######## block 1 ########
**Block 1: met1 routing**

Drawn at 6 px/µm. Supply wires on this layer in gray. Cells faint in the background.
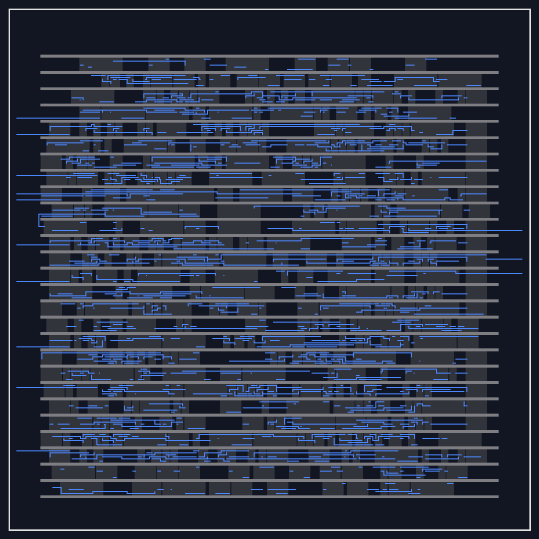

File: src/rtl/demux32x2_reg.sv
// demux32x2_reg: registered 1:2 valid/ready stream demux, one output register per channel.
// Rev 1.0 -- define DEMUX_CNT_EN to add the cnt0/cnt1 per-channel transfer counters.
`default_nettype none

module demux32x2_reg #(
  parameter int WIDTH = 32
`ifdef DEMUX_CNT_EN
  , parameter int CNT_WIDTH = 16
`endif
) (
  input  logic             clk,
  input  logic             rst_n,
  input  logic [WIDTH-1:0] in_data,
  input  logic             in_select,
  input  logic             in_valid,
  output logic             in_ready,
  output logic [WIDTH-1:0] out0_data,
  output logic             out0_valid,
  input  logic             out0_ready,
  output logic [WIDTH-1:0] out1_data,
  output logic             out1_valid,
  input  logic             out1_ready
`ifdef DEMUX_CNT_EN
  , output logic [CNT_WIDTH-1:0] cnt0,
  output logic [CNT_WIDTH-1:0] cnt1
`endif
);

  logic free0;
  logic free1;
  logic load0;
  logic load1;

  // A channel can take a word when empty or when its current word leaves this edge.
  assign free0    = ~out0_valid | out0_ready;
  assign free1    = ~out1_valid | out1_ready;
  assign in_ready = rst_n & (in_select ? free1 : free0);
  assign load0    = in_valid & in_ready & ~in_select;
  assign load1    = in_valid & in_ready &  in_select;

  always_ff @(posedge clk) begin
    if (!rst_n) begin
      out0_data  <= '0;
      out0_valid <= 1'b0;
      out1_data  <= '0;
      out1_valid <= 1'b0;
    end else begin
      if (load0) begin
        out0_data  <= in_data;
        out0_valid <= 1'b1;
      end else if (out0_ready) begin
        out0_valid <= 1'b0;
      end
      if (load1) begin
        out1_data  <= in_data;
        out1_valid <= 1'b1;
      end else if (out1_ready) begin
        out1_valid <= 1'b0;
      end
    end
  end

`ifdef DEMUX_CNT_EN
  always_ff @(posedge clk) begin
    if (!rst_n) begin
      cnt0 <= '0;
      cnt1 <= '0;
    end else begin
      if (out0_valid && out0_ready) cnt0 <= cnt0 + 1'b1;
      if (out1_valid && out1_ready) cnt1 <= cnt1 + 1'b1;
    end
  end
`endif

endmodule

`default_nettype wire

File: config.mk
export PLATFORM = sky130hd
export DESIGN_NAME = demux32x2_reg
export DESIGN_NICKNAME = d
export VERILOG_FILES = /design/src/rtl/demux32x2_reg.sv
export SDC_FILE = /design/constraint.sdc
export NUM_CORES = 1
export LEC_CHECK = 0
export ABC_AREA = 1
export CAP_MARGIN = 20
export CORE_MARGIN = 5
export CORE_UTILIZATION = 45
export DETAILED_ROUTE_END_ITERATION = 10
export MAX_ROUTING_LAYER = met4
export PLACE_DENSITY_LB_ADDON = 0.1
export SYNTH_ARGS = -nofsm -noshare
export SYNTH_HDL_FRONTEND = slang
export SYNTH_SLANG_ARGS = --single-unit
File: constraint.sdc
create_clock -name clk -period 1.7 [get_ports clk]
set_clock_uncertainty 0.05 [all_clocks]
set_input_delay 0.255 -clock clk [delete_from_list [all_inputs] [get_ports clk]]
set_output_delay 0.255 -clock clk [all_outputs]
set_load 0.01 [all_outputs]
######## block 2 ########
**src/rtl/popcount_serial_acc.sv**
```systemverilog
// rtl/popcount_serial_acc.sv - multi-cycle chunked popcount with exact/approximate accumulation and threshold fire bit
module popcount_serial_acc #(
  parameter int N_IN  = 30,
  parameter int CHUNK = 8,
  parameter int DROP  = 1,
  localparam int NCH   = (N_IN + CHUNK - 1) / CHUNK,
  localparam int CNT_W = $clog2(N_IN + 1)
) (
  input  logic             clk,
  input  logic             rst_n,
  input  logic             in_valid,
  output logic             in_ready,
  input  logic [N_IN-1:0]  in_data,
  input  logic             in_mode_approx,
  input  logic [CNT_W-1:0] in_thresh,
  output logic             out_valid,
  input  logic             out_ready,
  output logic [CNT_W-1:0] out_count,
  output logic             out_fire,
  output logic             busy
);

  localparam int PW    = $clog2(CHUNK + 1);
  localparam int IDX_W = (NCH > 1) ? $clog2(NCH) : 1;
  localparam int PAD_W = NCH * CHUNK;
  localparam logic [PW-1:0]    KEEP_MASK = ~PW'((1 << DROP) - 1);
  localparam logic [IDX_W-1:0] LAST_IDX  = IDX_W'(NCH - 1);

  localparam logic [1:0] IDLE  = 2'd0;
  localparam logic [1:0] ACCUM = 2'd1;
  localparam logic [1:0] DONE  = 2'd2;

  logic [1:0]       state;
  logic [PAD_W-1:0] data_q;
  logic [PAD_W-1:0] data_pad;
  logic             approx_q;
  logic [CNT_W-1:0] thr_q;
  logic [CNT_W-1:0] acc;
  logic [CNT_W-1:0] acc_next;
  logic [IDX_W-1:0] idx;
  logic [PW-1:0]    part;
  logic [PW-1:0]    part_m;

  assign in_ready  = (state == IDLE);
  assign out_valid = (state == DONE);
  assign busy      = (state != IDLE);

  // Zero-extend so the last slice reads bits beyond N_IN as 0.
  always_comb begin
    data_pad = '0;
    data_pad[N_IN-1:0] = in_data;
  end

  // The current chunk always sits in the low CHUNK bits; data_q shifts down each cycle.
  always_comb begin
    part = '0;
    for (int i = 0; i < CHUNK; i++) begin
      part = part + PW'(data_q[i]);
    end
    part_m   = approx_q ? (part & KEEP_MASK) : part;
    acc_next = acc + CNT_W'(part_m);
  end

  always_ff @(posedge clk or negedge rst_n) begin
    if (!rst_n) begin
      state     <= IDLE;
      data_q    <= '0;
      approx_q  <= 1'b0;
      thr_q     <= '0;
      acc       <= '0;
      idx       <= '0;
      out_count <= '0;
      out_fire  <= 1'b0;
    end else begin
      case (state)
        IDLE: begin
          if (in_valid) begin
            data_q   <= data_pad;
            approx_q <= in_mode_approx;
            thr_q    <= in_thresh;
            acc      <= '0;
            idx      <= '0;
            state    <= ACCUM;
          end
        end
        ACCUM: begin
          acc    <= acc_next;
          data_q <= data_q >> CHUNK;
          idx    <= idx + 1'b1;
          if (idx == LAST_IDX) begin
            out_count <= acc_next;
            out_fire  <= (acc_next >= thr_q);
            state     <= DONE;
          end
        end
        DONE: begin
          if (out_ready) begin
            state <= IDLE;
          end
        end
        default: state <= IDLE;
      endcase
    end
  end

endmodule

```
**config.mk**
```make
export PLATFORM = sky130hd
export DESIGN_NAME = popcount_serial_acc
export DESIGN_NICKNAME = d
export VERILOG_FILES = /design/src/rtl/popcount_serial_acc.sv
export SDC_FILE = /design/constraint.sdc
export NUM_CORES = 1
export LEC_CHECK = 0
export ABC_AREA = 1
export ABC_CLOCK_PERIOD_IN_PS = 11700
export CORE_ASPECT_RATIO = 1.1
export CORE_MARGIN = 4
export CORE_UTILIZATION = 40
export CTS_BUF_LIST = sky130_fd_sc_hd__clkbuf_4
export DETAILED_ROUTE_END_ITERATION = 10
export HOLD_SLACK_MARGIN = 0.08
export MAX_ROUTING_LAYER = met4
export SKIP_CTS_REPAIR_TIMING = 1
export SLEW_MARGIN = 20
export SYNTH_ARGS = -nofsm -noshare
export SYNTH_HDL_FRONTEND = slang
export SYNTH_SLANG_ARGS = --single-unit
```
**constraint.sdc**
```tcl
create_clock -name clk -period 11.7 [get_ports clk]
set_input_delay 2.34 -clock clk [delete_from_list [all_inputs] [get_ports clk]]
set_output_delay 2.34 -clock clk [all_outputs]
set_load 0.01 [all_outputs]
```
######## block 3 ########
`config.mk`:
```
export PLATFORM = sky130hd
export DESIGN_NAME = any1_branch_resolve_queue
export DESIGN_NICKNAME = d
export VERILOG_FILES = /design/src/rtl/any1_branch_resolve_queue.sv
export SDC_FILE = /design/constraint.sdc
export NUM_CORES = 1
export LEC_CHECK = 0
export ABC_AREA = 0
export CORE_ASPECT_RATIO = 1.75
export CORE_MARGIN = 5
export CORE_UTILIZATION = 63
export CTS_CLUSTER_DIAMETER = 200
export CTS_CLUSTER_SIZE = 28
export DETAILED_ROUTE_END_ITERATION = 6
export HOLD_SLACK_MARGIN = 0.15
export PLACE_DENSITY = 0.95
export SLEW_MARGIN = 20
export SYNTH_ARGS = -nofsm -noshare
export SYNTH_HDL_FRONTEND = slang
export SYNTH_SLANG_ARGS = --single-unit
export TNS_END_PERCENT = 50
```
`constraint.sdc`:
```
create_clock -name clk -period 10.4 [get_ports clk]
set_input_delay 1.04 -clock clk [delete_from_list [all_inputs] [get_ports clk]]
set_output_delay 1.04 -clock clk [all_outputs]
set_load 0.05 [all_outputs]
```
`src/rtl/any1_branch_resolve_queue.sv`:
```
// In-flight branch queue between fetch and execute: checks each resolved
// branch against its prediction, drives the predictor update and redirects fetch.
module any1_branch_resolve_queue #(
    parameter int DEPTH = 8,
    parameter int AWID  = 32,
    parameter int ISZ   = 4
) (
    input  logic                     clk,
    input  logic                     rst,
    input  logic                     f_valid,
    input  logic [AWID-1:0]          f_ip,
    input  logic                     f_pred,
    input  logic [AWID-1:0]          f_tgt,
    output logic                     f_ready,
    input  logic                     x_valid,
    input  logic                     x_takb,
    input  logic [AWID-1:0]          x_tgt,
    input  logic                     flush,
    output logic                     xisBranch,
    output logic [AWID-1:0]          xip,
    output logic                     takb,
    output logic                     redirect_valid,
    output logic [AWID-1:0]          redirect_ip,
    output logic [$clog2(DEPTH):0]   count,
    output logic                     underflow,
    output logic [15:0]              mispredicts
);
    localparam int PW = $clog2(DEPTH);
    localparam int CW = PW + 1;

    // Head entry is read combinationally because the compare happens in the resolve cycle.
    logic [AWID-1:0] ip_mem   [DEPTH];
    logic [AWID-1:0] tgt_mem  [DEPTH];
    logic            pred_mem [DEPTH];

    logic [PW-1:0]   head_reg;
    logic [PW-1:0]   tail_reg;
    logic [AWID-1:0] head_ip;
    logic [AWID-1:0] head_tgt;
    logic            head_pred;
    logic            resolve;
    logic            mispredict_now;
    logic            push;
    logic [AWID-1:0] redirect_next;

    assign head_ip   = ip_mem[head_reg];
    assign head_tgt  = tgt_mem[head_reg];
    assign head_pred = pred_mem[head_reg];

    assign f_ready = (count != CW'(DEPTH));

    always_comb begin
        resolve        = x_valid && (count != '0) && !flush;
        mispredict_now = resolve && ((head_pred != x_takb) ||
                                     (x_takb && head_pred && (head_tgt != x_tgt)));
        push           = f_valid && f_ready && !flush && !mispredict_now;
        redirect_next  = x_takb ? x_tgt : head_ip + AWID'(ISZ);
    end

    always_ff @(posedge clk) begin
        if (push) begin
            ip_mem[tail_reg]   <= f_ip;
            tgt_mem[tail_reg]  <= f_tgt;
            pred_mem[tail_reg] <= f_pred;
        end
    end

    always_ff @(posedge clk) begin
        if (rst) begin
            head_reg       <= '0;
            tail_reg       <= '0;
            count          <= '0;
            underflow      <= 1'b0;
            mispredicts    <= '0;
            xisBranch      <= 1'b0;
            xip            <= '0;
            takb           <= 1'b0;
            redirect_valid <= 1'b0;
            redirect_ip    <= '0;
        end else begin
            xisBranch      <= 1'b0;
            redirect_valid <= 1'b0;

            if (flush) begin
                count    <= '0;
                tail_reg <= head_reg;
            end else if (mispredict_now) begin
                // Everything younger than the mispredicted branch is wrong-path.
                head_reg <= head_reg + 1'b1;
                tail_reg <= head_reg + 1'b1;
                count    <= '0;
            end else begin
                if (resolve) head_reg <= head_reg + 1'b1;
                if (push)    tail_reg <= tail_reg + 1'b1;
                count <= count + CW'(push) - CW'(resolve);
            end

            if (x_valid && count == '0) underflow <= 1'b1;

            if (resolve) begin
                xisBranch <= 1'b1;
                xip       <= head_ip;
                takb      <= x_takb;
            end

            if (mispredict_now) begin
                redirect_valid <= 1'b1;
                redirect_ip    <= redirect_next;
                if (mispredicts != 16'hFFFF) mispredicts <= mispredicts + 16'd1;
            end
        end
    end
endmodule

```
######## block 4 ########
--- config.mk ---
export PLATFORM = sky130hd
export DESIGN_NAME = temp_disp_scan
export DESIGN_NICKNAME = d
export VERILOG_FILES = /design/src/rtl/temp_disp_scan.sv
export SDC_FILE = /design/constraint.sdc
export NUM_CORES = 1
export LEC_CHECK = 0
export CELL_PAD_IN_SITES_DETAIL_PLACEMENT = 1
export CELL_PAD_IN_SITES_GLOBAL_PLACEMENT = 2
export CORE_UTILIZATION = 36
export CTS_BUF_LIST = sky130_fd_sc_hd__clkbuf_4
export CTS_CLUSTER_SIZE = 40
export DETAILED_ROUTE_END_ITERATION = 10
export HOLD_SLACK_MARGIN = 0.1
export PLACE_DENSITY = 0.85
export SYNTH_ARGS = -nofsm -noshare
export SYNTH_HDL_FRONTEND = slang
export SYNTH_SLANG_ARGS = --single-unit
--- constraint.sdc ---
create_clock -name SYSCLK -period 4.9 [get_ports SYSCLK]
set_input_delay 0.98 -clock SYSCLK [delete_from_list [all_inputs] [get_ports SYSCLK]]
set_output_delay 0.98 -clock SYSCLK [all_outputs]
set_load 0.03 [all_outputs]
--- src/rtl/temp_disp_scan.sv ---
// Display stage for the LM07 temperature path: captures BCD digits and sign on
// the converter's done edge and scans them onto a 3-digit multiplexed 7-segment display.
module temp_disp_scan #(
  parameter int unsigned REFRESH_DIV      = 2500,
  parameter int unsigned DEAD_CYCLES      = 4,
  parameter int unsigned STALE_FRAMES     = 255,
  parameter bit          SEG_ACTIVE_LOW   = 1'b0,
  parameter bit          DIGIT_ACTIVE_LOW = 1'b0
) (
  input  logic       SYSCLK,
  input  logic       RST,
  input  logic [3:0] BCD_MSB,
  input  logic [3:0] BCD_LSB,
  input  logic       SIGN,
  input  logic       DONE,
  output logic [6:0] SEG,
  output logic       DP,
  output logic [2:0] DIGIT_EN,
  output logic       STALE,
  output logic       NEW_SAMPLE
);

  localparam int unsigned ON_W    = (REFRESH_DIV > 1) ? $clog2(REFRESH_DIV) : 1;
  localparam int unsigned DEAD_W  = (DEAD_CYCLES > 1) ? $clog2(DEAD_CYCLES) : 1;
  localparam int unsigned STALE_W = $clog2(STALE_FRAMES + 1);

  localparam logic [ON_W-1:0]    ON_LAST    = ON_W'(REFRESH_DIV - 1);
  localparam logic [DEAD_W-1:0]  DEAD_LAST  = DEAD_W'(DEAD_CYCLES - 1);
  localparam logic [STALE_W-1:0] STALE_MAX  = STALE_W'(STALE_FRAMES);
  localparam logic [STALE_W-1:0] STALE_PRE  = STALE_W'(STALE_FRAMES - 1);

  localparam logic [6:0] SEG_OFF   = {7{SEG_ACTIVE_LOW}};
  localparam logic [2:0] DIG_OFF   = {3{DIGIT_ACTIVE_LOW}};
  localparam logic [6:0] SEG_BLANK = 7'b0000000;
  localparam logic [6:0] SEG_MINUS = 7'b1000000;
  localparam logic [6:0] SEG_E     = 7'b1111001;

  localparam logic [1:0] IDX_ONES = 2'd0;
  localparam logic [1:0] IDX_TENS = 2'd1;
  localparam logic [1:0] IDX_SIGN = 2'd2;

  typedef enum logic {
    S_DEAD = 1'b0,
    S_ON   = 1'b1
  } scan_state_t;

  scan_state_t         state_q, state_d;
  logic [1:0]          idx_q, idx_d;
  logic [DEAD_W-1:0]   dead_cnt_q, dead_cnt_d;
  logic [ON_W-1:0]     on_cnt_q, on_cnt_d;
  logic [6:0]          seg_q, seg_d;
  logic [2:0]          dig_q, dig_d;
  logic                frame_end;

  logic                done_q;
  logic                capture;
  logic [3:0]          hold_msb, hold_lsb;
  logic                hold_sign;
  logic                err_q;
  logic                stale_q;
  logic [STALE_W-1:0]  stale_cnt_q;
  logic                new_sample_q;

  function automatic logic [6:0] seg_font(input logic [3:0] d);
    logic [6:0] s;
    case (d)
      4'd0:    s = 7'b0111111;
      4'd1:    s = 7'b0000110;
      4'd2:    s = 7'b1011011;
      4'd3:    s = 7'b1001111;
      4'd4:    s = 7'b1100110;
      4'd5:    s = 7'b1101101;
      4'd6:    s = 7'b1111101;
      4'd7:    s = 7'b0000111;
      4'd8:    s = 7'b1111111;
      4'd9:    s = 7'b1101111;
      default: s = SEG_BLANK;
    endcase
    return s;
  endfunction

  // Priority: stale dashes, then error 'E E', then the captured reading
  // with leading-zero blanking and no sign on a zero reading.
  function automatic logic [6:0] digit_seg(input logic [1:0] idx,
                                           input logic       stale,
                                           input logic       err,
                                           input logic [3:0] msb,
                                           input logic [3:0] lsb,
                                           input logic       sgn);
    logic [6:0] s;
    s = SEG_BLANK;
    if (stale) begin
      s = SEG_MINUS;
    end else if (err) begin
      s = (idx == IDX_SIGN) ? SEG_BLANK : SEG_E;
    end else begin
      case (idx)
        IDX_ONES: s = seg_font(lsb);
        IDX_TENS: s = (msb == 4'd0) ? SEG_BLANK : seg_font(msb);
        IDX_SIGN: s = (sgn && ({msb, lsb} != 8'd0)) ? SEG_MINUS : SEG_BLANK;
        default:  s = SEG_BLANK;
      endcase
    end
    return s;
  endfunction

  assign capture = DONE & ~done_q;

  always_ff @(posedge SYSCLK) begin
    if (RST) begin
      state_q    <= S_DEAD;
      idx_q      <= IDX_ONES;
      dead_cnt_q <= '0;
      on_cnt_q   <= '0;
      seg_q      <= SEG_OFF;
      dig_q      <= DIG_OFF;
    end else begin
      state_q    <= state_d;
      idx_q      <= idx_d;
      dead_cnt_q <= dead_cnt_d;
      on_cnt_q   <= on_cnt_d;
      seg_q      <= seg_d;
      dig_q      <= dig_d;
    end
  end

  // Segment pattern is latched only at DEAD->ON so a lit digit never changes.
  always_comb begin
    state_d    = state_q;
    idx_d      = idx_q;
    dead_cnt_d = dead_cnt_q;
    on_cnt_d   = on_cnt_q;
    seg_d      = seg_q;
    dig_d      = dig_q;
    frame_end  = 1'b0;
    case (state_q)
      S_DEAD: begin
        if (dead_cnt_q == DEAD_LAST) begin
          state_d    = S_ON;
          dead_cnt_d = '0;
          on_cnt_d   = '0;
          dig_d      = DIG_OFF ^ (3'b001 << idx_q);
          seg_d      = SEG_OFF ^ digit_seg(idx_q, stale_q, err_q,
                                           hold_msb, hold_lsb, hold_sign);
        end else begin
          dead_cnt_d = dead_cnt_q + 1'b1;
        end
      end
      S_ON: begin
        if (on_cnt_q == ON_LAST) begin
          state_d    = S_DEAD;
          on_cnt_d   = '0;
          dead_cnt_d = '0;
          dig_d      = DIG_OFF;
          seg_d      = SEG_OFF;
          frame_end  = (idx_q == IDX_SIGN);
          idx_d      = (idx_q == IDX_SIGN) ? IDX_ONES : idx_q + 1'b1;
        end else begin
          on_cnt_d = on_cnt_q + 1'b1;
        end
      end
      default: begin
        state_d = S_DEAD;
      end
    endcase
  end

  // Capture and staleness; a capture on a frame-end edge takes precedence.
  always_ff @(posedge SYSCLK) begin
    if (RST) begin
      done_q       <= 1'b0;
      hold_msb     <= 4'd0;
      hold_lsb     <= 4'd0;
      hold_sign    <= 1'b0;
      err_q        <= 1'b0;
      stale_q      <= 1'b1;
      stale_cnt_q  <= '0;
      new_sample_q <= 1'b0;
    end else begin
      done_q       <= DONE;
      new_sample_q <= capture;
      if (capture) begin
        hold_msb    <= BCD_MSB;
        hold_lsb    <= BCD_LSB;
        hold_sign   <= SIGN;
        err_q       <= (BCD_MSB > 4'd9) || (BCD_LSB > 4'd9);
        stale_q     <= 1'b0;
        stale_cnt_q <= '0;
      end else if (frame_end && (stale_cnt_q != STALE_MAX)) begin
        stale_cnt_q <= stale_cnt_q + 1'b1;
        if (stale_cnt_q == STALE_PRE) begin
          stale_q <= 1'b1;
        end
      end
    end
  end

  assign SEG        = seg_q;
  assign DIGIT_EN   = dig_q;
  assign DP         = SEG_ACTIVE_LOW;
  assign STALE      = stale_q;
  assign NEW_SAMPLE = new_sample_q;

endmodule

**Block 4: metal 3**

Drawn at 6 px/µm. Cells faint in the background.
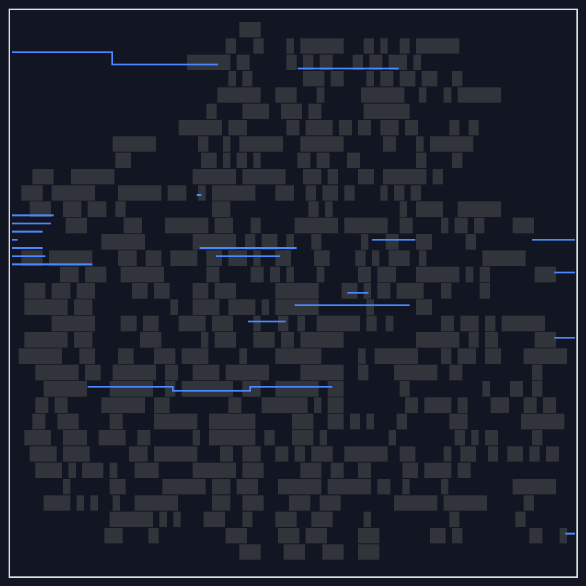
wire length on this layer = 212 µm
nets with wire on the layer = 16
main direction = horizontal

**Block 4: met2 routing**

Drawn at 4 px/µm.
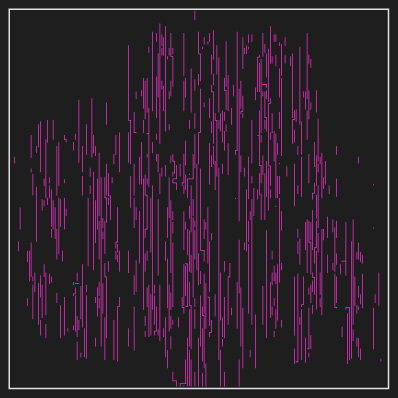
main direction = vertical
nets with wire on the layer = 322

==> flow_metrics.env, block 4 <==
# yosys + openroad results
export IMPL_reg2reg_from="done_q"
export IMPL_highest_layer="met4"
export IMPL_viasPerCell=5.51
export IMPL_use_met2=0.309
export IMPL_p_leak_nw=1.35
export IMPL_flop_cell="dfxtp_1"
export IMPL_layout_top_cells="62 x dfxtp_1, 27 x nand2_1, 23 x o21ai_0, 23 x clkdlybuf4s50_1, 19 x a21oi_1"
export IMPL_synth_cell_types=60
export IMPL_cts_resized=0
export IMPL_path_cells="clkdlybuf4s50_1 -> inv_1 -> a31o_2 -> inv_1 -> ha_1 -> inv_1 -> or4b_1 -> o21ai_0"
export IMPL_met3_length_um=212
export IMPL_grt_pass1_vias=2605
export IMPL_hold_path_end="SEG[0]"
export IMPL_hold_depth=1
export IMPL_crit_type="primary input to flop"
export IMPL_p_switching_mw=0.291
export IMPL_path_clk_slew_ns=0.09
export IMPL_cts_root_buf="clkbuf_4"
export IMPL_ys_cells=326
export IMPL_status="complete, no violations"
export IMPL_drc=0
export IMPL_syn_to_final_growth_pct=12.7
block 4: area by class of cell:
class | count | area share
Sequential cell | 62 | 0.358
Inverter | 17 | 0.0184
Tap cell | 105 | 0.0379
Timing Repair Buffer | 24 | 0.0686
Clock inverter | 3 | 0.00397
Clock buffer | 11 | 0.0238
Multi-Input combinational cell | 235 | 0.489
block 4: per-stage QoR:
step,hold slack (ns),cells,utilization
final,0.474,457,0.420
after global routing,0.488,457,0.420
after CTS,0.481,457,0.420
after detailed placement,0.447,443,0.408
after global placement,0.453,443,0.408
after floorplan,0.437,326,-
**Block 3: routing congestion**

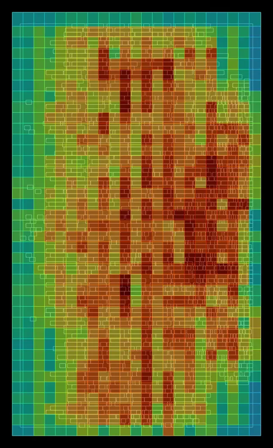
met3 usage: 0.0566
total track usage: 0.289

==> flow_metrics.env, block 3 <==
# yosys + openroad results
export IMPL_grt_pass1_wl_um=93800
export IMPL_status="complete, no violations"
export IMPL_netSwitchingFraction=0.224
export IMPL_cts_root_buf="clkbuf_16"
export IMPL_chip_area_um2=43200
export IMPL_mi_logic_area_um2=6570
export IMPL_ys_seq_share=0.715
export IMPL_wl_met1_um=20600
export IMPL_antenna_found_initial=9
export IMPL_critPathLaunchType="flop"
export IMPL_grt_most_used_layer="met2"
export IMPL_top_area_frac=0.636
export IMPL_grt_pass1_vias=14364
export IMPL_syn_cell_area_um2=24600
export IMPL_adder_share=0.00642
export IMPL_hold_worst_slack_ns=0.459
export IMPL_seq_share=0.634
export IMPL_initialDrtViolationCount=2063
export IMPL_hold_class="flop to flop"
export IMPL_seq_cells=617
export IMPL_power_top_group="registers"
export IMPL_path_max_fanout=100
export IMPL_cp_required_ns=10.63
export IMPL_setup_viol=0
[block 3: cells in the final DEF, fill, tap and decap left out, types with 6 or more instances in the layout]
cell type and n:
buf_4 24, nor4_1 7, a21oi_1 31, inv_1 13, or3_1 7, ha_1 11, nand2_1 32, nand3_1 15
a211oi_1 48, and2_1 6, xor2_1 21, edfxtp_1 520, nor2_1 104, clkbuf_16 27, mux2i_1 81, dfxtp_1 94
xnor2_1 47, clkbuf_1 19, clkdlybuf4s50_1 189, mux4_2 126, nor3_1 21, o21ai_0 21, diode_2 8
**Block 2: routing congestion**

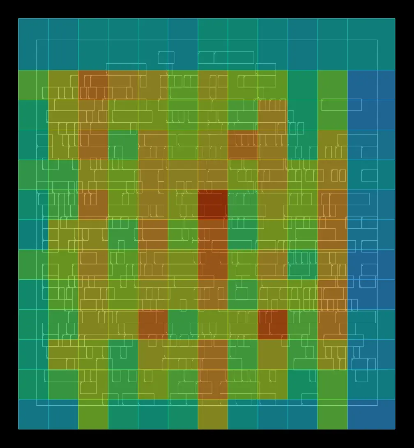
fin util: 0.495
met2 usage: 0.253
met1 Use GR: 0.190

==> flow_metrics.env, block 2 <==
# yosys + openroad results
export IMPL_status="complete, no violations"
export IMPL_cts_buffers_inserted=5
export IMPL_grt_pass1_wl_um=9560
export IMPL_path_clk_slew_ns=0.16
export IMPL_pg_seq_mw=0.284
export IMPL_hp_start="out_count[2]"
export IMPL_hold_depth=2
export IMPL_p_comb_frac=0.650
export IMPL_fp_util=0.412
export IMPL_yosysWarnings=0
export IMPL_top_logic_kind="simple AND/OR/NAND/NOR gates"
export IMPL_hold_class="flop to flop"
export IMPL_htreeDepth=2
export IMPL_syn_to_final_growth_pct=20.1
export IMPL_tightestPinTransition_ns=0.809
export IMPL_worstSetupEndpointType="flop"
export IMPL_path_buffers=5
export IMPL_finalWorstSetupSlack_ns=7.41
export IMPL_synth_cell_types=26
export IMPL_fin_setup_tns_ns=0
export IMPL_dp_slack_ns=7.07
export IMPL_vias=2135
==> block 2: cell type report <==
type / instances / area (µm²) / share of cell area
multi-input combinational: 212 / 1120 / 0.342
clock inverter: 3 / 38.8 / 0.0118
clock buffer: 5 / 37.5 / 0.0114
inverter: 57 / 214 / 0.0651
timing repair buffer: 50 / 490 / 0.149
sequential: 51 / 1280 / 0.389
tap: 82 / 103 / 0.0312
==> block 2: registers in the layout (all words and copies together), names as in the netlist <==
register,count
out_count,5
data_q,30
state,2
acc,5
thr_q,5
approx_q,1
out_fire,1
idx,2
**Block 1: metal 3**

Drawn at 6 px/µm. Cells faint in the background.
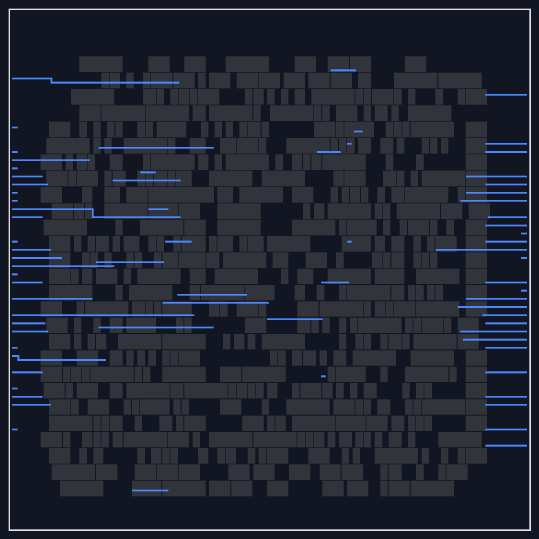
longest straight run = 30.1 µm
main direction = horizontal
via count: 2631
WL final: 7350 µm
met3 usage: 0.0551

**Block 1: routing congestion**

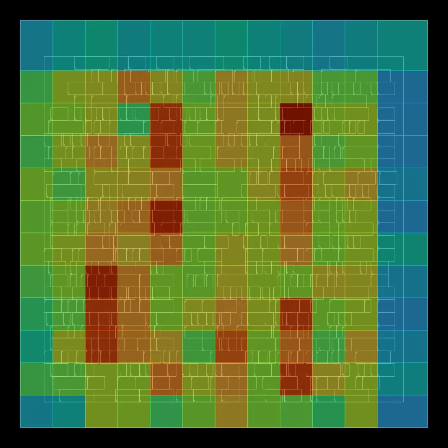
WL/cell: 13.4 µm
total track usage: 0.211
layer with the highest usage: met2
met1 Use GR: 0.257

Notes on 'met1 routing' of block 1 above:
main direction = horizontal
share of all routed wire = 44%
longest straight run = 44.2 µm
nets with wire on the layer = 459
wire length on this layer = 3260 µm

==> flow_metrics.env, block 1 <==
# yosys + openroad results
export IMPL_clk_path_buf_depth=2
export IMPL_crit_cells=1
export IMPL_status="complete, no violations"
export IMPL_layout_top_cell="nor2_1"
export IMPL_path_clk_slew_ns=0.07
export IMPL_rsz0062_at_grt="no"
export IMPL_clkPwrFrac=0.393
export IMPL_fp_nets=405
export IMPL_syn_cell_area_um2=2640
export IMPL_stdcell_count=548
export IMPL_path_cells="clkdlybuf4s50_1"
export IMPL_use_met2=0.328
export IMPL_cts_resized=1
export IMPL_nClkBuffers=15
export IMPL_syn_to_final_growth_pct=52.1
export IMPL_initialDrtViolationCount=93
export IMPL_fp_dieH_um=86.6
export IMPL_hpwlAfterDp_um=5140
export IMPL_relSlewSlack=0.776
export IMPL_path_buffers=1
export IMPL_fp_util=0.470
export IMPL_worstSkewPairLatency_ns=0.33
export IMPL_nFillCells=494
export IMPL_seq_share=0.329
export IMPL_synthArstFlopShare=0
export IMPL_dp_cells=532
export IMPL_p_switching_mw=0.868
==> block 1: cells by family after synthesis <==
kind of cell,Yosys count
buf+inv,64
compound gates,33
simple gates,204
flops,66
==> block 1: power groups by stage <==
stage	sequential [mW]	clock [mW]	combinational, mW
2_1_floorplan	1.71	0	0.218
3_5_place_dp	1.68	0	0.541
6_report	1.65	1.41	0.540
5_1_grt	1.66	1.51	0.591
4_1_cts	1.65	1.44	0.544
3_3_place_gp	1.68	0	0.534
==> block 1: state kept, by name, indices dropped and copies added, names as in the netlist <==
signal	count
out1_valid	1
out1_data	32
out0_valid	1
out0_data	32

######## block 5 ########
**src/rtl/xs3_pkg.sv**
```systemverilog
// Shared types and constants for the BCD <-> Excess-3 sequential converter.
// Holds the FSM state enum, digit range limits and the error nibble.
package xs3_pkg;

   typedef enum logic [1:0] {
      IDLE = 2'd0,
      CONV = 2'd1,
      DONE = 2'd2
   } state_e;

   localparam logic [3:0] XS3_OFFSET = 4'd3;
   localparam logic [3:0] BCD_MAX    = 4'd9;
   localparam logic [3:0] XS3_MIN    = 4'd3;
   localparam logic [3:0] XS3_MAX    = 4'd12;
   localparam logic [3:0] ERR_NIBBLE = 4'hF;

   // Index counter width; a single-digit word still needs a 1-bit index.
   function automatic int idx_width(input int n);
      return (n > 1) ? $clog2(n) : 1;
   endfunction

endpackage

```
**src/rtl/xs3_digit.sv**
```systemverilog
// Single-nibble converter: BCD -> Excess-3 (mode 0) or Excess-3 -> BCD (mode 1).
// Purely combinational; out-of-range digits yield ERR_NIBBLE with invalid set.
module xs3_digit
   import xs3_pkg::*;
(
   input  logic [3:0] digit,
   input  logic       mode,
   output logic [3:0] result,
   output logic       invalid
);

   always_comb begin
      if (mode) begin
         invalid = (digit < XS3_MIN) || (digit > XS3_MAX);
         result  = invalid ? ERR_NIBBLE : (digit - XS3_OFFSET);
      end else begin
         invalid = (digit > BCD_MAX);
         result  = invalid ? ERR_NIBBLE : (digit + XS3_OFFSET);
      end
   end

endmodule

```
**src/rtl/xs3_conv_seq.sv**
```systemverilog
// Sequential multi-digit BCD/Excess-3 converter, one digit per cycle, LSD first.
// A single xs3_digit instance is time-shared across all digit positions.
module xs3_conv_seq
   import xs3_pkg::*;
#(
   parameter int DIGITS = 4
) (
   input  logic                  clk,
   input  logic                  rst_n,
   input  logic                  start,
   input  logic                  mode,
   input  logic [4*DIGITS-1:0]   din,
   output logic                  busy,
   output logic                  done,
   output logic [4*DIGITS-1:0]   dout,
   output logic [DIGITS-1:0]     err_mask
);

   localparam int IW = idx_width(DIGITS);
   localparam int W  = 4 * DIGITS;
   localparam logic [IW-1:0] LAST_IDX = IW'(DIGITS - 1);

   state_e            state_q, state_d;
   logic [IW-1:0]     idx_q, idx_d;
   logic              mode_q, mode_d;
   logic [W-1:0]      din_q, din_d;
   logic [W-1:0]      dout_q, dout_d;
   logic [DIGITS-1:0] err_q, err_d;
   logic              done_q, done_d;

   logic [3:0]        cur_digit;
   logic [3:0]        cur_result;
   logic              cur_invalid;

   always_ff @(posedge clk) begin
      if (!rst_n) begin
         state_q <= IDLE;
         idx_q   <= '0;
         mode_q  <= 1'b0;
         din_q   <= '0;
         dout_q  <= '0;
         err_q   <= '0;
         done_q  <= 1'b0;
      end else begin
         state_q <= state_d;
         idx_q   <= idx_d;
         mode_q  <= mode_d;
         din_q   <= din_d;
         dout_q  <= dout_d;
         err_q   <= err_d;
         done_q  <= done_d;
      end
   end

   always_comb begin
      state_d = state_q;
      case (state_q)
         IDLE:    if (start) state_d = CONV;
         CONV:    if (idx_q == LAST_IDX) state_d = DONE;
         DONE:    state_d = IDLE;
         default: state_d = IDLE;
      endcase
   end

   // Select the nibble currently being converted from the latched word.
   always_comb begin
      cur_digit = '0;
      for (int k = 0; k < DIGITS; k++) begin
         if (idx_q == IW'(k)) cur_digit = din_q[k*4 +: 4];
      end
   end

   xs3_digit u_digit (
      .digit   (cur_digit),
      .mode    (mode_q),
      .result  (cur_result),
      .invalid (cur_invalid)
   );

   // done is registered off DONE so it appears in the first IDLE cycle, with busy low.
   always_comb begin
      idx_d  = idx_q;
      mode_d = mode_q;
      din_d  = din_q;
      dout_d = dout_q;
      err_d  = err_q;
      done_d = (state_q == DONE);
      case (state_q)
         IDLE: begin
            if (start) begin
               mode_d = mode;
               din_d  = din;
               idx_d  = '0;
               dout_d = '0;
               err_d  = '0;
            end
         end
         CONV: begin
            for (int k = 0; k < DIGITS; k++) begin
               if (idx_q == IW'(k)) begin
                  dout_d[k*4 +: 4] = cur_result;
                  err_d[k]         = cur_invalid;
               end
            end
            if (idx_q != LAST_IDX) idx_d = idx_q + IW'(1);
         end
         default: ;
      endcase
   end

   always_comb begin
      busy     = (state_q != IDLE);
      done     = done_q;
      dout     = dout_q;
      err_mask = err_q;
   end

endmodule

```
**config.mk**
```make
export PLATFORM = sky130hd
export DESIGN_NAME = xs3_conv_seq
export DESIGN_NICKNAME = d
export VERILOG_FILES = /design/src/rtl/xs3_pkg.sv /design/src/rtl/xs3_digit.sv /design/src/rtl/xs3_conv_seq.sv
export SDC_FILE = /design/constraint.sdc
export NUM_CORES = 1
export LEC_CHECK = 0
export ABC_AREA = 0
export CAP_MARGIN = 10
export CORE_ASPECT_RATIO = 0.9
export CORE_UTILIZATION = 54
export CTS_CLUSTER_SIZE = 28
export DETAILED_ROUTE_END_ITERATION = 10
export PLACE_DENSITY = 0.83
export SETUP_SLACK_MARGIN = 0.02
export SLEW_MARGIN = 10
export SYNTH_ARGS = -nofsm -noshare
export SYNTH_HDL_FRONTEND = slang
export SYNTH_SLANG_ARGS = --single-unit
```
**constraint.sdc**
```tcl
create_clock -name clk -period 5.75 [get_ports clk]
set_input_delay 1.15 -clock clk [delete_from_list [all_inputs] [get_ports clk]]
set_output_delay 1.15 -clock clk [all_outputs]
set_load 0.02 [all_outputs]
```
######## block 6 ########
### config.mk
export PLATFORM = sky130hd
export DESIGN_NAME = sram_chan_requester
export DESIGN_NICKNAME = d
export VERILOG_FILES = /design/src/rtl/sram_pkg.sv /design/src/rtl/sram_rsp_fifo.sv /design/src/rtl/sram_chan_requester.sv
export SDC_FILE = /design/constraint.sdc
export NUM_CORES = 1
export LEC_CHECK = 0
export ABC_CLOCK_PERIOD_IN_PS = 4100
export CAP_MARGIN = 20
export CORE_MARGIN = 2
export CORE_UTILIZATION = 41
export CTS_BUF_LIST = sky130_fd_sc_hd__clkbuf_4
export DETAILED_ROUTE_END_ITERATION = 6
export PLACE_DENSITY_LB_ADDON = 0.08
export SYNTH_ARGS = -nofsm -noshare
export SYNTH_HDL_FRONTEND = slang
export SYNTH_SLANG_ARGS = --single-unit
### constraint.sdc
create_clock -name clk -period 4.1 [get_ports clk]
set_input_delay 0.82 -clock clk [delete_from_list [all_inputs] [get_ports clk]]
set_output_delay 0.82 -clock clk [all_outputs]
set_load 0.005 [all_outputs]
### src/rtl/sram_pkg.sv
// Shared types and default geometry for the banked SRAM chain and its channel requesters.
package sram_pkg;

  localparam int unsigned SRAM_MEM_NUM    = 16;
  localparam int unsigned SRAM_MEM_WIDTH  = 32;
  localparam int unsigned SRAM_MEM_DEPTH  = 2048;
  localparam int unsigned SRAM_RD_LAT     = 2;
  localparam int unsigned SRAM_RSP_DEPTH  = 4;
  localparam int unsigned SRAM_ADDR_WIDTH = $clog2(SRAM_MEM_DEPTH);
  localparam int unsigned SRAM_BANK_WIDTH = $clog2(SRAM_MEM_NUM);

  typedef struct packed {
    logic                       wr;
    logic [SRAM_BANK_WIDTH-1:0] bank;
    logic [SRAM_ADDR_WIDTH-1:0] addr;
    logic [SRAM_MEM_WIDTH-1:0]  data;
  } mem_req_t;

endpackage

### src/rtl/sram_rsp_fifo.sv
// Response FIFO for read data; head entry is presented combinationally, no push-to-pop bypass.
module sram_rsp_fifo #(
  parameter int unsigned WIDTH = 32,
  parameter int unsigned DEPTH = 4
) (
  input  logic             clk,
  input  logic             rst_n,
  input  logic             push,
  input  logic [WIDTH-1:0] push_data,
  input  logic             pop,
  output logic             empty,
  output logic             full,
  output logic [WIDTH-1:0] head_data
);

  localparam int unsigned AW = $clog2(DEPTH);

  logic [WIDTH-1:0] mem_q [DEPTH];
  logic [AW:0]      wr_ptr_q;
  logic [AW:0]      rd_ptr_q;
  logic             pop_eff;

  assign empty     = (wr_ptr_q == rd_ptr_q);
  assign full      = (wr_ptr_q[AW] != rd_ptr_q[AW]) && (wr_ptr_q[AW-1:0] == rd_ptr_q[AW-1:0]);
  assign head_data = mem_q[rd_ptr_q[AW-1:0]];
  assign pop_eff   = pop & ~empty;

  always_ff @(posedge clk or negedge rst_n) begin
    if (!rst_n) begin
      wr_ptr_q <= '0;
      rd_ptr_q <= '0;
      for (int i = 0; i < DEPTH; i++) mem_q[i] <= '0;
    end else begin
      if (push) begin
        mem_q[wr_ptr_q[AW-1:0]] <= push_data;
        wr_ptr_q                <= wr_ptr_q + 1'b1;
      end
      if (pop_eff) rd_ptr_q <= rd_ptr_q + 1'b1;
    end
  end

  a_no_overflow: assert property (@(posedge clk) disable iff (!rst_n) !(push && full && !pop));

endmodule

### src/rtl/sram_chan_requester.sv
// Channel-side initiator: issues one request per cycle into the bank chain and returns
// read data in order through a credit-protected response FIFO.
module sram_chan_requester
  import sram_pkg::*;
#(
  parameter int unsigned MEM_NUM    = SRAM_MEM_NUM,
  parameter int unsigned MEM_WIDTH  = SRAM_MEM_WIDTH,
  parameter int unsigned MEM_DEPTH  = SRAM_MEM_DEPTH,
  parameter int unsigned ADDR_WIDTH = $clog2(MEM_DEPTH),
  parameter int unsigned BANK_WIDTH = $clog2(MEM_NUM),
  parameter int unsigned RD_LAT     = SRAM_RD_LAT,
  parameter int unsigned RSP_DEPTH  = SRAM_RSP_DEPTH
) (
  input  logic                  clk,
  input  logic                  rst_n,
  input  logic                  req_vld,
  output logic                  req_rdy,
  input  logic                  req_wr,
  input  logic [BANK_WIDTH-1:0] req_bank,
  input  logic [ADDR_WIDTH-1:0] req_addr,
  input  logic [MEM_WIDTH-1:0]  req_data,
  output logic [MEM_NUM-1:0]    mem_en,
  output logic                  wr_en,
  output logic [ADDR_WIDTH-1:0] addr,
  output logic [MEM_WIDTH-1:0]  wr_data,
  input  logic [MEM_WIDTH-1:0]  rd_data_ret,
  output logic                  rsp_vld,
  input  logic                  rsp_rdy,
  output logic [MEM_WIDTH-1:0]  rsp_data
);

  localparam int unsigned CW    = $clog2(RSP_DEPTH + 1);
  localparam int unsigned SEL_W = 1 << BANK_WIDTH;

  logic [CW-1:0]         credit_q, credit_d;
  logic [MEM_NUM-1:0]    mem_en_q, mem_en_d;
  logic                  wr_en_q, wr_en_d;
  logic [ADDR_WIDTH-1:0] addr_q, addr_d;
  logic [MEM_WIDTH-1:0]  wr_data_q, wr_data_d;
  logic                  rd_iss_q, rd_iss_d;
  logic [RD_LAT-1:0]     lat_q;
  logic [SEL_W-1:0]      bank_dec;
  logic                  acc, rd_acc, pop, push;
  logic                  fifo_empty, fifo_full;

  assign req_rdy = (credit_q != '0);
  assign acc     = req_vld & req_rdy;
  assign rd_acc  = acc & ~req_wr;
  assign pop     = rsp_vld & rsp_rdy;
  assign push    = lat_q[RD_LAT-1];

  // Credits cover reads in flight plus entries held in the FIFO.
  always_comb begin
    credit_d = credit_q;
    case ({rd_acc, pop})
      2'b10:   credit_d = credit_q - 1'b1;
      2'b01:   credit_d = credit_q + 1'b1;
      default: credit_d = credit_q;
    endcase
  end

  // Decoding into a power-of-2 vector drops out-of-range banks when truncated to MEM_NUM.
  always_comb begin
    bank_dec           = '0;
    bank_dec[req_bank] = 1'b1;
    mem_en_d           = '0;
    wr_en_d            = 1'b0;
    addr_d             = addr_q;
    wr_data_d          = wr_data_q;
    rd_iss_d           = 1'b0;
    if (acc) begin
      mem_en_d  = bank_dec[MEM_NUM-1:0];
      wr_en_d   = req_wr;
      addr_d    = req_addr;
      wr_data_d = req_wr ? req_data : '0;
      rd_iss_d  = ~req_wr;
    end
  end

  always_ff @(posedge clk or negedge rst_n) begin
    if (!rst_n) begin
      credit_q  <= CW'(RSP_DEPTH);
      mem_en_q  <= '0;
      wr_en_q   <= 1'b0;
      addr_q    <= '0;
      wr_data_q <= '0;
      rd_iss_q  <= 1'b0;
      lat_q     <= '0;
    end else begin
      credit_q  <= credit_d;
      mem_en_q  <= mem_en_d;
      wr_en_q   <= wr_en_d;
      addr_q    <= addr_d;
      wr_data_q <= wr_data_d;
      rd_iss_q  <= rd_iss_d;
      lat_q[0]  <= rd_iss_q;
      for (int i = 1; i < RD_LAT; i++) lat_q[i] <= lat_q[i-1];
    end
  end

  assign mem_en  = mem_en_q;
  assign wr_en   = wr_en_q;
  assign addr    = addr_q;
  assign wr_data = wr_data_q;

  sram_rsp_fifo #(
    .WIDTH (MEM_WIDTH),
    .DEPTH (RSP_DEPTH)
  ) u_rsp_fifo (
    .clk       (clk),
    .rst_n     (rst_n),
    .push      (push),
    .push_data (rd_data_ret),
    .pop       (pop),
    .empty     (fifo_empty),
    .full      (fifo_full),
    .head_data (rsp_data)
  );

  assign rsp_vld = ~fifo_empty;

  a_full_no_credit: assert property (@(posedge clk) disable iff (!rst_n) fifo_full |-> (credit_q == '0));

endmodule

######## block 7 ########
[src/rtl/data_mem_arbiter.sv]
// Round-robin arbiter sharing one data-memory port between the load/store unit (port 0)
// and the debug/DMA master (port 1); one access at a time with an acknowledge timeout.
module data_mem_arbiter #(
  parameter int TIMEOUT_CYCLES = 15
) (
  input  logic        clk_i,
  input  logic        rst_i,
  input  logic [1:0]  req_valid_i,
  output logic [1:0]  req_ready_o,
  input  logic [1:0]  req_we_i,
  input  logic [5:0]  req_funct3_i,
  input  logic [63:0] req_addr_i,
  input  logic [63:0] req_wdata_i,
  output logic [1:0]  resp_valid_o,
  output logic        resp_err_o,
  output logic [31:0] resp_rdata_o,
  output logic        mem_req_o,
  output logic        mem_we_o,
  output logic [2:0]  mem_funct3_o,
  output logic [31:0] mem_addr_o,
  output logic [31:0] mem_wdata_o,
  input  logic        mem_ack_i,
  input  logic [31:0] mem_rdata_i,
  output logic        busy_o
);

  typedef enum logic [1:0] {
    S_IDLE  = 2'd0,
    S_ISSUE = 2'd1,
    S_WAIT  = 2'd2,
    S_RESP  = 2'd3
  } state_t;

  localparam logic [7:0] TMO_LAST = 8'(TIMEOUT_CYCLES - 1);

  state_t      state;
  logic        last_owner;
  logic        owner;
  logic        we_q;
  logic [2:0]  funct3_q;
  logic [31:0] addr_q;
  logic [31:0] wdata_q;
  logic [31:0] rdata_q;
  logic        err_q;
  logic [7:0]  timer;

  logic [1:0]  grant;
  logic        win;

  // The port that did not win last time takes a tie; a lone requester always wins.
  always_comb begin
    grant = 2'b00;
    win   = 1'b0;
    if (!rst_i && state == S_IDLE && |req_valid_i) begin
      if (&req_valid_i) win = ~last_owner;
      else              win = req_valid_i[1];
      grant[win] = 1'b1;
    end
  end

  always_ff @(posedge clk_i) begin
    if (rst_i) begin
      state      <= S_IDLE;
      last_owner <= 1'b1;
      owner      <= 1'b0;
      we_q       <= 1'b0;
      funct3_q   <= 3'd0;
      addr_q     <= 32'd0;
      wdata_q    <= 32'd0;
      rdata_q    <= 32'd0;
      err_q      <= 1'b0;
      timer      <= 8'd0;
    end else begin
      case (state)
        S_IDLE: begin
          if (|grant) begin
            owner      <= win;
            last_owner <= win;
            we_q       <= req_we_i[win];
            funct3_q   <= win ? req_funct3_i[5:3] : req_funct3_i[2:0];
            addr_q     <= win ? req_addr_i[63:32] : req_addr_i[31:0];
            wdata_q    <= win ? req_wdata_i[63:32] : req_wdata_i[31:0];
            state      <= S_ISSUE;
          end
        end
        S_ISSUE: begin
          timer <= 8'd0;
          state <= S_WAIT;
        end
        S_WAIT: begin
          // An acknowledge arriving in the expiry cycle still completes normally.
          if (mem_ack_i) begin
            rdata_q <= mem_rdata_i;
            err_q   <= 1'b0;
            state   <= S_RESP;
          end else if (timer == TMO_LAST) begin
            rdata_q <= 32'd0;
            err_q   <= 1'b1;
            state   <= S_RESP;
          end else begin
            timer <= timer + 8'd1;
          end
        end
        S_RESP: begin
          state <= S_IDLE;
        end
        default: state <= S_IDLE;
      endcase
    end
  end

  assign req_ready_o  = grant;
  assign mem_req_o    = (state == S_ISSUE);
  assign mem_we_o     = we_q;
  assign mem_funct3_o = funct3_q;
  assign mem_addr_o   = addr_q;
  assign mem_wdata_o  = wdata_q;
  assign resp_valid_o = (state == S_RESP) ? (owner ? 2'b10 : 2'b01) : 2'b00;
  assign resp_err_o   = (state == S_RESP) & err_q;
  assign resp_rdata_o = rdata_q;
  assign busy_o       = (state != S_IDLE);

endmodule

[config.mk]
export PLATFORM = sky130hd
export DESIGN_NAME = data_mem_arbiter
export DESIGN_NICKNAME = d
export VERILOG_FILES = /design/src/rtl/data_mem_arbiter.sv
export SDC_FILE = /design/constraint.sdc
export NUM_CORES = 1
export LEC_CHECK = 0
export CELL_PAD_IN_SITES_DETAIL_PLACEMENT = 1
export CELL_PAD_IN_SITES_GLOBAL_PLACEMENT = 1
export CORE_UTILIZATION = 30
export DETAILED_ROUTE_END_ITERATION = 6
export DONT_BUFFER_PORTS = 1
export PLACE_DENSITY_LB_ADDON = 0.3
export SYNTH_ARGS = -nofsm -noshare
export SYNTH_HDL_FRONTEND = slang
export SYNTH_SLANG_ARGS = --single-unit
[constraint.sdc]
create_clock -name clk_i -period 1.9 [get_ports clk_i]
set_input_delay 0.285 -clock clk_i [delete_from_list [all_inputs] [get_ports clk_i]]
set_output_delay 0.285 -clock clk_i [all_outputs]
set_load 0.01 [all_outputs]
######## block 8 ########
### src/rtl/cpu16_mem_arbiter_pkg.sv
// Shared types and memory-map constants for the cpu16 memory arbiter.
package cpu16_mem_pkg;

  // Which CPU grant is waiting for its rdy pulse in the following cycle.
  typedef enum logic [1:0] {
    TAG_NONE,
    TAG_INS,
    TAG_DAT_RD,
    TAG_DAT_WR
  } tag_e;

  localparam logic [3:0]  RAM_PAGE      = 4'h0;
  localparam logic [3:0]  VRAM_PAGE     = 4'h8;
  localparam logic [3:0]  CTRL_PAGE     = 4'hF;
  localparam logic [15:0] UNMAPPED_DATA = 16'hEEEE;

  function automatic logic [3:0] page_of(input logic [15:0] addr);
    return addr[15:12];
  endfunction

endpackage

### src/rtl/cpu16_mem_arbiter_if.sv
// Requester and memory-port bundle between cpu16, the debug writer and SRAM.
interface cpu16_mem_arbiter_if;
  logic        dbg_we;
  logic [15:0] dbg_waddr;
  logic [15:0] dbg_wdata;
  logic [15:0] ins_rd_addr;
  logic        ins_rd_req;
  logic        ins_rd_rdy;
  logic [15:0] ins_rd_data;
  logic [15:0] dat_rw_addr;
  logic [15:0] dat_wr_data;
  logic        dat_rd_req;
  logic        dat_rd_rdy;
  logic [15:0] dat_rd_data;
  logic        dat_wr_req;
  logic        dat_wr_rdy;
  logic [15:0] mem_addr;
  logic [15:0] mem_wdata;
  logic        mem_we;
  logic        mem_re;
  logic [15:0] mem_rdata;

  modport slave (
    input  dbg_we, dbg_waddr, dbg_wdata,
    input  ins_rd_addr, ins_rd_req,
    output ins_rd_rdy, ins_rd_data,
    input  dat_rw_addr, dat_wr_data, dat_rd_req, dat_wr_req,
    output dat_rd_rdy, dat_rd_data, dat_wr_rdy,
    output mem_addr, mem_wdata, mem_we, mem_re,
    input  mem_rdata
  );

  modport master (
    output dbg_we, dbg_waddr, dbg_wdata,
    output ins_rd_addr, ins_rd_req,
    input  ins_rd_rdy, ins_rd_data,
    output dat_rw_addr, dat_wr_data, dat_rd_req, dat_wr_req,
    input  dat_rd_rdy, dat_rd_data, dat_wr_rdy,
    input  mem_addr, mem_wdata, mem_we, mem_re,
    output mem_rdata
  );

endinterface

### src/rtl/cpu16_mem_arbiter_rr_arb2.sv
// Two-way round-robin arbiter with per-requester mask; bit 0 = ins, bit 1 = dat.
module rr_arb2 (
  input  logic       clk,
  input  logic       rst,
  input  logic [1:0] req,
  input  logic [1:0] mask,
  output logic [1:0] gnt
);

  logic [1:0] elig;
  logic       last;  // 0: requester 0 had the last grant, 1: requester 1

  assign elig = req & ~mask;

  always_comb begin
    gnt    = 2'b00;
    gnt[1] = elig[1] & (~elig[0] | ~last);
    gnt[0] = elig[0] & (~elig[1] |  last);
  end

  always_ff @(posedge clk or posedge rst) begin
    if (rst)       last <= 1'b0;
    else if (|gnt) last <= gnt[1];
  end

endmodule

### src/rtl/cpu16_mem_arbiter.sv
// Serialises debug writes, CPU data and CPU fetch onto one SRAM port and returns rdy/data.
module cpu16_mem_arbiter #(
  parameter logic [3:0]  RAM_PAGE      = cpu16_mem_pkg::RAM_PAGE,
  parameter logic [15:0] UNMAPPED_DATA = cpu16_mem_pkg::UNMAPPED_DATA
) (
  input  logic                clk,
  input  logic                reset,
  cpu16_mem_arbiter_if.slave  bus
);
  import cpu16_mem_pkg::*;

  tag_e        tag_q, tag_d;
  logic [3:0]  rd_page_q;
  logic [1:0]  req, mask, gnt;
  logic [15:0] addr_c, wdata_c, rd_data;
  logic        we_c, re_c;

  // A port granted last cycle is masked so its held request is not served twice.
  assign req  = {bus.dat_rd_req | bus.dat_wr_req, bus.ins_rd_req};
  assign mask = {bus.dbg_we | (tag_q == TAG_DAT_RD) | (tag_q == TAG_DAT_WR),
                 bus.dbg_we | (tag_q == TAG_INS)};

  rr_arb2 u_rr (
    .clk  (clk),
    .rst  (reset),
    .req  (req),
    .mask (mask),
    .gnt  (gnt)
  );

  always_comb begin
    tag_d   = TAG_NONE;
    addr_c  = 16'h0000;
    wdata_c = 16'h0000;
    we_c    = 1'b0;
    re_c    = 1'b0;
    if (bus.dbg_we) begin
      we_c    = 1'b1;
      addr_c  = bus.dbg_waddr;
      wdata_c = bus.dbg_wdata;
    end else if (gnt[1]) begin
      addr_c = bus.dat_rw_addr;
      if (bus.dat_wr_req) begin
        we_c    = 1'b1;
        wdata_c = bus.dat_wr_data;
        tag_d   = TAG_DAT_WR;
      end else begin
        re_c  = 1'b1;
        tag_d = TAG_DAT_RD;
      end
    end else if (gnt[0]) begin
      addr_c = bus.ins_rd_addr;
      re_c   = 1'b1;
      tag_d  = TAG_INS;
    end
  end

  always_ff @(posedge clk or posedge reset) begin
    if (reset) begin
      tag_q     <= TAG_NONE;
      rd_page_q <= 4'h0;
    end else begin
      tag_q <= tag_d;
      if (re_c) rd_page_q <= page_of(addr_c);
    end
  end

  // Only the RAM page is readable; vram is write-only and ctrl reads are stubbed.
  assign rd_data = (rd_page_q == RAM_PAGE) ? bus.mem_rdata : UNMAPPED_DATA;

  assign bus.mem_addr    = addr_c;
  assign bus.mem_wdata   = wdata_c;
  assign bus.mem_we      = we_c & ~reset;
  assign bus.mem_re      = re_c & ~reset;
  assign bus.ins_rd_rdy  = (tag_q == TAG_INS);
  assign bus.dat_rd_rdy  = (tag_q == TAG_DAT_RD);
  assign bus.dat_wr_rdy  = (tag_q == TAG_DAT_WR);
  assign bus.ins_rd_data = rd_data;
  assign bus.dat_rd_data = rd_data;

endmodule

### src/flat_wrapper.sv
// flat-port wrapper written by rule: the top's interface ports become plain ports
module cpu16_mem_arbiter_flat import cpu16_mem_pkg::*;
#(
  parameter logic [3:0]  RAM_PAGE      = cpu16_mem_pkg::RAM_PAGE,
  parameter logic [15:0] UNMAPPED_DATA = cpu16_mem_pkg::UNMAPPED_DATA
)
  (clk, reset, bus_dbg_we, bus_dbg_waddr, bus_dbg_wdata, bus_ins_rd_addr, bus_ins_rd_req, bus_ins_rd_rdy, bus_ins_rd_data, bus_dat_rw_addr, bus_dat_wr_data, bus_dat_rd_req, bus_dat_wr_req, bus_dat_rd_rdy, bus_dat_rd_data, bus_dat_wr_rdy, bus_mem_addr, bus_mem_wdata, bus_mem_we, bus_mem_re, bus_mem_rdata);
  cpu16_mem_arbiter_if bus_i ();
  input  logic clk;
  input  logic reset;
  input wire logic [$bits(bus_i.dbg_we)-1:0] bus_dbg_we;
  input wire logic [$bits(bus_i.dbg_waddr)-1:0] bus_dbg_waddr;
  input wire logic [$bits(bus_i.dbg_wdata)-1:0] bus_dbg_wdata;
  input wire logic [$bits(bus_i.ins_rd_addr)-1:0] bus_ins_rd_addr;
  input wire logic [$bits(bus_i.ins_rd_req)-1:0] bus_ins_rd_req;
  output wire logic [$bits(bus_i.ins_rd_rdy)-1:0] bus_ins_rd_rdy;
  output wire logic [$bits(bus_i.ins_rd_data)-1:0] bus_ins_rd_data;
  input wire logic [$bits(bus_i.dat_rw_addr)-1:0] bus_dat_rw_addr;
  input wire logic [$bits(bus_i.dat_wr_data)-1:0] bus_dat_wr_data;
  input wire logic [$bits(bus_i.dat_rd_req)-1:0] bus_dat_rd_req;
  input wire logic [$bits(bus_i.dat_wr_req)-1:0] bus_dat_wr_req;
  output wire logic [$bits(bus_i.dat_rd_rdy)-1:0] bus_dat_rd_rdy;
  output wire logic [$bits(bus_i.dat_rd_data)-1:0] bus_dat_rd_data;
  output wire logic [$bits(bus_i.dat_wr_rdy)-1:0] bus_dat_wr_rdy;
  output wire logic [$bits(bus_i.mem_addr)-1:0] bus_mem_addr;
  output wire logic [$bits(bus_i.mem_wdata)-1:0] bus_mem_wdata;
  output wire logic [$bits(bus_i.mem_we)-1:0] bus_mem_we;
  output wire logic [$bits(bus_i.mem_re)-1:0] bus_mem_re;
  input wire logic [$bits(bus_i.mem_rdata)-1:0] bus_mem_rdata;
  assign bus_i.dbg_we = bus_dbg_we;
  assign bus_i.dbg_waddr = bus_dbg_waddr;
  assign bus_i.dbg_wdata = bus_dbg_wdata;
  assign bus_i.ins_rd_addr = bus_ins_rd_addr;
  assign bus_i.ins_rd_req = bus_ins_rd_req;
  assign bus_ins_rd_rdy = bus_i.ins_rd_rdy;
  assign bus_ins_rd_data = bus_i.ins_rd_data;
  assign bus_i.dat_rw_addr = bus_dat_rw_addr;
  assign bus_i.dat_wr_data = bus_dat_wr_data;
  assign bus_i.dat_rd_req = bus_dat_rd_req;
  assign bus_i.dat_wr_req = bus_dat_wr_req;
  assign bus_dat_rd_rdy = bus_i.dat_rd_rdy;
  assign bus_dat_rd_data = bus_i.dat_rd_data;
  assign bus_dat_wr_rdy = bus_i.dat_wr_rdy;
  assign bus_mem_addr = bus_i.mem_addr;
  assign bus_mem_wdata = bus_i.mem_wdata;
  assign bus_mem_we = bus_i.mem_we;
  assign bus_mem_re = bus_i.mem_re;
  assign bus_i.mem_rdata = bus_mem_rdata;
  cpu16_mem_arbiter #(.RAM_PAGE(RAM_PAGE), .UNMAPPED_DATA(UNMAPPED_DATA)) u_core (.clk(clk), .reset(reset), .bus(bus_i));
endmodule
### config.mk
export PLATFORM = sky130hd
export DESIGN_NAME = cpu16_mem_arbiter_flat
export DESIGN_NICKNAME = d
export VERILOG_FILES = /design/src/rtl/cpu16_mem_arbiter_pkg.sv /design/src/rtl/cpu16_mem_arbiter_if.sv /design/src/rtl/cpu16_mem_arbiter_rr_arb2.sv /design/src/rtl/cpu16_mem_arbiter.sv /design/src/flat_wrapper.sv
export SDC_FILE = /design/constraint.sdc
export NUM_CORES = 1
export LEC_CHECK = 0
export CAP_MARGIN = 20
export CORE_MARGIN = 1.5
export CORE_UTILIZATION = 21
export CTS_BUF_LIST = sky130_fd_sc_hd__clkbuf_2
export DETAILED_ROUTE_END_ITERATION = 7
export MAX_ROUTING_LAYER = met4
export PLACE_DENSITY = 0.79
export SYNTH_ARGS = -nofsm -noshare
export SYNTH_HDL_FRONTEND = slang
export SYNTH_SLANG_ARGS = --single-unit
### constraint.sdc
create_clock -name clk -period 1.7 [get_ports clk]
set_input_delay 0.34 -clock clk [delete_from_list [all_inputs] [get_ports clk]]
set_output_delay 0.34 -clock clk [all_outputs]
set_load 0.01 [all_outputs]
**Block 6: met1 routing**

Drawn at 3 px/µm. Supply wires on this layer in gray. Cells faint in the background.
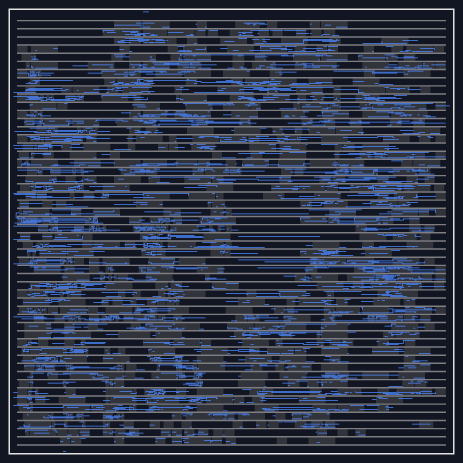
share of all routed wire = 41%
nets with wire on the layer = 735
wire length on this layer = 7430 µm

==> flow_metrics.env, block 6 <==
# yosys + openroad results
export IMPL_status="complete, no violations"
export IMPL_clkPwrFrac=0.129
export IMPL_fp_util=0.418
export IMPL_p_switching_mw=2.16
export IMPL_numSynthFlops=200
export IMPL_viasPerCell=5.02
export IMPL_top_cells_by_count="199 x dfrtp_1, 129 x mux2_2, 102 x nand2_1"
export IMPL_nClkBuffers=18
export IMPL_r2r_end="credit_q[2]"
export IMPL_met3_length_um=1390
export IMPL_p_comb_frac=0.411
export IMPL_top_area_frac=0.588
export IMPL_path_max_fanout=21
export IMPL_overflow=0
export IMPL_syn_cell_area_um2=8470
export IMPL_hold_violations=0
export IMPL_avgSynthCellArea_um2=14.3
export IMPL_slew_viol_final=0
export IMPL_startpoint="u_rsp_fifo.rd_ptr_q[0]"
export IMPL_xor_area_frac=0.0102
export IMPL_wl_met1_um=7430
export IMPL_mi_logic_area_um2=3180
==> block 6: metrics by stage <==
step           total power [mW]  hold slack, ns
2_1_floorplan              5.02           0.331
3_3_place_gp               6.29           0.337
3_5_place_dp               6.43           0.338
4_1_cts                    7.39           0.297
5_1_grt                    7.77           0.304
6_report                   7.25           0.293
==> block 6: critical path: cells and delay by family, from the launching register on <==
family / cells / cell delay [ns]
buffers and inverters: 2 / 0.76
muxes: 1 / 0.55
DFF: 1 / 0.76
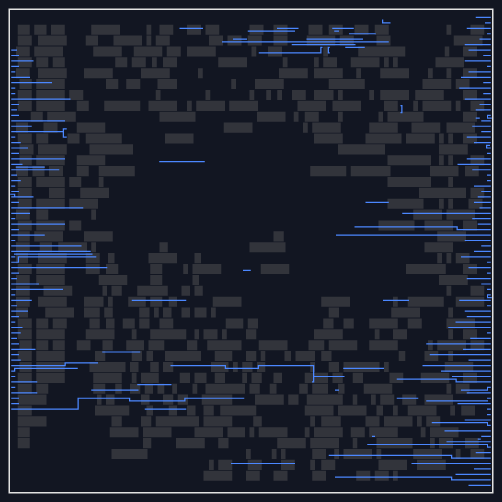
**Above:** block 7 (metal 3).
Drawn at 4 px/µm. Cells faint in the background.
main direction = horizontal
wire length on this layer = 1400 µm
share of all routed wire = 9.2%
nets with wire on the layer = 172

==> flow_metrics.env, block 7 <==
# yosys + openroad results
export IMPL_status="finished, violations left"
export IMPL_violations="DRC"
export IMPL_startpoint="state[1]"
export IMPL_top_logic_kind="AND-OR/OR-AND gates"
export IMPL_vias=3855
export IMPL_aoi_share=0.269
export IMPL_hold_worst_slack_ns=0.0218
export IMPL_stdcell_count=637
export IMPL_viasPerCell=6.05
export IMPL_period_minus_slack_ns=1.82
export IMPL_die_x_um=121
export IMPL_top_cells_by_count="113 x dfxtp_1, 70 x nor2_1, 68 x a222oi_1"
export IMPL_ys_cells=404
export IMPL_adder_share=0.0208
export IMPL_netSwitchingFraction=0.285
export IMPL_hp_start="mem_rdata_i[23]"
export IMPL_critPathTopFamily="simple AND/OR/NAND/NOR gates"
export IMPL_routabilityCongestion=0.788
export IMPL_synth_cell_types=36
export IMPL_drc=3
export IMPL_overflow=0
==> block 7: area by class of cell <==
| class | count | area (µm²) |
|---|---|---|
| clock buffer | 23 | 488 |
| clock inverter | 9 | 153 |
| fill | 1464 | 7680 |
| inverter | 5 | 18.8 |
| multi-input combinational | 246 | 1820 |
| sequential | 113 | 2270 |
| tap | 176 | 220 |
| timing repair buffer | 65 | 801 |
==> block 7: routing by layer <==
layer	share of wire	global-route usage	up-vias	wire [µm]
met1	0.38	0.217	1916	5760
met4	0.013	0.0826	0	192
met5	0	0	-	0
met2	0.52	0.350	231	7960
met3	0.092	0.0830	11	1400
li1	-	-	1697	-
**Block 8: met1 routing**

Drawn at 6 px/µm. Supply wires on this layer in gray. Cells faint in the background.
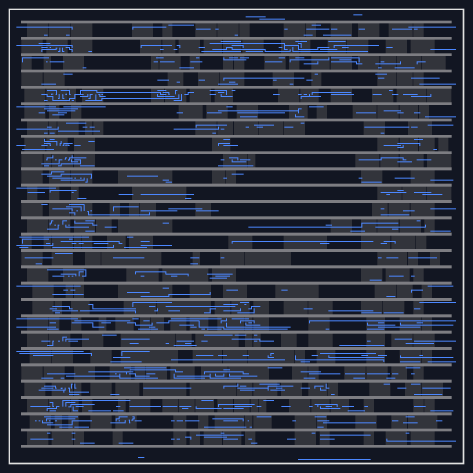
nets with wire on the layer = 349
share of all routed wire = 33%
wire length on this layer = 1800 µm
main direction = horizontal
longest straight run = 24.4 µm

==> flow_metrics.env, block 8 <==
# yosys + openroad results
export IMPL_status="finished, violations left"
export IMPL_violations="setup timing"
export IMPL_drt_total_wl_um=5450
export IMPL_yosys_top_cells_area="dfrtp_1 16%, a22o_1 15%, a222oi_1 15%, buf_4 12%, inv_1 6.8%"
export IMPL_aoi_share=0.350
export IMPL_syn_to_final_growth_pct=173
export IMPL_rows=26
export IMPL_finalInstanceArea_um2=3010
export IMPL_critPathTopFamily="AND-OR/OR-AND gates"
export IMPL_crit_type="flop to primary output"
export IMPL_antenna_found_initial=0
export IMPL_setup_viol=69
export IMPL_cts_resized=301
export IMPL_hold_buffers=0
export IMPL_finalPower_mw=2.31
export IMPL_flop_cell="dfrtp_1"
export IMPL_avgSynthCellArea_um2=8.29
export IMPL_finalWorstSetupSlack_ns=-0.484
export IMPL_max_stage_delay_ns=0.44
export IMPL_finalClockPeriodUsage=1.28
export IMPL_max_cap_viol_count=0
## block 8: cells by family after synthesis
| kind of cell | count (synthesis) |
|---|---|
| AND/OR/NAND/NOR | 35 |
| AND-OR/OR-AND | 40 |
| buffers and inverters | 47 |
| flip-flops | 7 |
| multiplexers | 4 |
## block 8: stage by stage
step / util / hold WS [ns]
finish: 0.594 / 0.499
global route: 0.594 / 0.503
CTS: 0.570 / 0.498
detailed placement: 0.586 / 0.563
global placement: 0.586 / 0.548
floorplan: - / 0.148
## block 8: flip-flops by register name, indices dropped and copies added, names as in the netlist
signal and count:
u_core.rd_page_q 4, u_core.u_rr.last 1, u_core.tag_q 2
**Block 5: routing congestion**

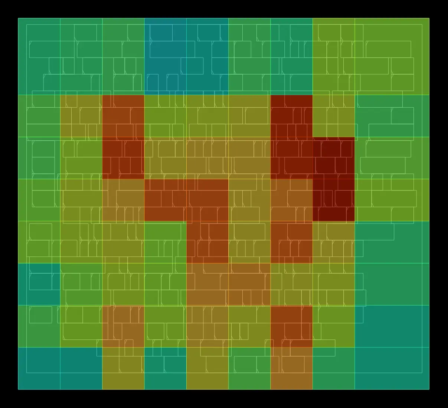
layer with the highest usage: met2
met2 usage: 0.354
fin util: 0.687
total track usage: 0.237

**Block 5: clock distribution**

Drawn at 4 px/µm.
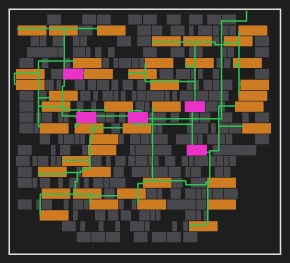
cells driving clock nets -> magenta  # count 5
flip-flops -> orange  # count 42
clock wires -> green  # length 476 µm
flops lie = spread over the die
routed clock nets = 6
clock skew: 0.00388 ns
clock-net power: 0.226 mW
Skew-Pair Late Insertion Delay: 0.28 ns
Clk pwr share: 0.328

==> flow_metrics.env, block 5 <==
# yosys + openroad results
export IMPL_critPathLaunchType="flop"
export IMPL_synth_cell_types=45
export IMPL_pg_seq_mw=0.321
export IMPL_xor_area_frac=0.00421
export IMPL_crit_slowest_cell="ha_1"
export IMPL_clk_path_buf_depth=2
export IMPL_top_area_frac=0.404
export IMPL_rsz0062_at_grt="no"
export IMPL_netlist_instances=239
export IMPL_layout_top_cells="47 x nand2_1, 42 x dfxtp_1, 41 x clkdlybuf4s50_1, 17 x a21boi_0, 13 x nand3_1"
export IMPL_p_leak_nw=0.930
export IMPL_dr_pass1_iters=4
export IMPL_path_clk_slew_ns=0.08
export IMPL_crit_type="flop to flop"
export IMPL_power_top_group="registers"
export IMPL_die_x_um=67.4
export IMPL_synthSimpleGateAreaFrac=0.221
export IMPL_vdd_drop_max_mv=0.213
export IMPL_antenna_found_initial=0
export IMPL_status="complete, no violations"
export IMPL_top_logic_kind="AND-OR/OR-AND gates"
export IMPL_seq_cells=42
-- block 5: worst max path at each step --
stage	startpoint	end	slack (ns)
final	idx_q[0]	dout[4]	2.95
after global routing	idx_q[0]	dout[12]	2.75
after CTS	state_q[1]	busy	2.95
after detailed placement	rst_n	dout[7]	2.79
after global placement	rst_n	dout[15]	2.93
after floorplan	idx_q[0]	dout[8]	3.44
-- block 5: flip-flops by register name, indices dropped and copies added (netlist names) --
name	flops
err_mask	4
mode_q	1
din_q	16
idx_q	2
state_q	2
dout	16
done	1

######## block 9 ########
**Block 9: metal 3**

Drawn at 4 px/µm. Cells faint in the background.
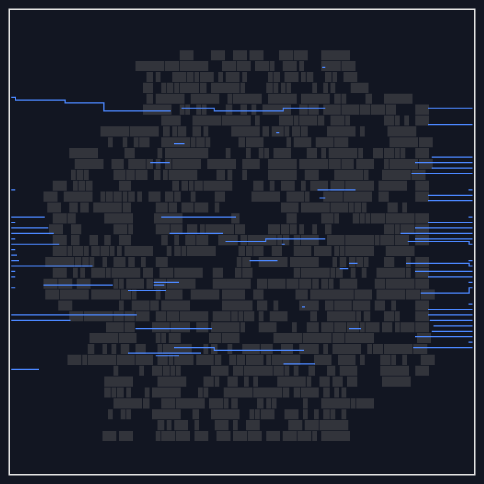

===== config.mk =====
export PLATFORM = sky130hd
export DESIGN_NAME = oflow_iou_min_select_flat
export DESIGN_NICKNAME = d
export VERILOG_FILES = /design/src/rtl/oflow_iou_min_select_if.sv /design/src/rtl/oflow_iou_min_select.sv /design/src/flat_wrapper.sv
export SDC_FILE = /design/constraint.sdc
export NUM_CORES = 1
export LEC_CHECK = 0
export CORE_MARGIN = 8
export CORE_UTILIZATION = 45
export CTS_BUF_LIST = sky130_fd_sc_hd__clkbuf_8
export CTS_CLUSTER_DIAMETER = 100
export DETAILED_ROUTE_END_ITERATION = 16
export PLACE_DENSITY = 0.71
export SYNTH_ARGS = -nofsm -noshare
export SYNTH_HDL_FRONTEND = slang
export SYNTH_SLANG_ARGS = --single-unit

===== constraint.sdc =====
create_clock -name clk -period 3.4 [get_ports clk]
set_input_delay 0.34 -clock clk [delete_from_list [all_inputs] [get_ports clk]]
set_output_delay 0.34 -clock clk [all_outputs]
set_load 0.02 [all_outputs]

===== src/rtl/oflow_iou_min_select_if.sv =====
// Handshake and result bundle between the IoU-cost stage, the min-select block and
// the object-matching logic.
interface oflow_iou_min_select_if #(
  parameter int IOU_LEN = 22,
  parameter int IDX_W   = 5
);
  logic               start;
  logic [IDX_W:0]     num_candidates;
  logic [IOU_LEN-1:0] cost_threshold;
  logic               valid_iou;
  logic [IOU_LEN-1:0] iou;
  logic               busy;
  logic               done;
  logic [IDX_W-1:0]   best_idx;
  logic [IOU_LEN-1:0] best_cost;
  logic               match_found;
  logic               err_overrun;

  modport master (
    output start, num_candidates, cost_threshold, valid_iou, iou,
    input  busy, done, best_idx, best_cost, match_found, err_overrun
  );

  modport slave (
    input  start, num_candidates, cost_threshold, valid_iou, iou,
    output busy, done, best_idx, best_cost, match_found, err_overrun
  );
endinterface


===== src/rtl/oflow_iou_min_select.sv =====
// Streams 1-IoU costs for one object's history candidates, keeps the running
// minimum (earliest index wins ties) and reports it with a threshold match flag.
module oflow_iou_min_select #(
  parameter int IOU_LEN     = 22,
  parameter int MAX_HISTORY = 32,
  parameter int IDX_W       = 5
) (
  input logic                   clk,
  input logic                   reset_N,
  oflow_iou_min_select_if.slave bus
);

  typedef enum logic [1:0] {
    IDLE    = 2'd0,
    COLLECT = 2'd1,
    DECIDE  = 2'd2,
    DONE    = 2'd3
  } state_t;

  localparam logic [IDX_W:0]     MAX_CNT  = (IDX_W+1)'(MAX_HISTORY);
  localparam logic [IOU_LEN-1:0] ALL_ONES = {IOU_LEN{1'b1}};

  state_t             state_q, state_d;
  logic [IDX_W:0]     cnt_q, cnt_d;
  logic [IDX_W:0]     count_q, count_d;
  logic [IOU_LEN-1:0] thr_q, thr_d;
  logic [IOU_LEN-1:0] min_q, min_d;
  logic [IDX_W-1:0]   min_idx_q, min_idx_d;
  logic               busy_q, busy_d;
  logic               done_q, done_d;
  logic [IDX_W-1:0]   best_idx_q, best_idx_d;
  logic [IOU_LEN-1:0] best_cost_q, best_cost_d;
  logic               match_q, match_d;
  logic               err_q, err_d;

  // Next-state and next-output computation for the search sequencer.
  always_comb begin
    state_d     = state_q;
    cnt_d       = cnt_q;
    count_d     = count_q;
    thr_d       = thr_q;
    min_d       = min_q;
    min_idx_d   = min_idx_q;
    busy_d      = busy_q;
    done_d      = 1'b0;
    best_idx_d  = best_idx_q;
    best_cost_d = best_cost_q;
    match_d     = match_q;
    err_d       = err_q;

    // A start outside IDLE (including the DONE cycle) is dropped but remembered.
    if (bus.start && (state_q != IDLE)) begin
      err_d = 1'b1;
    end else begin
      err_d = err_q;
    end

    case (state_q)
      IDLE: begin
        if (bus.start) begin
          thr_d     = bus.cost_threshold;
          min_d     = ALL_ONES;
          min_idx_d = {IDX_W{1'b0}};
          cnt_d     = {(IDX_W+1){1'b0}};
          busy_d    = 1'b1;
          match_d   = 1'b0;
          if (bus.num_candidates > MAX_CNT) begin
            count_d = MAX_CNT;
            err_d   = 1'b1;
          end else begin
            count_d = bus.num_candidates;
          end
          if (bus.num_candidates == {(IDX_W+1){1'b0}}) begin
            state_d = DECIDE;
          end else begin
            state_d = COLLECT;
          end
        end else begin
          state_d = IDLE;
        end
      end
      COLLECT: begin
        if (bus.valid_iou) begin
          // Strict compare keeps the earlier index on equal costs.
          if (bus.iou < min_q) begin
            min_d     = bus.iou;
            min_idx_d = cnt_q[IDX_W-1:0];
          end else begin
            min_d     = min_q;
            min_idx_d = min_idx_q;
          end
          cnt_d = cnt_q + {{IDX_W{1'b0}}, 1'b1};
          if ((cnt_q + {{IDX_W{1'b0}}, 1'b1}) == count_q) begin
            state_d = DECIDE;
          end else begin
            state_d = COLLECT;
          end
        end else begin
          state_d = COLLECT;
        end
      end
      DECIDE: begin
        best_idx_d  = min_idx_q;
        best_cost_d = min_q;
        match_d     = (count_q != {(IDX_W+1){1'b0}}) && (min_q <= thr_q);
        done_d      = 1'b1;
        busy_d      = 1'b0;
        state_d     = DONE;
      end
      DONE: begin
        state_d = IDLE;
      end
      default: begin
        state_d = IDLE;
      end
    endcase
  end

  // State and output registers with synchronous reset.
  always_ff @(posedge clk) begin
    if (reset_N) begin
      state_q     <= IDLE;
      cnt_q       <= {(IDX_W+1){1'b0}};
      count_q     <= {(IDX_W+1){1'b0}};
      thr_q       <= {IOU_LEN{1'b0}};
      min_q       <= ALL_ONES;
      min_idx_q   <= {IDX_W{1'b0}};
      busy_q      <= 1'b0;
      done_q      <= 1'b0;
      best_idx_q  <= {IDX_W{1'b0}};
      best_cost_q <= ALL_ONES;
      match_q     <= 1'b0;
      err_q       <= 1'b0;
    end else begin
      state_q     <= state_d;
      cnt_q       <= cnt_d;
      count_q     <= count_d;
      thr_q       <= thr_d;
      min_q       <= min_d;
      min_idx_q   <= min_idx_d;
      busy_q      <= busy_d;
      done_q      <= done_d;
      best_idx_q  <= best_idx_d;
      best_cost_q <= best_cost_d;
      match_q     <= match_d;
      err_q       <= err_d;
    end
  end

  assign bus.busy        = busy_q;
  assign bus.done        = done_q;
  assign bus.best_idx    = best_idx_q;
  assign bus.best_cost   = best_cost_q;
  assign bus.match_found = match_q;
  assign bus.err_overrun = err_q;

endmodule


===== src/flat_wrapper.sv =====
// flat-port wrapper written by rule: the top's interface ports become plain ports
module oflow_iou_min_select_flat 
#(
  parameter int IOU_LEN     = 22,
  parameter int MAX_HISTORY = 32,
  parameter int IDX_W       = 5
)
  (clk, reset_N, bus_start, bus_num_candidates, bus_cost_threshold, bus_valid_iou, bus_iou, bus_busy, bus_done, bus_best_idx, bus_best_cost, bus_match_found, bus_err_overrun);
  oflow_iou_min_select_if #(.IOU_LEN(IOU_LEN), .IDX_W(IDX_W)) bus_i ();
  input logic clk;
  input logic reset_N;
  input wire logic [$bits(bus_i.start)-1:0] bus_start;
  input wire logic [$bits(bus_i.num_candidates)-1:0] bus_num_candidates;
  input wire logic [$bits(bus_i.cost_threshold)-1:0] bus_cost_threshold;
  input wire logic [$bits(bus_i.valid_iou)-1:0] bus_valid_iou;
  input wire logic [$bits(bus_i.iou)-1:0] bus_iou;
  output wire logic [$bits(bus_i.busy)-1:0] bus_busy;
  output wire logic [$bits(bus_i.done)-1:0] bus_done;
  output wire logic [$bits(bus_i.best_idx)-1:0] bus_best_idx;
  output wire logic [$bits(bus_i.best_cost)-1:0] bus_best_cost;
  output wire logic [$bits(bus_i.match_found)-1:0] bus_match_found;
  output wire logic [$bits(bus_i.err_overrun)-1:0] bus_err_overrun;
  assign bus_i.start = bus_start;
  assign bus_i.num_candidates = bus_num_candidates;
  assign bus_i.cost_threshold = bus_cost_threshold;
  assign bus_i.valid_iou = bus_valid_iou;
  assign bus_i.iou = bus_iou;
  assign bus_busy = bus_i.busy;
  assign bus_done = bus_i.done;
  assign bus_best_idx = bus_i.best_idx;
  assign bus_best_cost = bus_i.best_cost;
  assign bus_match_found = bus_i.match_found;
  assign bus_err_overrun = bus_i.err_overrun;
  oflow_iou_min_select #(.IOU_LEN(IOU_LEN), .MAX_HISTORY(MAX_HISTORY), .IDX_W(IDX_W)) u_core (.clk(clk), .reset_N(reset_N), .bus(bus_i));
endmodule

######## block 10 ########
## src/rtl/writeback_stage.sv

```systemverilog
// Final pipeline stage: MEM/WB register, register-file write selection,
// NZP condition codes and a retired-instruction counter.
module writeback_stage #(
  parameter int unsigned CNT_WIDTH = 32
) (
  input  logic                 clk,
  input  logic                 reset_n,
  input  logic                 load_mem_wb,
  input  logic                 mem_stall,
  input  logic                 flush,
  input  logic                 mem_valid,
  input  logic [3:0]           opcode,
  input  logic [2:0]           dest_reg,
  input  logic [15:0]          alu_out,
  input  logic [15:0]          pc_plus2,
  input  logic [15:0]          dmem_rdata_out,
  output logic                 regfile_load,
  output logic [2:0]           regfile_dest,
  output logic [15:0]          regfile_data,
  output logic [2:0]           cc_nzp,
  output logic                 wb_valid,
  output logic [CNT_WIDTH-1:0] retire_count
);

  typedef enum logic [3:0] {
    OP_BR   = 4'b0000,
    OP_ADD  = 4'b0001,
    OP_LDB  = 4'b0010,
    OP_STB  = 4'b0011,
    OP_JSR  = 4'b0100,
    OP_AND  = 4'b0101,
    OP_LDR  = 4'b0110,
    OP_STR  = 4'b0111,
    OP_RTI  = 4'b1000,
    OP_NOT  = 4'b1001,
    OP_LDI  = 4'b1010,
    OP_STI  = 4'b1011,
    OP_JMP  = 4'b1100,
    OP_SHF  = 4'b1101,
    OP_LEA  = 4'b1110,
    OP_TRAP = 4'b1111
  } opcode_e;

  logic                 valid_q,  valid_d;
  opcode_e              opcode_q, opcode_d;
  logic [2:0]           dest_q,   dest_d;
  logic [15:0]          alu_q,    alu_d;
  logic [15:0]          pc_q,     pc_d;
  logic [15:0]          rdata_q,  rdata_d;
  logic [2:0]           cc_q,     cc_d;
  logic [CNT_WIDTH-1:0] retire_q, retire_d;

  logic        wr_en;
  logic        sets_cc;
  logic [2:0]  wr_dest;
  logic [15:0] wr_data;
  logic [7:0]  ld_byte;

  always_ff @(posedge clk or negedge reset_n) begin
    if (!reset_n) begin
      valid_q  <= 1'b0;
      opcode_q <= OP_BR;
      dest_q   <= '0;
      alu_q    <= '0;
      pc_q     <= '0;
      rdata_q  <= '0;
      cc_q     <= 3'b010;
      retire_q <= '0;
    end else begin
      valid_q  <= valid_d;
      opcode_q <= opcode_d;
      dest_q   <= dest_d;
      alu_q    <= alu_d;
      pc_q     <= pc_d;
      rdata_q  <= rdata_d;
      cc_q     <= cc_d;
      retire_q <= retire_d;
    end
  end

  // Any cycle without a fresh capture becomes a bubble, so an instruction
  // occupies WB for exactly one cycle even when upstream is frozen.
  always_comb begin
    valid_d  = 1'b0;
    opcode_d = opcode_q;
    dest_d   = dest_q;
    alu_d    = alu_q;
    pc_d     = pc_q;
    rdata_d  = rdata_q;
    if (flush || mem_stall) begin
      valid_d = 1'b0;
    end else if (load_mem_wb) begin
      valid_d  = mem_valid;
      opcode_d = opcode_e'(opcode);
      dest_d   = dest_reg;
      alu_d    = alu_out;
      pc_d     = pc_plus2;
      rdata_d  = dmem_rdata_out;
    end
  end

  assign ld_byte = alu_q[0] ? rdata_q[15:8] : rdata_q[7:0];

  always_comb begin
    wr_en   = 1'b0;
    sets_cc = 1'b0;
    wr_dest = dest_q;
    wr_data = alu_q;
    case (opcode_q)
      OP_ADD, OP_AND, OP_NOT, OP_SHF: begin
        wr_en   = 1'b1;
        sets_cc = 1'b1;
      end
      OP_LEA: begin
        wr_en = 1'b1;
      end
      OP_LDR, OP_LDI: begin
        wr_en   = 1'b1;
        sets_cc = 1'b1;
        wr_data = rdata_q;
      end
      OP_LDB: begin
        wr_en   = 1'b1;
        sets_cc = 1'b1;
        wr_data = {8'h00, ld_byte};
      end
      OP_JSR, OP_TRAP: begin
        wr_en   = 1'b1;
        wr_dest = 3'd7;
        wr_data = pc_q;
      end
      default: begin
        wr_en = 1'b0;
      end
    endcase
  end

  always_comb begin
    cc_d     = cc_q;
    retire_d = retire_q;
    if (valid_q) begin
      retire_d = retire_q + CNT_WIDTH'(1);
      if (sets_cc) begin
        cc_d = {wr_data[15], (wr_data == '0), (!wr_data[15] && (wr_data != '0))};
      end
    end
  end

  assign regfile_load = valid_q && wr_en;
  assign regfile_dest = wr_dest;
  assign regfile_data = wr_data;
  assign cc_nzp       = cc_q;
  assign wb_valid     = valid_q;
  assign retire_count = retire_q;

endmodule

```

## config.mk

```make
export PLATFORM = sky130hd
export DESIGN_NAME = writeback_stage
export DESIGN_NICKNAME = d
export VERILOG_FILES = /design/src/rtl/writeback_stage.sv
export SDC_FILE = /design/constraint.sdc
export NUM_CORES = 1
export LEC_CHECK = 0
export CAP_MARGIN = 20
export CORE_MARGIN = 5
export CORE_UTILIZATION = 53
export CTS_CLUSTER_SIZE = 12
export DETAILED_ROUTE_END_ITERATION = 16
export HOLD_SLACK_MARGIN = 0.12
export PLACE_DENSITY_LB_ADDON = 0.2
export SLEW_MARGIN = 30
export SYNTH_ARGS = -nofsm -noshare
export SYNTH_HDL_FRONTEND = slang
export SYNTH_SLANG_ARGS = --single-unit
```

## constraint.sdc

```tcl
create_clock -name clk -period 3.17 [get_ports clk]
set_input_delay 0.4755 -clock clk [delete_from_list [all_inputs] [get_ports clk]]
set_output_delay 0.4755 -clock clk [all_outputs]
set_load 0.02 [all_outputs]
```

######## block 11 ########
**src/rtl/fpu_cmp_lane_pipe.sv**
```systemverilog
// Per-channel op/valid tracking pipeline for the split high/low FPU datapath.
// At stage DEPTH each channel picks its status flags from the high half, low half or both.

`ifndef fop_cmpDH
`define fop_cmpDH 8'h5A
`endif

module fpu_cmp_lane #(
  parameter int          DEPTH   = 4,
  parameter int          OPW     = 13,
  parameter int          FLAGW   = 6,
  parameter logic [7:0]  CMPH_OP = `fop_cmpDH,
  parameter logic [7:0]  CMPB_OP = 8'hFF
) (
  input  logic             clk,
  input  logic             rst,
  input  logic [OPW-1:0]   op_in,
  input  logic             op_vld,
  input  logic             kill,
  input  logic [FLAGW-1:0] flg_h,
  input  logic [FLAGW-1:0] flg_l,
  input  logic             sticky_clr,
  output logic [FLAGW-1:0] fus,
  output logic             fus_vld,
  output logic [FLAGW-1:0] sticky,
  output logic             busy
);

  logic [DEPTH:1][OPW-1:0] op_pipe;
  logic [DEPTH:1]          vld_pipe;
  logic [7:0]              opc;

  assign opc     = op_pipe[DEPTH][7:0];
  assign fus_vld = vld_pipe[DEPTH];
  assign busy    = |vld_pipe;

  // Only the low byte of the op steers the select; the rest rides along for alignment.
  if (OPW > 8) begin : g_op_hi
    logic op_hi_unused;
    assign op_hi_unused = ^op_pipe[DEPTH][OPW-1:8];
  end

  // High-select wins when both codes coincide.
  always_comb begin
    fus = '0;
    if (vld_pipe[DEPTH]) begin
      if (opc == CMPH_OP)      fus = flg_h;
      else if (opc == CMPB_OP) fus = flg_h | flg_l;
      else                     fus = flg_l;
    end
  end

  always_ff @(posedge clk or negedge rst) begin
    if (!rst) begin
      op_pipe  <= '0;
      vld_pipe <= '0;
      sticky   <= '0;
    end else begin
      op_pipe[1]  <= op_in;
      vld_pipe[1] <= op_vld & ~kill;
      for (int s = 2; s <= DEPTH; s++) begin
        op_pipe[s]  <= op_pipe[s-1];
        vld_pipe[s] <= vld_pipe[s-1] & ~kill;
      end
      // fus is zero when nothing retires, so the clear path needs no extra gating.
      if (sticky_clr)   sticky <= fus;
      else if (fus_vld) sticky <= sticky | fus;
    end
  end

endmodule

module fpu_cmp_lane_pipe #(
  parameter int          NCH     = 3,
  parameter int          DEPTH   = 4,
  parameter int          OPW     = 13,
  parameter int          FLAGW   = 6,
  parameter logic [7:0]  CMPH_OP = `fop_cmpDH,
  parameter logic [7:0]  CMPB_OP = 8'hFF
) (
  input  logic                 clk,
  input  logic                 rst,
  input  logic [NCH*OPW-1:0]   op_in,
  input  logic [NCH-1:0]       op_vld,
  input  logic [NCH-1:0]       kill,
  input  logic [NCH*FLAGW-1:0] flgH,
  input  logic [NCH*FLAGW-1:0] flgL,
  input  logic                 sticky_clr,
  output logic [NCH*FLAGW-1:0] fus,
  output logic [NCH-1:0]       fus_vld,
  output logic [NCH*FLAGW-1:0] sticky,
  output logic [NCH-1:0]       busy
);

  logic [NCH-1:0][OPW-1:0]   op_a;
  logic [NCH-1:0][FLAGW-1:0] flg_h_a, flg_l_a, fus_a, sticky_a;

  assign op_a    = op_in;
  assign flg_h_a = flgH;
  assign flg_l_a = flgL;
  assign fus     = fus_a;
  assign sticky  = sticky_a;

  for (genvar c = 0; c < NCH; c++) begin : g_lane
    fpu_cmp_lane #(
      .DEPTH(DEPTH), .OPW(OPW), .FLAGW(FLAGW),
      .CMPH_OP(CMPH_OP), .CMPB_OP(CMPB_OP)
    ) u_lane (
      .clk        (clk),
      .rst        (rst),
      .op_in      (op_a[c]),
      .op_vld     (op_vld[c]),
      .kill       (kill[c]),
      .flg_h      (flg_h_a[c]),
      .flg_l      (flg_l_a[c]),
      .sticky_clr (sticky_clr),
      .fus        (fus_a[c]),
      .fus_vld    (fus_vld[c]),
      .sticky     (sticky_a[c]),
      .busy       (busy[c])
    );
  end

endmodule

```
**config.mk**
```make
export PLATFORM = sky130hd
export DESIGN_NAME = fpu_cmp_lane_pipe
export DESIGN_NICKNAME = d
export VERILOG_FILES = /design/src/rtl/fpu_cmp_lane_pipe.sv
export SDC_FILE = /design/constraint.sdc
export NUM_CORES = 1
export LEC_CHECK = 0
export ABC_AREA = 1
export CORE_MARGIN = 2
export CORE_UTILIZATION = 39
export CTS_CLUSTER_DIAMETER = 60
export DETAILED_ROUTE_END_ITERATION = 16
export PLACE_DENSITY = 0.79
export SLEW_MARGIN = 20
export SYNTH_ARGS = -nofsm -noshare
export SYNTH_HDL_FRONTEND = slang
export SYNTH_SLANG_ARGS = --single-unit
```
**constraint.sdc**
```tcl
create_clock -name clk -period 3 [get_ports clk]
set_input_delay 0.3 -clock clk [delete_from_list [all_inputs] [get_ports clk]]
set_output_delay 0.3 -clock clk [all_outputs]
set_load 0.01 [all_outputs]
```
######## block 12 ########
File: src/rtl/config_mem_arbiter_pkg.sv
// Shared constants for the config memory read-port arbiter.
// Holds the FSM state encoding and the default BUSY timeout length.
// Optional feature macro used by the arbiter: CFG_ARB_TIMEOUT_EN.
package config_mem_arbiter_pkg;

    localparam logic [1:0] ST_IDLE = 2'd0;
    localparam logic [1:0] ST_BUSY = 2'd1;
    localparam logic [1:0] ST_RESP = 2'd2;

    localparam int DEFAULT_TIMEOUT_CYCLES = 16;

endpackage

File: src/rtl/config_mem_arbiter_rr_arbiter.sv
// rr_arbiter: combinational round-robin winner selection.
// Ports:
//   req      in   NUM_REQ  request vector
//   ptr      in   IDX_W    index with highest priority this round (must be < NUM_REQ)
//   winner   out  IDX_W    first requesting index at or after ptr, wrapping
//   any_req  out  1        at least one request bit is set
module rr_arbiter
    import config_mem_arbiter_pkg::*;
#(
    parameter int NUM_REQ = 2,
    parameter int IDX_W   = $clog2(NUM_REQ)
) (
    input  logic [NUM_REQ-1:0] req,
    input  logic [IDX_W-1:0]   ptr,
    output logic [IDX_W-1:0]   winner,
    output logic               any_req
);

    always_comb begin
        logic [IDX_W:0] cand;
        winner  = '0;
        any_req = 1'b0;
        cand    = '0;
        for (int i = 0; i < NUM_REQ; i++) begin
            // One extra bit so ptr + offset cannot overflow before the wrap.
            cand = {1'b0, ptr} + (IDX_W + 1)'(i);
            if (cand >= (IDX_W + 1)'(NUM_REQ)) begin
                cand = cand - (IDX_W + 1)'(NUM_REQ);
            end
            if (!any_req && req[cand[IDX_W-1:0]]) begin
                winner  = cand[IDX_W-1:0];
                any_req = 1'b1;
            end
        end
    end

endmodule

File: src/rtl/config_mem_arbiter.sv
// config_mem_arbiter: shares one config memory read port among NUM_REQ
// requesters, one transaction outstanding at a time, round-robin fairness.
// Optional feature macro: CFG_ARB_TIMEOUT_EN (BUSY timeout with error response).
// Ports:
//   clk_i, rst_i                 clock, synchronous active-high reset
//   req_valid_i / req_addr_i     per-requester request and packed addresses
//   rsp_ready_o                  one-hot, one-cycle response strobe
//   rsp_data_o / rsp_err_o       response data / timeout error flag
//   config_mem_addr_o            memory address (latched winner address)
//   config_mem_read_valid_o      memory read request (BUSY only)
//   config_mem_read_data_i       memory read data
//   config_mem_read_ready_i      memory data strobe (ignored outside BUSY)
//   grant_o                      current or most recent grant index
//   busy_o                       FSM not idle
//
// state | meaning
// IDLE  | no transaction; arbitrate any pending request this cycle
// BUSY  | read outstanding at config memory, waiting for read_ready
// RESP  | one-cycle response strobe to the granted requester
module config_mem_arbiter
    import config_mem_arbiter_pkg::*;
#(
    parameter int NUM_REQ        = 2,
    parameter int ADDR_W         = 32,
    parameter int DATA_W         = 32,
    parameter int TIMEOUT_CYCLES = DEFAULT_TIMEOUT_CYCLES
) (
    input  logic                        clk_i,
    input  logic                        rst_i,
    input  logic [NUM_REQ-1:0]          req_valid_i,
    input  logic [NUM_REQ*ADDR_W-1:0]   req_addr_i,
    output logic [NUM_REQ-1:0]          rsp_ready_o,
    output logic [DATA_W-1:0]           rsp_data_o,
    output logic                        rsp_err_o,
    output logic [ADDR_W-1:0]           config_mem_addr_o,
    output logic                        config_mem_read_valid_o,
    input  logic [DATA_W-1:0]           config_mem_read_data_i,
    input  logic                        config_mem_read_ready_i,
    output logic [$clog2(NUM_REQ)-1:0]  grant_o,
    output logic                        busy_o
);

    localparam int IDX_W = $clog2(NUM_REQ);

    logic [1:0]        state_q;
    logic [IDX_W-1:0]  rr_ptr_q;
    logic [IDX_W-1:0]  grant_q;
    logic [IDX_W-1:0]  win_idx;
    logic              any_req;
    logic [ADDR_W-1:0] addr_q;
    logic [ADDR_W-1:0] addr_sel;
    logic [DATA_W-1:0] data_q;
    logic [IDX_W-1:0]  rr_ptr_next;

`ifdef CFG_ARB_TIMEOUT_EN
    localparam int TMO_W = $clog2(TIMEOUT_CYCLES + 1);
    logic [TMO_W-1:0] tmo_cnt_q;
    logic             err_q;
`endif

    rr_arbiter #(
        .NUM_REQ (NUM_REQ),
        .IDX_W   (IDX_W)
    ) u_rr_arbiter (
        .req     (req_valid_i),
        .ptr     (rr_ptr_q),
        .winner  (win_idx),
        .any_req (any_req)
    );

    always_comb begin
        addr_sel = '0;
        for (int k = 0; k < NUM_REQ; k++) begin
            if (win_idx == IDX_W'(k)) begin
                addr_sel = req_addr_i[k*ADDR_W +: ADDR_W];
            end
        end
    end

    assign rr_ptr_next = (grant_q == IDX_W'(NUM_REQ - 1)) ? '0 : grant_q + 1'b1;

    always_ff @(posedge clk_i) begin
        if (rst_i) begin
            state_q  <= ST_IDLE;
            rr_ptr_q <= '0;
            grant_q  <= '0;
            addr_q   <= '0;
            data_q   <= '0;
`ifdef CFG_ARB_TIMEOUT_EN
            tmo_cnt_q <= '0;
            err_q     <= 1'b0;
`endif
        end else begin
            case (state_q)
                ST_IDLE: begin
                    if (any_req) begin
                        grant_q <= win_idx;
                        addr_q  <= addr_sel;
                        state_q <= ST_BUSY;
`ifdef CFG_ARB_TIMEOUT_EN
                        // Terminal count 0 is reached on the last allowed BUSY cycle.
                        tmo_cnt_q <= TMO_W'(TIMEOUT_CYCLES - 1);
`endif
                    end
                end
                ST_BUSY: begin
                    if (config_mem_read_ready_i) begin
                        data_q  <= config_mem_read_data_i;
                        state_q <= ST_RESP;
`ifdef CFG_ARB_TIMEOUT_EN
                        err_q   <= 1'b0;
                    end else if (tmo_cnt_q == '0) begin
                        data_q  <= '0;
                        err_q   <= 1'b1;
                        state_q <= ST_RESP;
                    end else begin
                        tmo_cnt_q <= tmo_cnt_q - 1'b1;
`endif
                    end
                end
                ST_RESP: begin
                    state_q  <= ST_IDLE;
                    rr_ptr_q <= rr_ptr_next;
                end
                default: begin
                    state_q <= ST_IDLE;
                end
            endcase
        end
    end

    always_comb begin
        rsp_ready_o = '0;
        if (state_q == ST_RESP) begin
            rsp_ready_o[grant_q] = 1'b1;
        end
    end

    assign rsp_data_o              = data_q;
    assign config_mem_addr_o       = addr_q;
    assign config_mem_read_valid_o = (state_q == ST_BUSY);
    assign busy_o                  = (state_q != ST_IDLE);
    assign grant_o                 = grant_q;

`ifdef CFG_ARB_TIMEOUT_EN
    assign rsp_err_o = (state_q == ST_RESP) && err_q;
`else
    assign rsp_err_o = 1'b0;
`endif

endmodule

File: config.mk
export PLATFORM = sky130hd
export DESIGN_NAME = config_mem_arbiter
export DESIGN_NICKNAME = d
export VERILOG_FILES = /design/src/rtl/config_mem_arbiter_pkg.sv /design/src/rtl/config_mem_arbiter_rr_arbiter.sv /design/src/rtl/config_mem_arbiter.sv
export SDC_FILE = /design/constraint.sdc
export NUM_CORES = 1
export LEC_CHECK = 0
export ABC_AREA = 1
export CAP_MARGIN = 25
export CORE_MARGIN = 1.5
export CORE_UTILIZATION = 43
export DETAILED_ROUTE_END_ITERATION = 10
export GPL_TIMING_DRIVEN = 0
export PLACE_DENSITY = 0.87
export SETUP_SLACK_MARGIN = 0.2
export SKIP_CTS_REPAIR_TIMING = 1
export SLEW_MARGIN = 10
export SYNTH_ARGS = -nofsm -noshare
export SYNTH_HDL_FRONTEND = slang
export SYNTH_SLANG_ARGS = --single-unit
File: constraint.sdc
create_clock -name clk_i -period 2.95 [get_ports clk_i]
set_input_delay 0.7375 -clock clk_i [delete_from_list [all_inputs] [get_ports clk_i]]
set_output_delay 0.7375 -clock clk_i [all_outputs]
set_load 0.005 [all_outputs]
**Block 9: routing congestion**

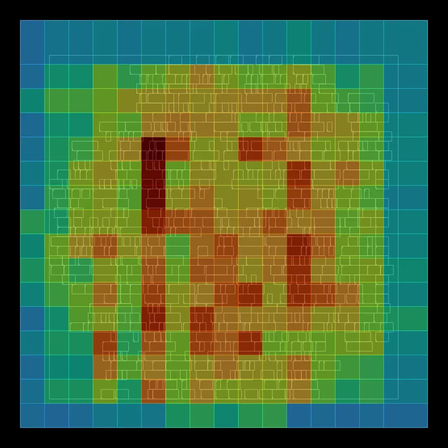
layer with the highest usage: met2
met1 Use GR: 0.203
met3 usage: 0.0500
WL/cell: 15.2 µm

## Picture notes: 'metal 3' of block 9
share of all routed wire = 6.4%
main direction = horizontal
wire length on this layer = 709 µm
longest straight run = 31.1 µm
nets with wire on the layer = 65

==> flow_metrics.env, block 9 <==
# yosys + openroad results
export IMPL_wl_met2_um=5200
export IMPL_status="complete, no violations"
export IMPL_highest_layer="met4"
export IMPL_seq_share=0.333
export IMPL_finalClockPeriodUsage=0.736
export IMPL_comb_area_frac=0.405
export IMPL_p_switching_mw=0.579
export IMPL_use_met2=0.296
export IMPL_ant_nets=0
export IMPL_cts_buffers_inserted=9
export IMPL_crit_end="u_core.min_idx_q[2]"
export IMPL_vdd_drop_max_mv=0.219
export IMPL_path_clk_slew_ns=0.08
export IMPL_hold_buffers=0
export IMPL_power_top_group="registers"
export IMPL_groute_usage_overall=0.173
export IMPL_xor_area_frac=0.0195
export IMPL_pg_comb_mw=0.335
export IMPL_nClkBuffers=9
export IMPL_crit_type="primary input to flop"
export IMPL_layout_top_cells="94 x dfxtp_1, 88 x nand2_1, 84 x clkdlybuf4s50_1, 59 x inv_1, 52 x a21oi_1"
export IMPL_met3_length_um=709
export IMPL_fp_nets=618
export IMPL_tool_warnings=26
## block 9: tightest hold or removal path: stages (launching register included)
cell and delay (ns):
dfxtp_1 0.31, nand2_1 0.05, a21oi_1 0.05
## block 9: metrics by stage
stage | hold WS [ns] | power (mW) | setup slack (ns)
after floorplan | 0.432 | 1.39 | 1.44
after global placement | 0.445 | 1.52 | 0.614
after detailed placement | 0.446 | 1.53 | 0.516
after CTS | 0.458 | 2.30 | 0.888
after global routing | 0.471 | 2.39 | 0.699
final | 0.456 | 2.28 | 0.897
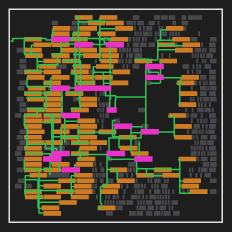
**Above:** block 11 (clock distribution).
Drawn at 2 px/µm.
clock wires -> green  # length 1440 µm
cells driving clock nets -> magenta  # count 17
flip-flops -> orange  # count 126
flops lie = spread over the die

==> flow_metrics.env, block 11 <==
# yosys + openroad results
export IMPL_netlist_instances=342
export IMPL_seq_share=0.536
export IMPL_reg2regPathDepth=8
export IMPL_reg2reg_from="g_lane[0].u_lane.op_pipe[40]"
export IMPL_crit_end="fus[12]"
export IMPL_clkCellAreaFrac=0.101
export IMPL_edf_count=0
export IMPL_ys_cells=342
export IMPL_use_met2=0.241
export IMPL_vias=2552
export IMPL_synthArstFlopShare=1.00
export IMPL_ios=126
export IMPL_layout_top_cell="nand2_1"
export IMPL_aoi_share=0
export IMPL_path_max_fanout=7
export IMPL_layout_top_cells="130 x nand2_1, 126 x dfrtp_1, 109 x clkdlybuf4s50_1, 45 x inv_1, 18 x nor2_1"
export IMPL_hold_path_end="g_lane[2].u_lane.op_pipe[1]"
export IMPL_pg_clk_mw=1.99
export IMPL_signal_buffers=112
export IMPL_nFillCells=832
export IMPL_logic_gate_count=163
export IMPL_synth_top_cell_by_area="dfrtp_1"
export IMPL_cts_buffers_inserted=17
export IMPL_fp_nets=426
export IMPL_power_frac_seq=0.451
export IMPL_finalWorstSetupSlack_ns=0.566
export IMPL_status="complete, no violations"
export IMPL_dp_cells=582
[block 11: critical path: stages, from the launching register on]
cell and delay (ns):
dfrtp_1 0.38, inv_1 0.06, nand2_1 0.07, nor2_2 0.09
nand2_2 0.13, nand2_4 0.12, nand2_1 0.06, nand2_1 0.06
nand2_1 0.06, inv_1 0.07, clkdlybuf4s50_1 0.54
[block 11: what timing repair did]
item                                   CTS  global route
hold buffers                             1             0
setup buffers                            0             0
endpoints found under the hold margin  126             0
[block 11: sequential cells by signal (all words and copies together), names as in the netlist]
register	count
g_lane.u_lane.op_pipe	96
g_lane.u_lane.sticky	18
g_lane.u_lane.vld_pipe	12
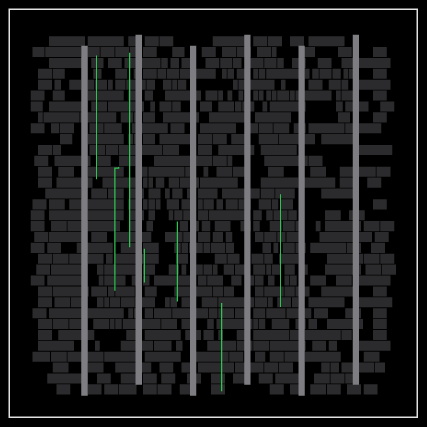
**Above:** block 10 (metal 4).
Drawn at 4 px/µm. Supply wires on this layer in gray. Cells faint in the background.
nets with wire on the layer = 6
longest straight run = 48.3 µm
main direction = vertical
wire length on this layer = 188 µm
share of all routed wire = 1.6%

==> flow_metrics.env, block 10 <==
# yosys + openroad results
export IMPL_flop_cell="dfrtp_1"
export IMPL_inverters_excl_clock=8
export IMPL_comb_area_frac=0.343
export IMPL_p_int_mw=2.46
export IMPL_top_area_frac=0.506
export IMPL_syn_cell_area_um2=4450
export IMPL_reg2reg_setup_slack_ns=0.76
export IMPL_ys_seq_share=0.512
export IMPL_layout_nonclk_buf_frac=0.211
export IMPL_status="complete, no violations"
export IMPL_ys_area_um2=4450
export IMPL_syn_to_final_growth_pct=35.3
export IMPL_tap_cell_count=105
export IMPL_synthArstFlopShare=1.00
export IMPL_clkPwrFrac=0.263
export IMPL_htreeDepth=3
export IMPL_initialDrtViolationCount=330
export IMPL_synthSimpleGateAreaFrac=0.145
export IMPL_seq_share=0.379
export IMPL_finalInstanceArea_um2=6020
export IMPL_crit_cells=4
export IMPL_layout_area_seq_um2=2280
block 10: power by group through the flow:
| stage | registers (mW) | logic, mW | clock network [mW] |
|---|---|---|---|
| floorplan | 1.49 | 0.639 | 0 |
| global route | 1.54 | 1.23 | 1.01 |
| finish | 1.52 | 1.14 | 0.950 |
| CTS | 1.51 | 1.15 | 0.967 |
| detailed placement | 1.53 | 1.14 | 0 |
| global placement | 1.52 | 1.11 | 0 |
block 10: worst register-to-register path: cells and delay by family (launching register included):
kind / cells / cell delay (ns)
compound gates: 4 / 0.83
simple gates: 2 / 0.78
flops: 1 / 0.54
buf+inv: 1 / 0.22
**Block 12: metal 3**

Drawn at 6 px/µm. Cells faint in the background.
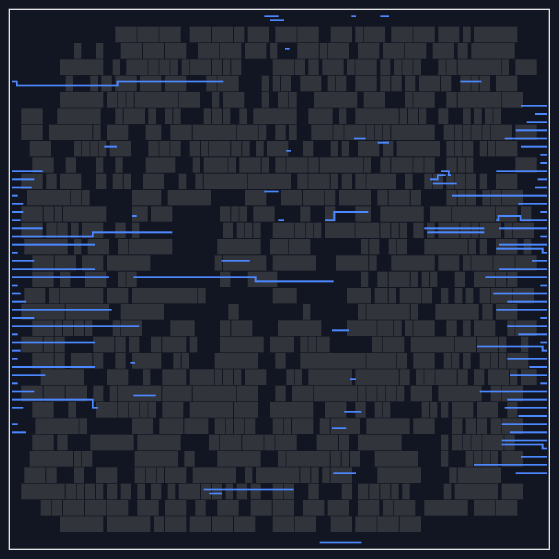
share of all routed wire = 6.5%
wire length on this layer = 619 µm
met3 usage: 0.0668
via count: 3524
WL final: 9470 µm

==> flow_metrics.env, block 12 <==
# yosys + openroad results
export IMPL_dr_pass1_iters=4
export IMPL_groute_usage_overall=0.234
export IMPL_synthArstFlopShare=0
export IMPL_p_switching_mw=0.668
export IMPL_seq_share=0.259
export IMPL_chip_area_um2=8060
export IMPL_setup_viol=0
export IMPL_finalWorstSetupSlack_ns=0.490
export IMPL_clkCellAreaFrac=0.0429
export IMPL_hold_class="flop to flop"
export IMPL_synth_cell_types=22
export IMPL_status="complete, no violations"
export IMPL_aoi_share=0.104
export IMPL_largest_class="non-clock buffers"
export IMPL_p_comb_frac=0.257
export IMPL_mi_logic_area_um2=1330
export IMPL_netSwitchingFraction=0.264
## block 12: metrics by stage
| stage | util | area [µm²] |
|---|---|---|
| 3_3_place_gp | 0.692 | 5020 |
| 5_1_grt | 0.723 | 5250 |
| 6_report | 0.723 | 5250 |
| 2_1_floorplan | - | 3240 |
| 3_5_place_dp | 0.692 | 5020 |
| 4_1_cts | 0.723 | 5250 |
## block 12: per-layer routing
| layer | track usage | share of wire |
|---|---|---|
| met1 | 0.268 | 0.42 |
| met4 | 0.106 | 0.026 |
| met5 | 0 | 0 |
| met2 | 0.403 | 0.49 |
| met3 | 0.0668 | 0.065 |

==> screenshots <==
Met2 routing.
shot_01.png
Drawn at 4 px/µm.
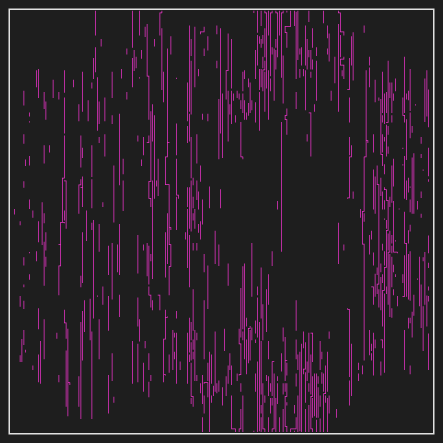
shot_02.png
Drawn at 4 px/µm.
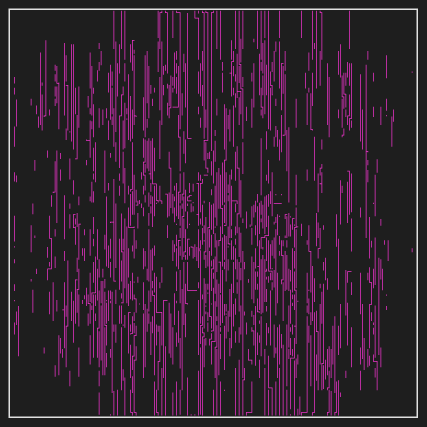
shot_03.png
Drawn at 4 px/µm.
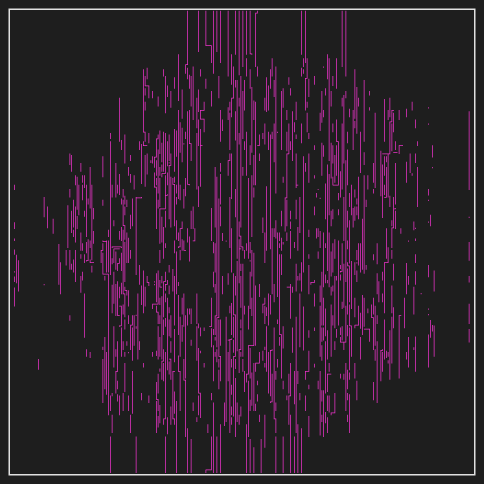
shot_04.png
Drawn at 6 px/µm.
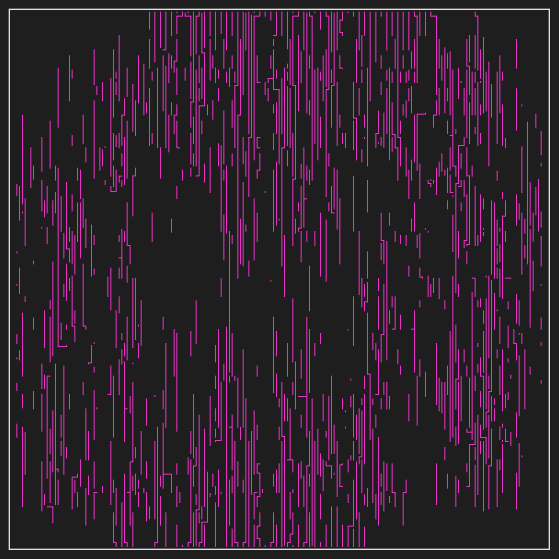
Of these, smallest die: shot_04.png
| from | picture |
|---|---|
| block 11 | shot_01.png |
| block 9 | shot_03.png |
| block 10 | shot_02.png |
| block 12 | shot_04.png |

Key to shot_03.png:
nets with wire on the layer = 593
share of all routed wire = 47%
longest straight run = 44.5 µm
main direction = vertical


######## block 13 ########
**Block 13: met1 routing**

Drawn at 4 px/µm. Supply wires on this layer in gray. Cells faint in the background.
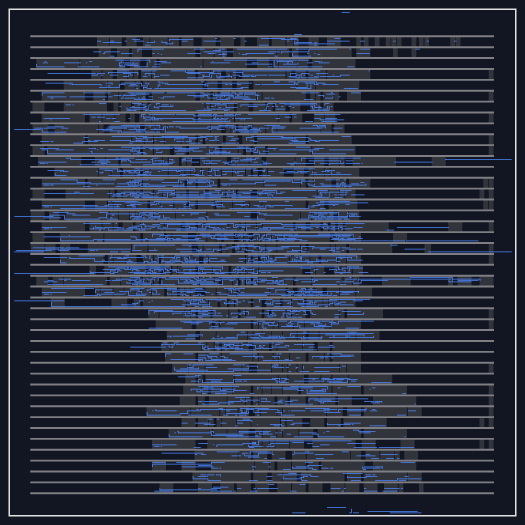
[src/rtl/l1tlb_l2req_pkg.sv]
// Shared types for the L1TLB side of the L1TLB<->L2TLB interface.
package l1tlb_l2req_pkg;

    localparam int SC_LADDRBITS  = 50;
    localparam int L1TLB_RIDBITS = 4;
    localparam int VPAGE_W       = 11;
    localparam int HPADDR_W      = 11;
    localparam int PPADDR_W      = 3;
    localparam int DCTLBE_W      = 13;

    typedef struct packed {
        logic [L1TLB_RIDBITS-1:0] rid;
        logic [SC_LADDRBITS-1:0]  laddr;
    } I_l1tlbtol2tlb_req_type;

    typedef struct packed {
        logic [L1TLB_RIDBITS-1:0] rid;
        logic [HPADDR_W-1:0]      hpaddr;
        logic [PPADDR_W-1:0]      ppaddr;
        logic [DCTLBE_W-1:0]      dctlbe;
    } I_l2tlbtol1tlb_ack_type;

    typedef struct packed {
        logic [HPADDR_W-1:0] hpaddr;
    } I_l2tlbtol1tlb_snoop_type;

    typedef struct packed {
        logic [HPADDR_W-1:0] hpaddr;
    } I_l1tlbtol2tlb_sack_type;

    typedef enum logic [1:0] {
        E_FREE,
        E_PEND,
        E_WAIT
    } entry_state_t;

    typedef enum logic [1:0] {
        S_IDLE,
        S_INV,
        S_SACK
    } snoop_state_t;

    function automatic logic [SC_LADDRBITS-1:0] vpage_to_laddr(input logic [VPAGE_W-1:0] vpage);
        logic [SC_LADDRBITS-1:0] laddr;
        laddr        = '0;
        laddr[22:12] = vpage;
        return laddr;
    endfunction

endpackage

[src/rtl/l1tlb_l2req_fflop.sv]
// Single-entry registered valid/retry stage used on the req and sack outputs.
module l1tlb_l2req_fflop #(
    parameter type T = logic [7:0]
) (
    input  logic clk,
    input  logic reset,
    input  logic din_valid,
    output logic din_retry,
    input  T     din,
    output logic dout_valid,
    input  logic dout_retry,
    output T     dout
);

    assign din_retry = dout_valid & dout_retry;

    always_ff @(posedge clk) begin
        if (reset) begin
            dout_valid <= 1'b0;
        end else if (!din_retry) begin
            dout_valid <= din_valid;
        end
        if (!din_retry && din_valid) begin
            dout <= din;
        end
    end

endmodule

[src/rtl/l1tlb_rid_table.sv]
// Per-rid entry state, stale bits and vpage storage with free/pend priority encoders.
module l1tlb_rid_table
    import l1tlb_l2req_pkg::*;
#(
    parameter int NUM_RID = 4,
    parameter int RID_W   = 2
) (
    input  logic               clk,
    input  logic               reset,
    input  logic [VPAGE_W-1:0] lookup_vpage,
    output logic               merge_hit,
    output logic               any_free,
    output logic [RID_W-1:0]   free_idx,
    output logic               any_pend,
    output logic [RID_W-1:0]   pend_idx,
    output logic [VPAGE_W-1:0] pend_vpage,
    input  logic [RID_W-1:0]   ack_idx,
    output entry_state_t       ack_state,
    output logic               ack_stale,
    output logic [VPAGE_W-1:0] ack_vpage,
    input  logic               alloc,
    input  logic [VPAGE_W-1:0] alloc_vpage,
    input  logic               issue,
    input  logic               fill_done,
    input  logic               replay,
    input  logic               snoop_accept
);

    entry_state_t       state     [NUM_RID];
    entry_state_t       state_nxt [NUM_RID];
    logic [NUM_RID-1:0] stale;
    logic [VPAGE_W-1:0] vpage     [NUM_RID];

    always_comb begin
        any_free  = 1'b0;
        free_idx  = '0;
        any_pend  = 1'b0;
        pend_idx  = '0;
        merge_hit = 1'b0;
        for (int unsigned i = 0; i < NUM_RID; i++) begin
            if (!any_free && state[i] == E_FREE) begin
                any_free = 1'b1;
                free_idx = RID_W'(i);
            end
            if (!any_pend && state[i] == E_PEND) begin
                any_pend = 1'b1;
                pend_idx = RID_W'(i);
            end
            if (state[i] != E_FREE && !stale[i] && vpage[i] == lookup_vpage) begin
                merge_hit = 1'b1;
            end
        end
        pend_vpage = vpage[pend_idx];
    end

    always_comb begin
        ack_state = E_FREE;
        ack_stale = 1'b0;
        ack_vpage = '0;
        if (int'(ack_idx) < NUM_RID) begin
            ack_state = state[ack_idx];
            ack_stale = stale[ack_idx];
            ack_vpage = vpage[ack_idx];
        end
    end

    // Allocation, issue and ack always target different entries, so the updates never collide.
    always_comb begin
        state_nxt = state;
        if (alloc)     state_nxt[free_idx] = E_PEND;
        if (issue)     state_nxt[pend_idx] = E_WAIT;
        if (fill_done) state_nxt[ack_idx]  = E_FREE;
        if (replay)    state_nxt[ack_idx]  = E_PEND;
    end

    // Stale marks whatever will be WAIT after this edge, so a same-cycle fill escapes it
    // and a same-cycle PEND->WAIT move is caught.
    always_ff @(posedge clk) begin
        if (reset) begin
            for (int unsigned i = 0; i < NUM_RID; i++) begin
                state[i] <= E_FREE;
            end
            stale <= '0;
        end else begin
            state <= state_nxt;
            for (int unsigned i = 0; i < NUM_RID; i++) begin
                if (snoop_accept && state_nxt[i] == E_WAIT) begin
                    stale[i] <= 1'b1;
                end else if (replay && ack_idx == RID_W'(i)) begin
                    stale[i] <= 1'b0;
                end
            end
        end
    end

    always_ff @(posedge clk) begin
        if (alloc) begin
            vpage[free_idx] <= alloc_vpage;
        end
    end

endmodule

[src/rtl/l1tlb_l2req.sv]
// L1TLB endpoint: turns lookup misses into rid-tagged L2TLB requests, returns fills,
// and services L2TLB snoops by invalidating the array before acknowledging.
module l1tlb_l2req
    import l1tlb_l2req_pkg::*;
#(
    parameter int NUM_RID = 4
) (
    input  logic                     clk,
    input  logic                     reset,
    input  logic                     miss_valid,
    output logic                     miss_retry,
    input  logic [SC_LADDRBITS-1:0]  miss_laddr,
    output logic                     l1tlbtol2tlb_req_valid,
    input  logic                     l1tlbtol2tlb_req_retry,
    output I_l1tlbtol2tlb_req_type   l1tlbtol2tlb_req,
    input  logic                     l2tlbtol1tlb_ack_valid,
    output logic                     l2tlbtol1tlb_ack_retry,
    input  I_l2tlbtol1tlb_ack_type   l2tlbtol1tlb_ack,
    output logic                     fill_valid,
    input  logic                     fill_retry,
    output logic [VPAGE_W-1:0]       fill_vpage,
    output logic [HPADDR_W-1:0]      fill_hpaddr,
    output logic [PPADDR_W-1:0]      fill_ppaddr,
    output logic [DCTLBE_W-1:0]      fill_dctlbe,
    input  logic                     l2tlbtol1tlb_snoop_valid,
    output logic                     l2tlbtol1tlb_snoop_retry,
    input  I_l2tlbtol1tlb_snoop_type l2tlbtol1tlb_snoop,
    output logic                     inv_valid,
    input  logic                     inv_retry,
    output logic [HPADDR_W-1:0]      inv_hpaddr,
    output logic                     l1tlbtol2tlb_sack_valid,
    input  logic                     l1tlbtol2tlb_sack_retry,
    output I_l1tlbtol2tlb_sack_type  l1tlbtol2tlb_sack,
    output logic                     err_ack
);

    localparam int RID_W = (NUM_RID > 1) ? $clog2(NUM_RID) : 1;

    logic [VPAGE_W-1:0]     miss_vpage;
    logic                   merge_hit, any_free, any_pend, alloc;
    logic [RID_W-1:0]       free_idx, pend_idx, ack_idx;
    logic [VPAGE_W-1:0]     pend_vpage, ack_vpage;
    entry_state_t           ack_state;
    logic                   ack_stale, ack_rid_ok, is_wait, is_fill, is_replay;
    logic                   ack_fire, fill_done, replay, ack_err;
    logic                   req_din_retry, sack_din_valid, sack_din_retry;
    I_l1tlbtol2tlb_req_type  req_din;
    I_l1tlbtol2tlb_sack_type sack_din;
    snoop_state_t           snp_state, snp_nxt;
    logic [HPADDR_W-1:0]    snp_hpaddr;
    logic                   snp_idle, snoop_accept;
    logic                   unused_laddr_bits;

    assign miss_vpage        = miss_laddr[22:12];
    assign unused_laddr_bits = ^{miss_laddr[SC_LADDRBITS-1:23], miss_laddr[11:0]};

    assign alloc      = miss_valid & ~merge_hit & any_free;
    assign miss_retry = miss_valid & ~merge_hit & ~any_free;

    assign ack_idx    = l2tlbtol1tlb_ack.rid[RID_W-1:0];
    assign ack_rid_ok = l2tlbtol1tlb_ack.rid < L1TLB_RIDBITS'(NUM_RID);
    assign is_wait    = ack_rid_ok & (ack_state == E_WAIT);
    assign is_fill    = is_wait & ~ack_stale;
    assign is_replay  = is_wait & ack_stale;

    assign snp_idle     = (snp_state == S_IDLE);
    assign snoop_accept = l2tlbtol1tlb_snoop_valid & snp_idle;

    // Every ack waits out an in-progress snoop so nothing lands between invalidate and sack.
    assign l2tlbtol1tlb_ack_retry = ~snp_idle | (is_fill & fill_retry);
    assign ack_fire  = l2tlbtol1tlb_ack_valid & ~l2tlbtol1tlb_ack_retry;
    assign fill_done = ack_fire & is_fill;
    assign replay    = ack_fire & is_replay;
    assign ack_err   = ack_fire & ~is_wait;

    assign fill_valid  = l2tlbtol1tlb_ack_valid & snp_idle & is_fill;
    assign fill_vpage  = ack_vpage;
    assign fill_hpaddr = l2tlbtol1tlb_ack.hpaddr;
    assign fill_ppaddr = l2tlbtol1tlb_ack.ppaddr;
    assign fill_dctlbe = l2tlbtol1tlb_ack.dctlbe;

    l1tlb_rid_table #(
        .NUM_RID (NUM_RID),
        .RID_W   (RID_W)
    ) u_rid_table (
        .clk          (clk),
        .reset        (reset),
        .lookup_vpage (miss_vpage),
        .merge_hit    (merge_hit),
        .any_free     (any_free),
        .free_idx     (free_idx),
        .any_pend     (any_pend),
        .pend_idx     (pend_idx),
        .pend_vpage   (pend_vpage),
        .ack_idx      (ack_idx),
        .ack_state    (ack_state),
        .ack_stale    (ack_stale),
        .ack_vpage    (ack_vpage),
        .alloc        (alloc),
        .alloc_vpage  (miss_vpage),
        .issue        (any_pend & ~req_din_retry),
        .fill_done    (fill_done),
        .replay       (replay),
        .snoop_accept (snoop_accept)
    );

    always_comb begin
        req_din.rid   = L1TLB_RIDBITS'(pend_idx);
        req_din.laddr = vpage_to_laddr(pend_vpage);
    end

    l1tlb_l2req_fflop #(
        .T (I_l1tlbtol2tlb_req_type)
    ) u_req_ff (
        .clk        (clk),
        .reset      (reset),
        .din_valid  (any_pend),
        .din_retry  (req_din_retry),
        .din        (req_din),
        .dout_valid (l1tlbtol2tlb_req_valid),
        .dout_retry (l1tlbtol2tlb_req_retry),
        .dout       (l1tlbtol2tlb_req)
    );

    always_comb begin
        snp_nxt                  = snp_state;
        l2tlbtol1tlb_snoop_retry = 1'b0;
        inv_valid                = 1'b0;
        sack_din_valid           = 1'b0;
        case (snp_state)
            S_IDLE: begin
                if (l2tlbtol1tlb_snoop_valid) snp_nxt = S_INV;
            end
            S_INV: begin
                l2tlbtol1tlb_snoop_retry = 1'b1;
                inv_valid                = 1'b1;
                if (!inv_retry) snp_nxt = S_SACK;
            end
            S_SACK: begin
                l2tlbtol1tlb_snoop_retry = 1'b1;
                sack_din_valid           = 1'b1;
                if (!sack_din_retry) snp_nxt = S_IDLE;
            end
            default: snp_nxt = S_IDLE;
        endcase
    end

    assign inv_hpaddr      = snp_hpaddr;
    assign sack_din.hpaddr = snp_hpaddr;

    always_ff @(posedge clk) begin
        if (reset) begin
            snp_state <= S_IDLE;
            err_ack   <= 1'b0;
        end else begin
            snp_state <= snp_nxt;
            err_ack   <= ack_err;
        end
        if (snoop_accept) begin
            snp_hpaddr <= l2tlbtol1tlb_snoop.hpaddr;
        end
    end

    l1tlb_l2req_fflop #(
        .T (I_l1tlbtol2tlb_sack_type)
    ) u_sack_ff (
        .clk        (clk),
        .reset      (reset),
        .din_valid  (sack_din_valid),
        .din_retry  (sack_din_retry),
        .din        (sack_din),
        .dout_valid (l1tlbtol2tlb_sack_valid),
        .dout_retry (l1tlbtol2tlb_sack_retry),
        .dout       (l1tlbtol2tlb_sack)
    );

endmodule

[config.mk]
export PLATFORM = sky130hd
export DESIGN_NAME = l1tlb_l2req
export DESIGN_NICKNAME = d
export VERILOG_FILES = /design/src/rtl/l1tlb_l2req_pkg.sv /design/src/rtl/l1tlb_l2req_fflop.sv /design/src/rtl/l1tlb_rid_table.sv /design/src/rtl/l1tlb_l2req.sv
export SDC_FILE = /design/constraint.sdc
export NUM_CORES = 1
export LEC_CHECK = 0
export ABC_AREA = 1
export CORE_MARGIN = 5
export CORE_UTILIZATION = 39
export DETAILED_ROUTE_END_ITERATION = 10
export MAX_ROUTING_LAYER = met4
export PLACE_DENSITY = 0.84
export SYNTH_ARGS = -nofsm -noshare
export SYNTH_HDL_FRONTEND = slang
export SYNTH_SLANG_ARGS = --single-unit
export TNS_END_PERCENT = 50
[constraint.sdc]
create_clock -name clk -period 1.7 [get_ports clk]
set_input_delay 0.255 -clock clk [delete_from_list [all_inputs] [get_ports clk]]
set_output_delay 0.255 -clock clk [all_outputs]
set_load 0.02 [all_outputs]
==> flow_metrics.env <==
# yosys + openroad results
export IMPL_status="finished, violations left"
export IMPL_violations="setup timing"
export IMPL_viasPerCell=5.37
export IMPL_grt_util_met3=0.0377
export IMPL_pg_comb_mw=4.23
export IMPL_pg_clk_mw=2.03
export IMPL_vdd_drop_max_mv=0.905
export IMPL_finalPower_mw=9.80
export IMPL_initialDrtViolationCount=569
export IMPL_stdcell_count=906
export IMPL_netSwitchingFraction=0.373
export IMPL_fin_setup_tns_ns=-13.50
export IMPL_finalWorstSetupSlack_ns=-0.370
export IMPL_reg2reg_from="u_rid_table.vpage[1][8]"
export IMPL_grt_max_degree=20
export IMPL_edf_count=79
export IMPL_synthArstFlopShare=0
export IMPL_adder_share=0.00949
export IMPL_layout_top_cell="buf_4"
export IMPL_dp_slack_ns=-0.883
export IMPL_path_max_fanout=4
export IMPL_hp_start="miss_laddr[22]"
export IMPL_crit_top_cell="nand2_1"
export IMPL_setup_viol=62
export IMPL_cts_resized=146
## Picture notes: 'met1 routing' of block 13
wire length on this layer = 5940 µm
nets with wire on the layer = 687
longest straight run = 33.4 µm
share of all routed wire = 34%
main direction = horizontal
WL final: 17300 µm
met1 Use GR: 0.244
via count: 4862

flip-flops by register name, indices dropped and copies added, names as in the netlist:
register and count:
u_rid_table.stale 4, inv_hpaddr 11, u_sack_ff.dout 11, u_req_ff.dout 13, err_ack 1, u_rid_table.state 8
u_req_ff.dout_valid 1, u_rid_table.vpage 44, snp_state 2, u_sack_ff.dout_valid 1
layout make-up:
type | instances | area, µm²
Clock inverter | 7 | 71.3
Clock buffer | 9 | 225
Fill cell | 969 | 5620
Multi-Input combinational cell | 348 | 2160
Inverter | 52 | 213
Tap cell | 176 | 220
Sequential cell | 96 | 2720
Timing Repair Buffer | 218 | 2010


==> screenshots <==
Metal 4.
Plate I
Drawn at 3 px/µm. Supply wires on this layer in gray. Cells faint in the background.
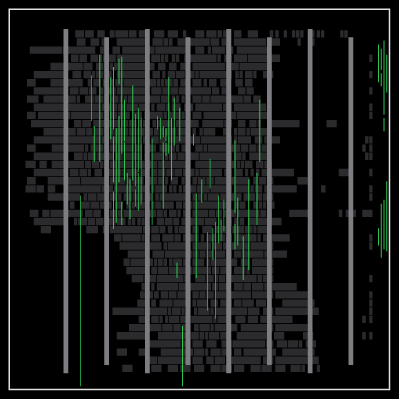
Plate II
Drawn at 4 px/µm. Supply wires on this layer in gray. Cells faint in the background.
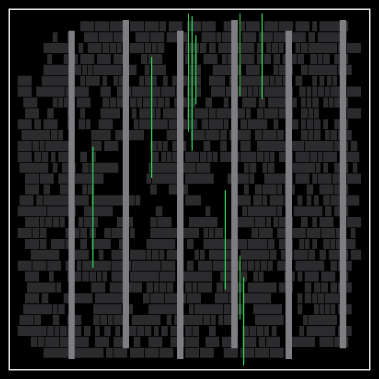
Plate III
Drawn at 2 px/µm. Supply wires on this layer in gray. Cells faint in the background.
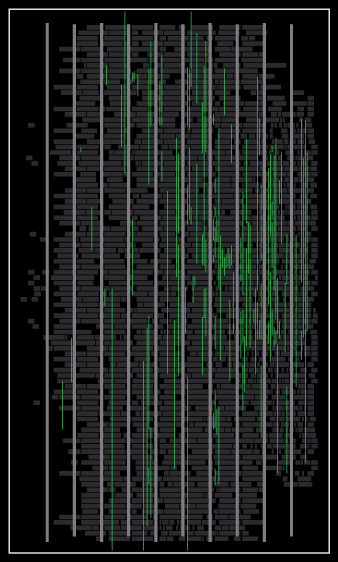
- Plate I = block 13
- Plate III = block 3
- Plate II = block 12

Key to Plate III:
wire length on this layer = 4120 µm
longest straight run = 171 µm


## Gallery

Metal 3.
(a)
Drawn at 6 px/µm. Cells faint in the background.
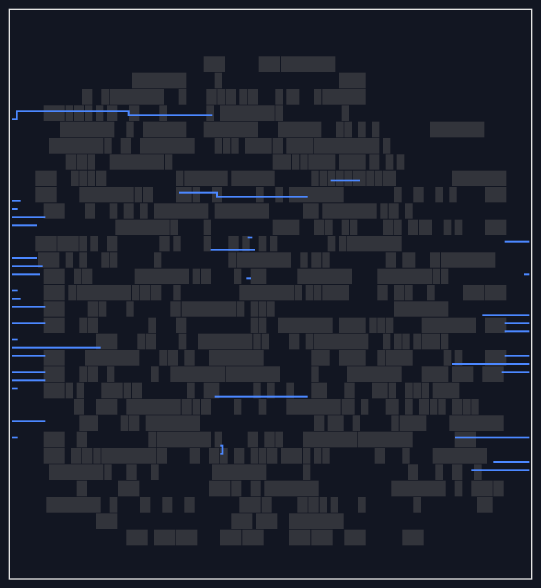
(b)
Drawn at 8 px/µm. Cells faint in the background.
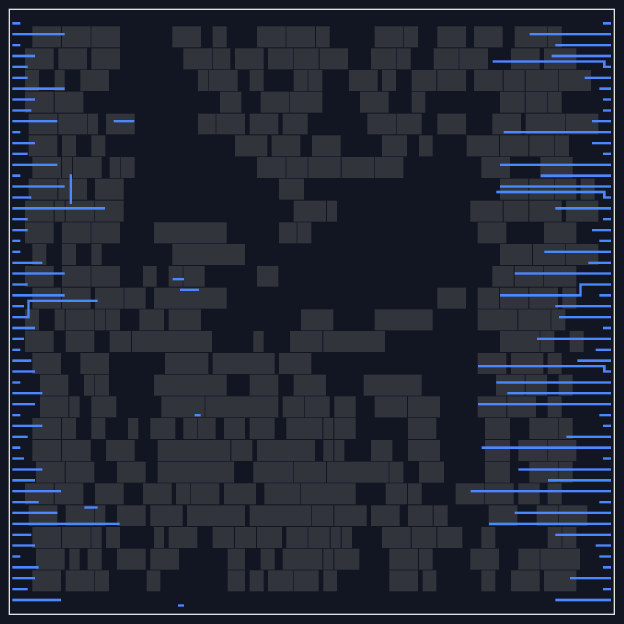
(c)
Drawn at 8 px/µm. Cells faint in the background.
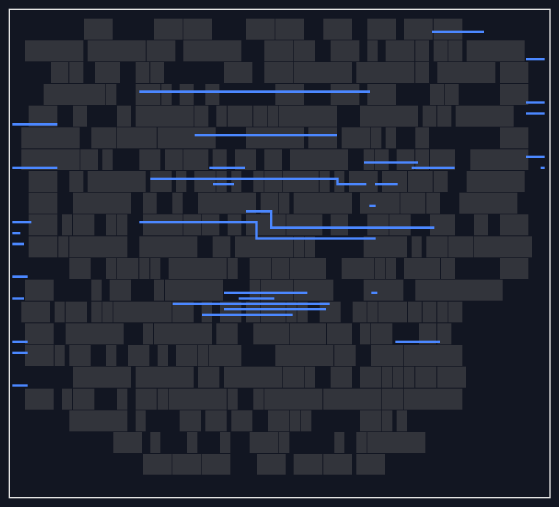
(d)
Drawn at 4 px/µm. Cells faint in the background.
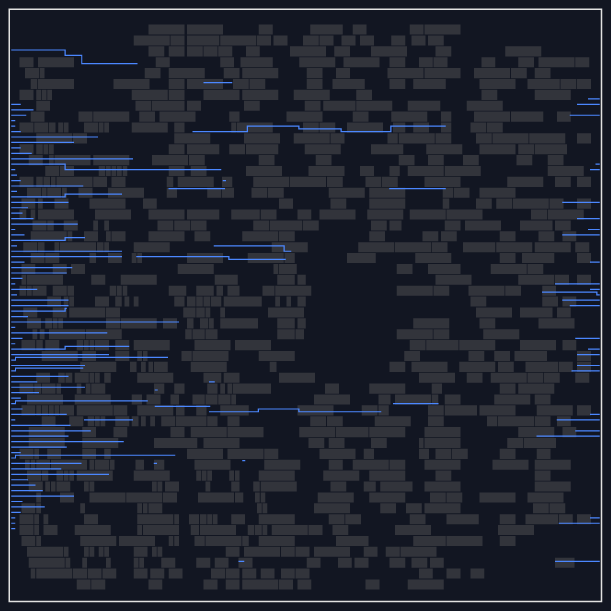
(e)
Drawn at 4 px/µm. Cells faint in the background.
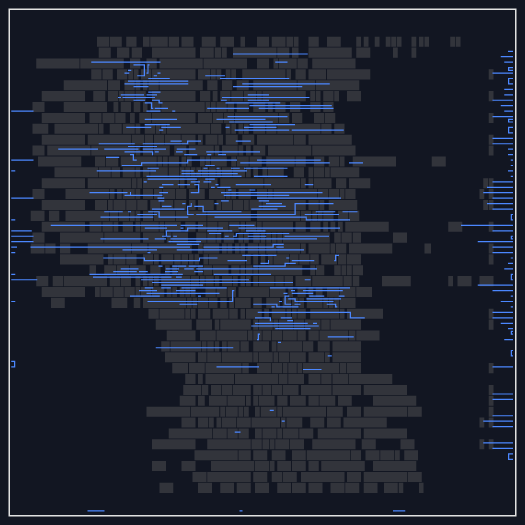
(f)
Drawn at 3 px/µm. Cells faint in the background.
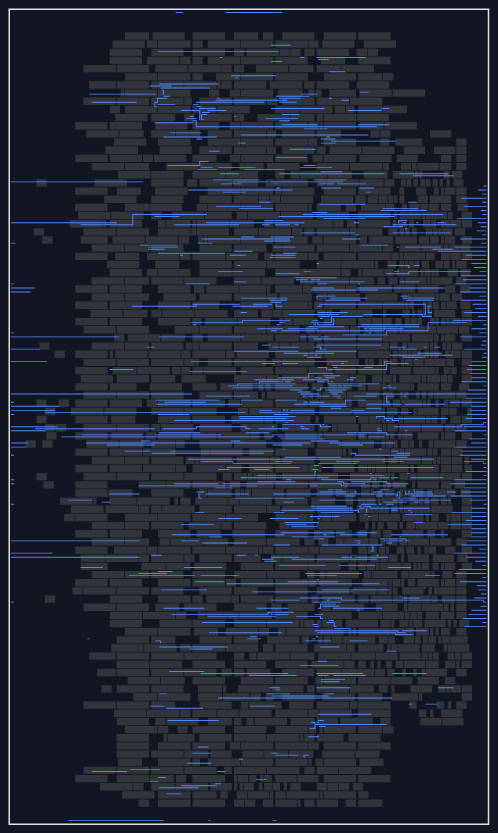
- largest die: (f)
- smallest die: (c)
- (a) = block 2
- (e) = block 13
- (d) = block 6
- (c) = block 5
- (b) = block 8
- (f) = block 3

Key to (f):
nets with wire on the layer = 414
main direction = horizontal
share of all routed wire = 11%

Power is estimated from default activity; no workload was simulated.
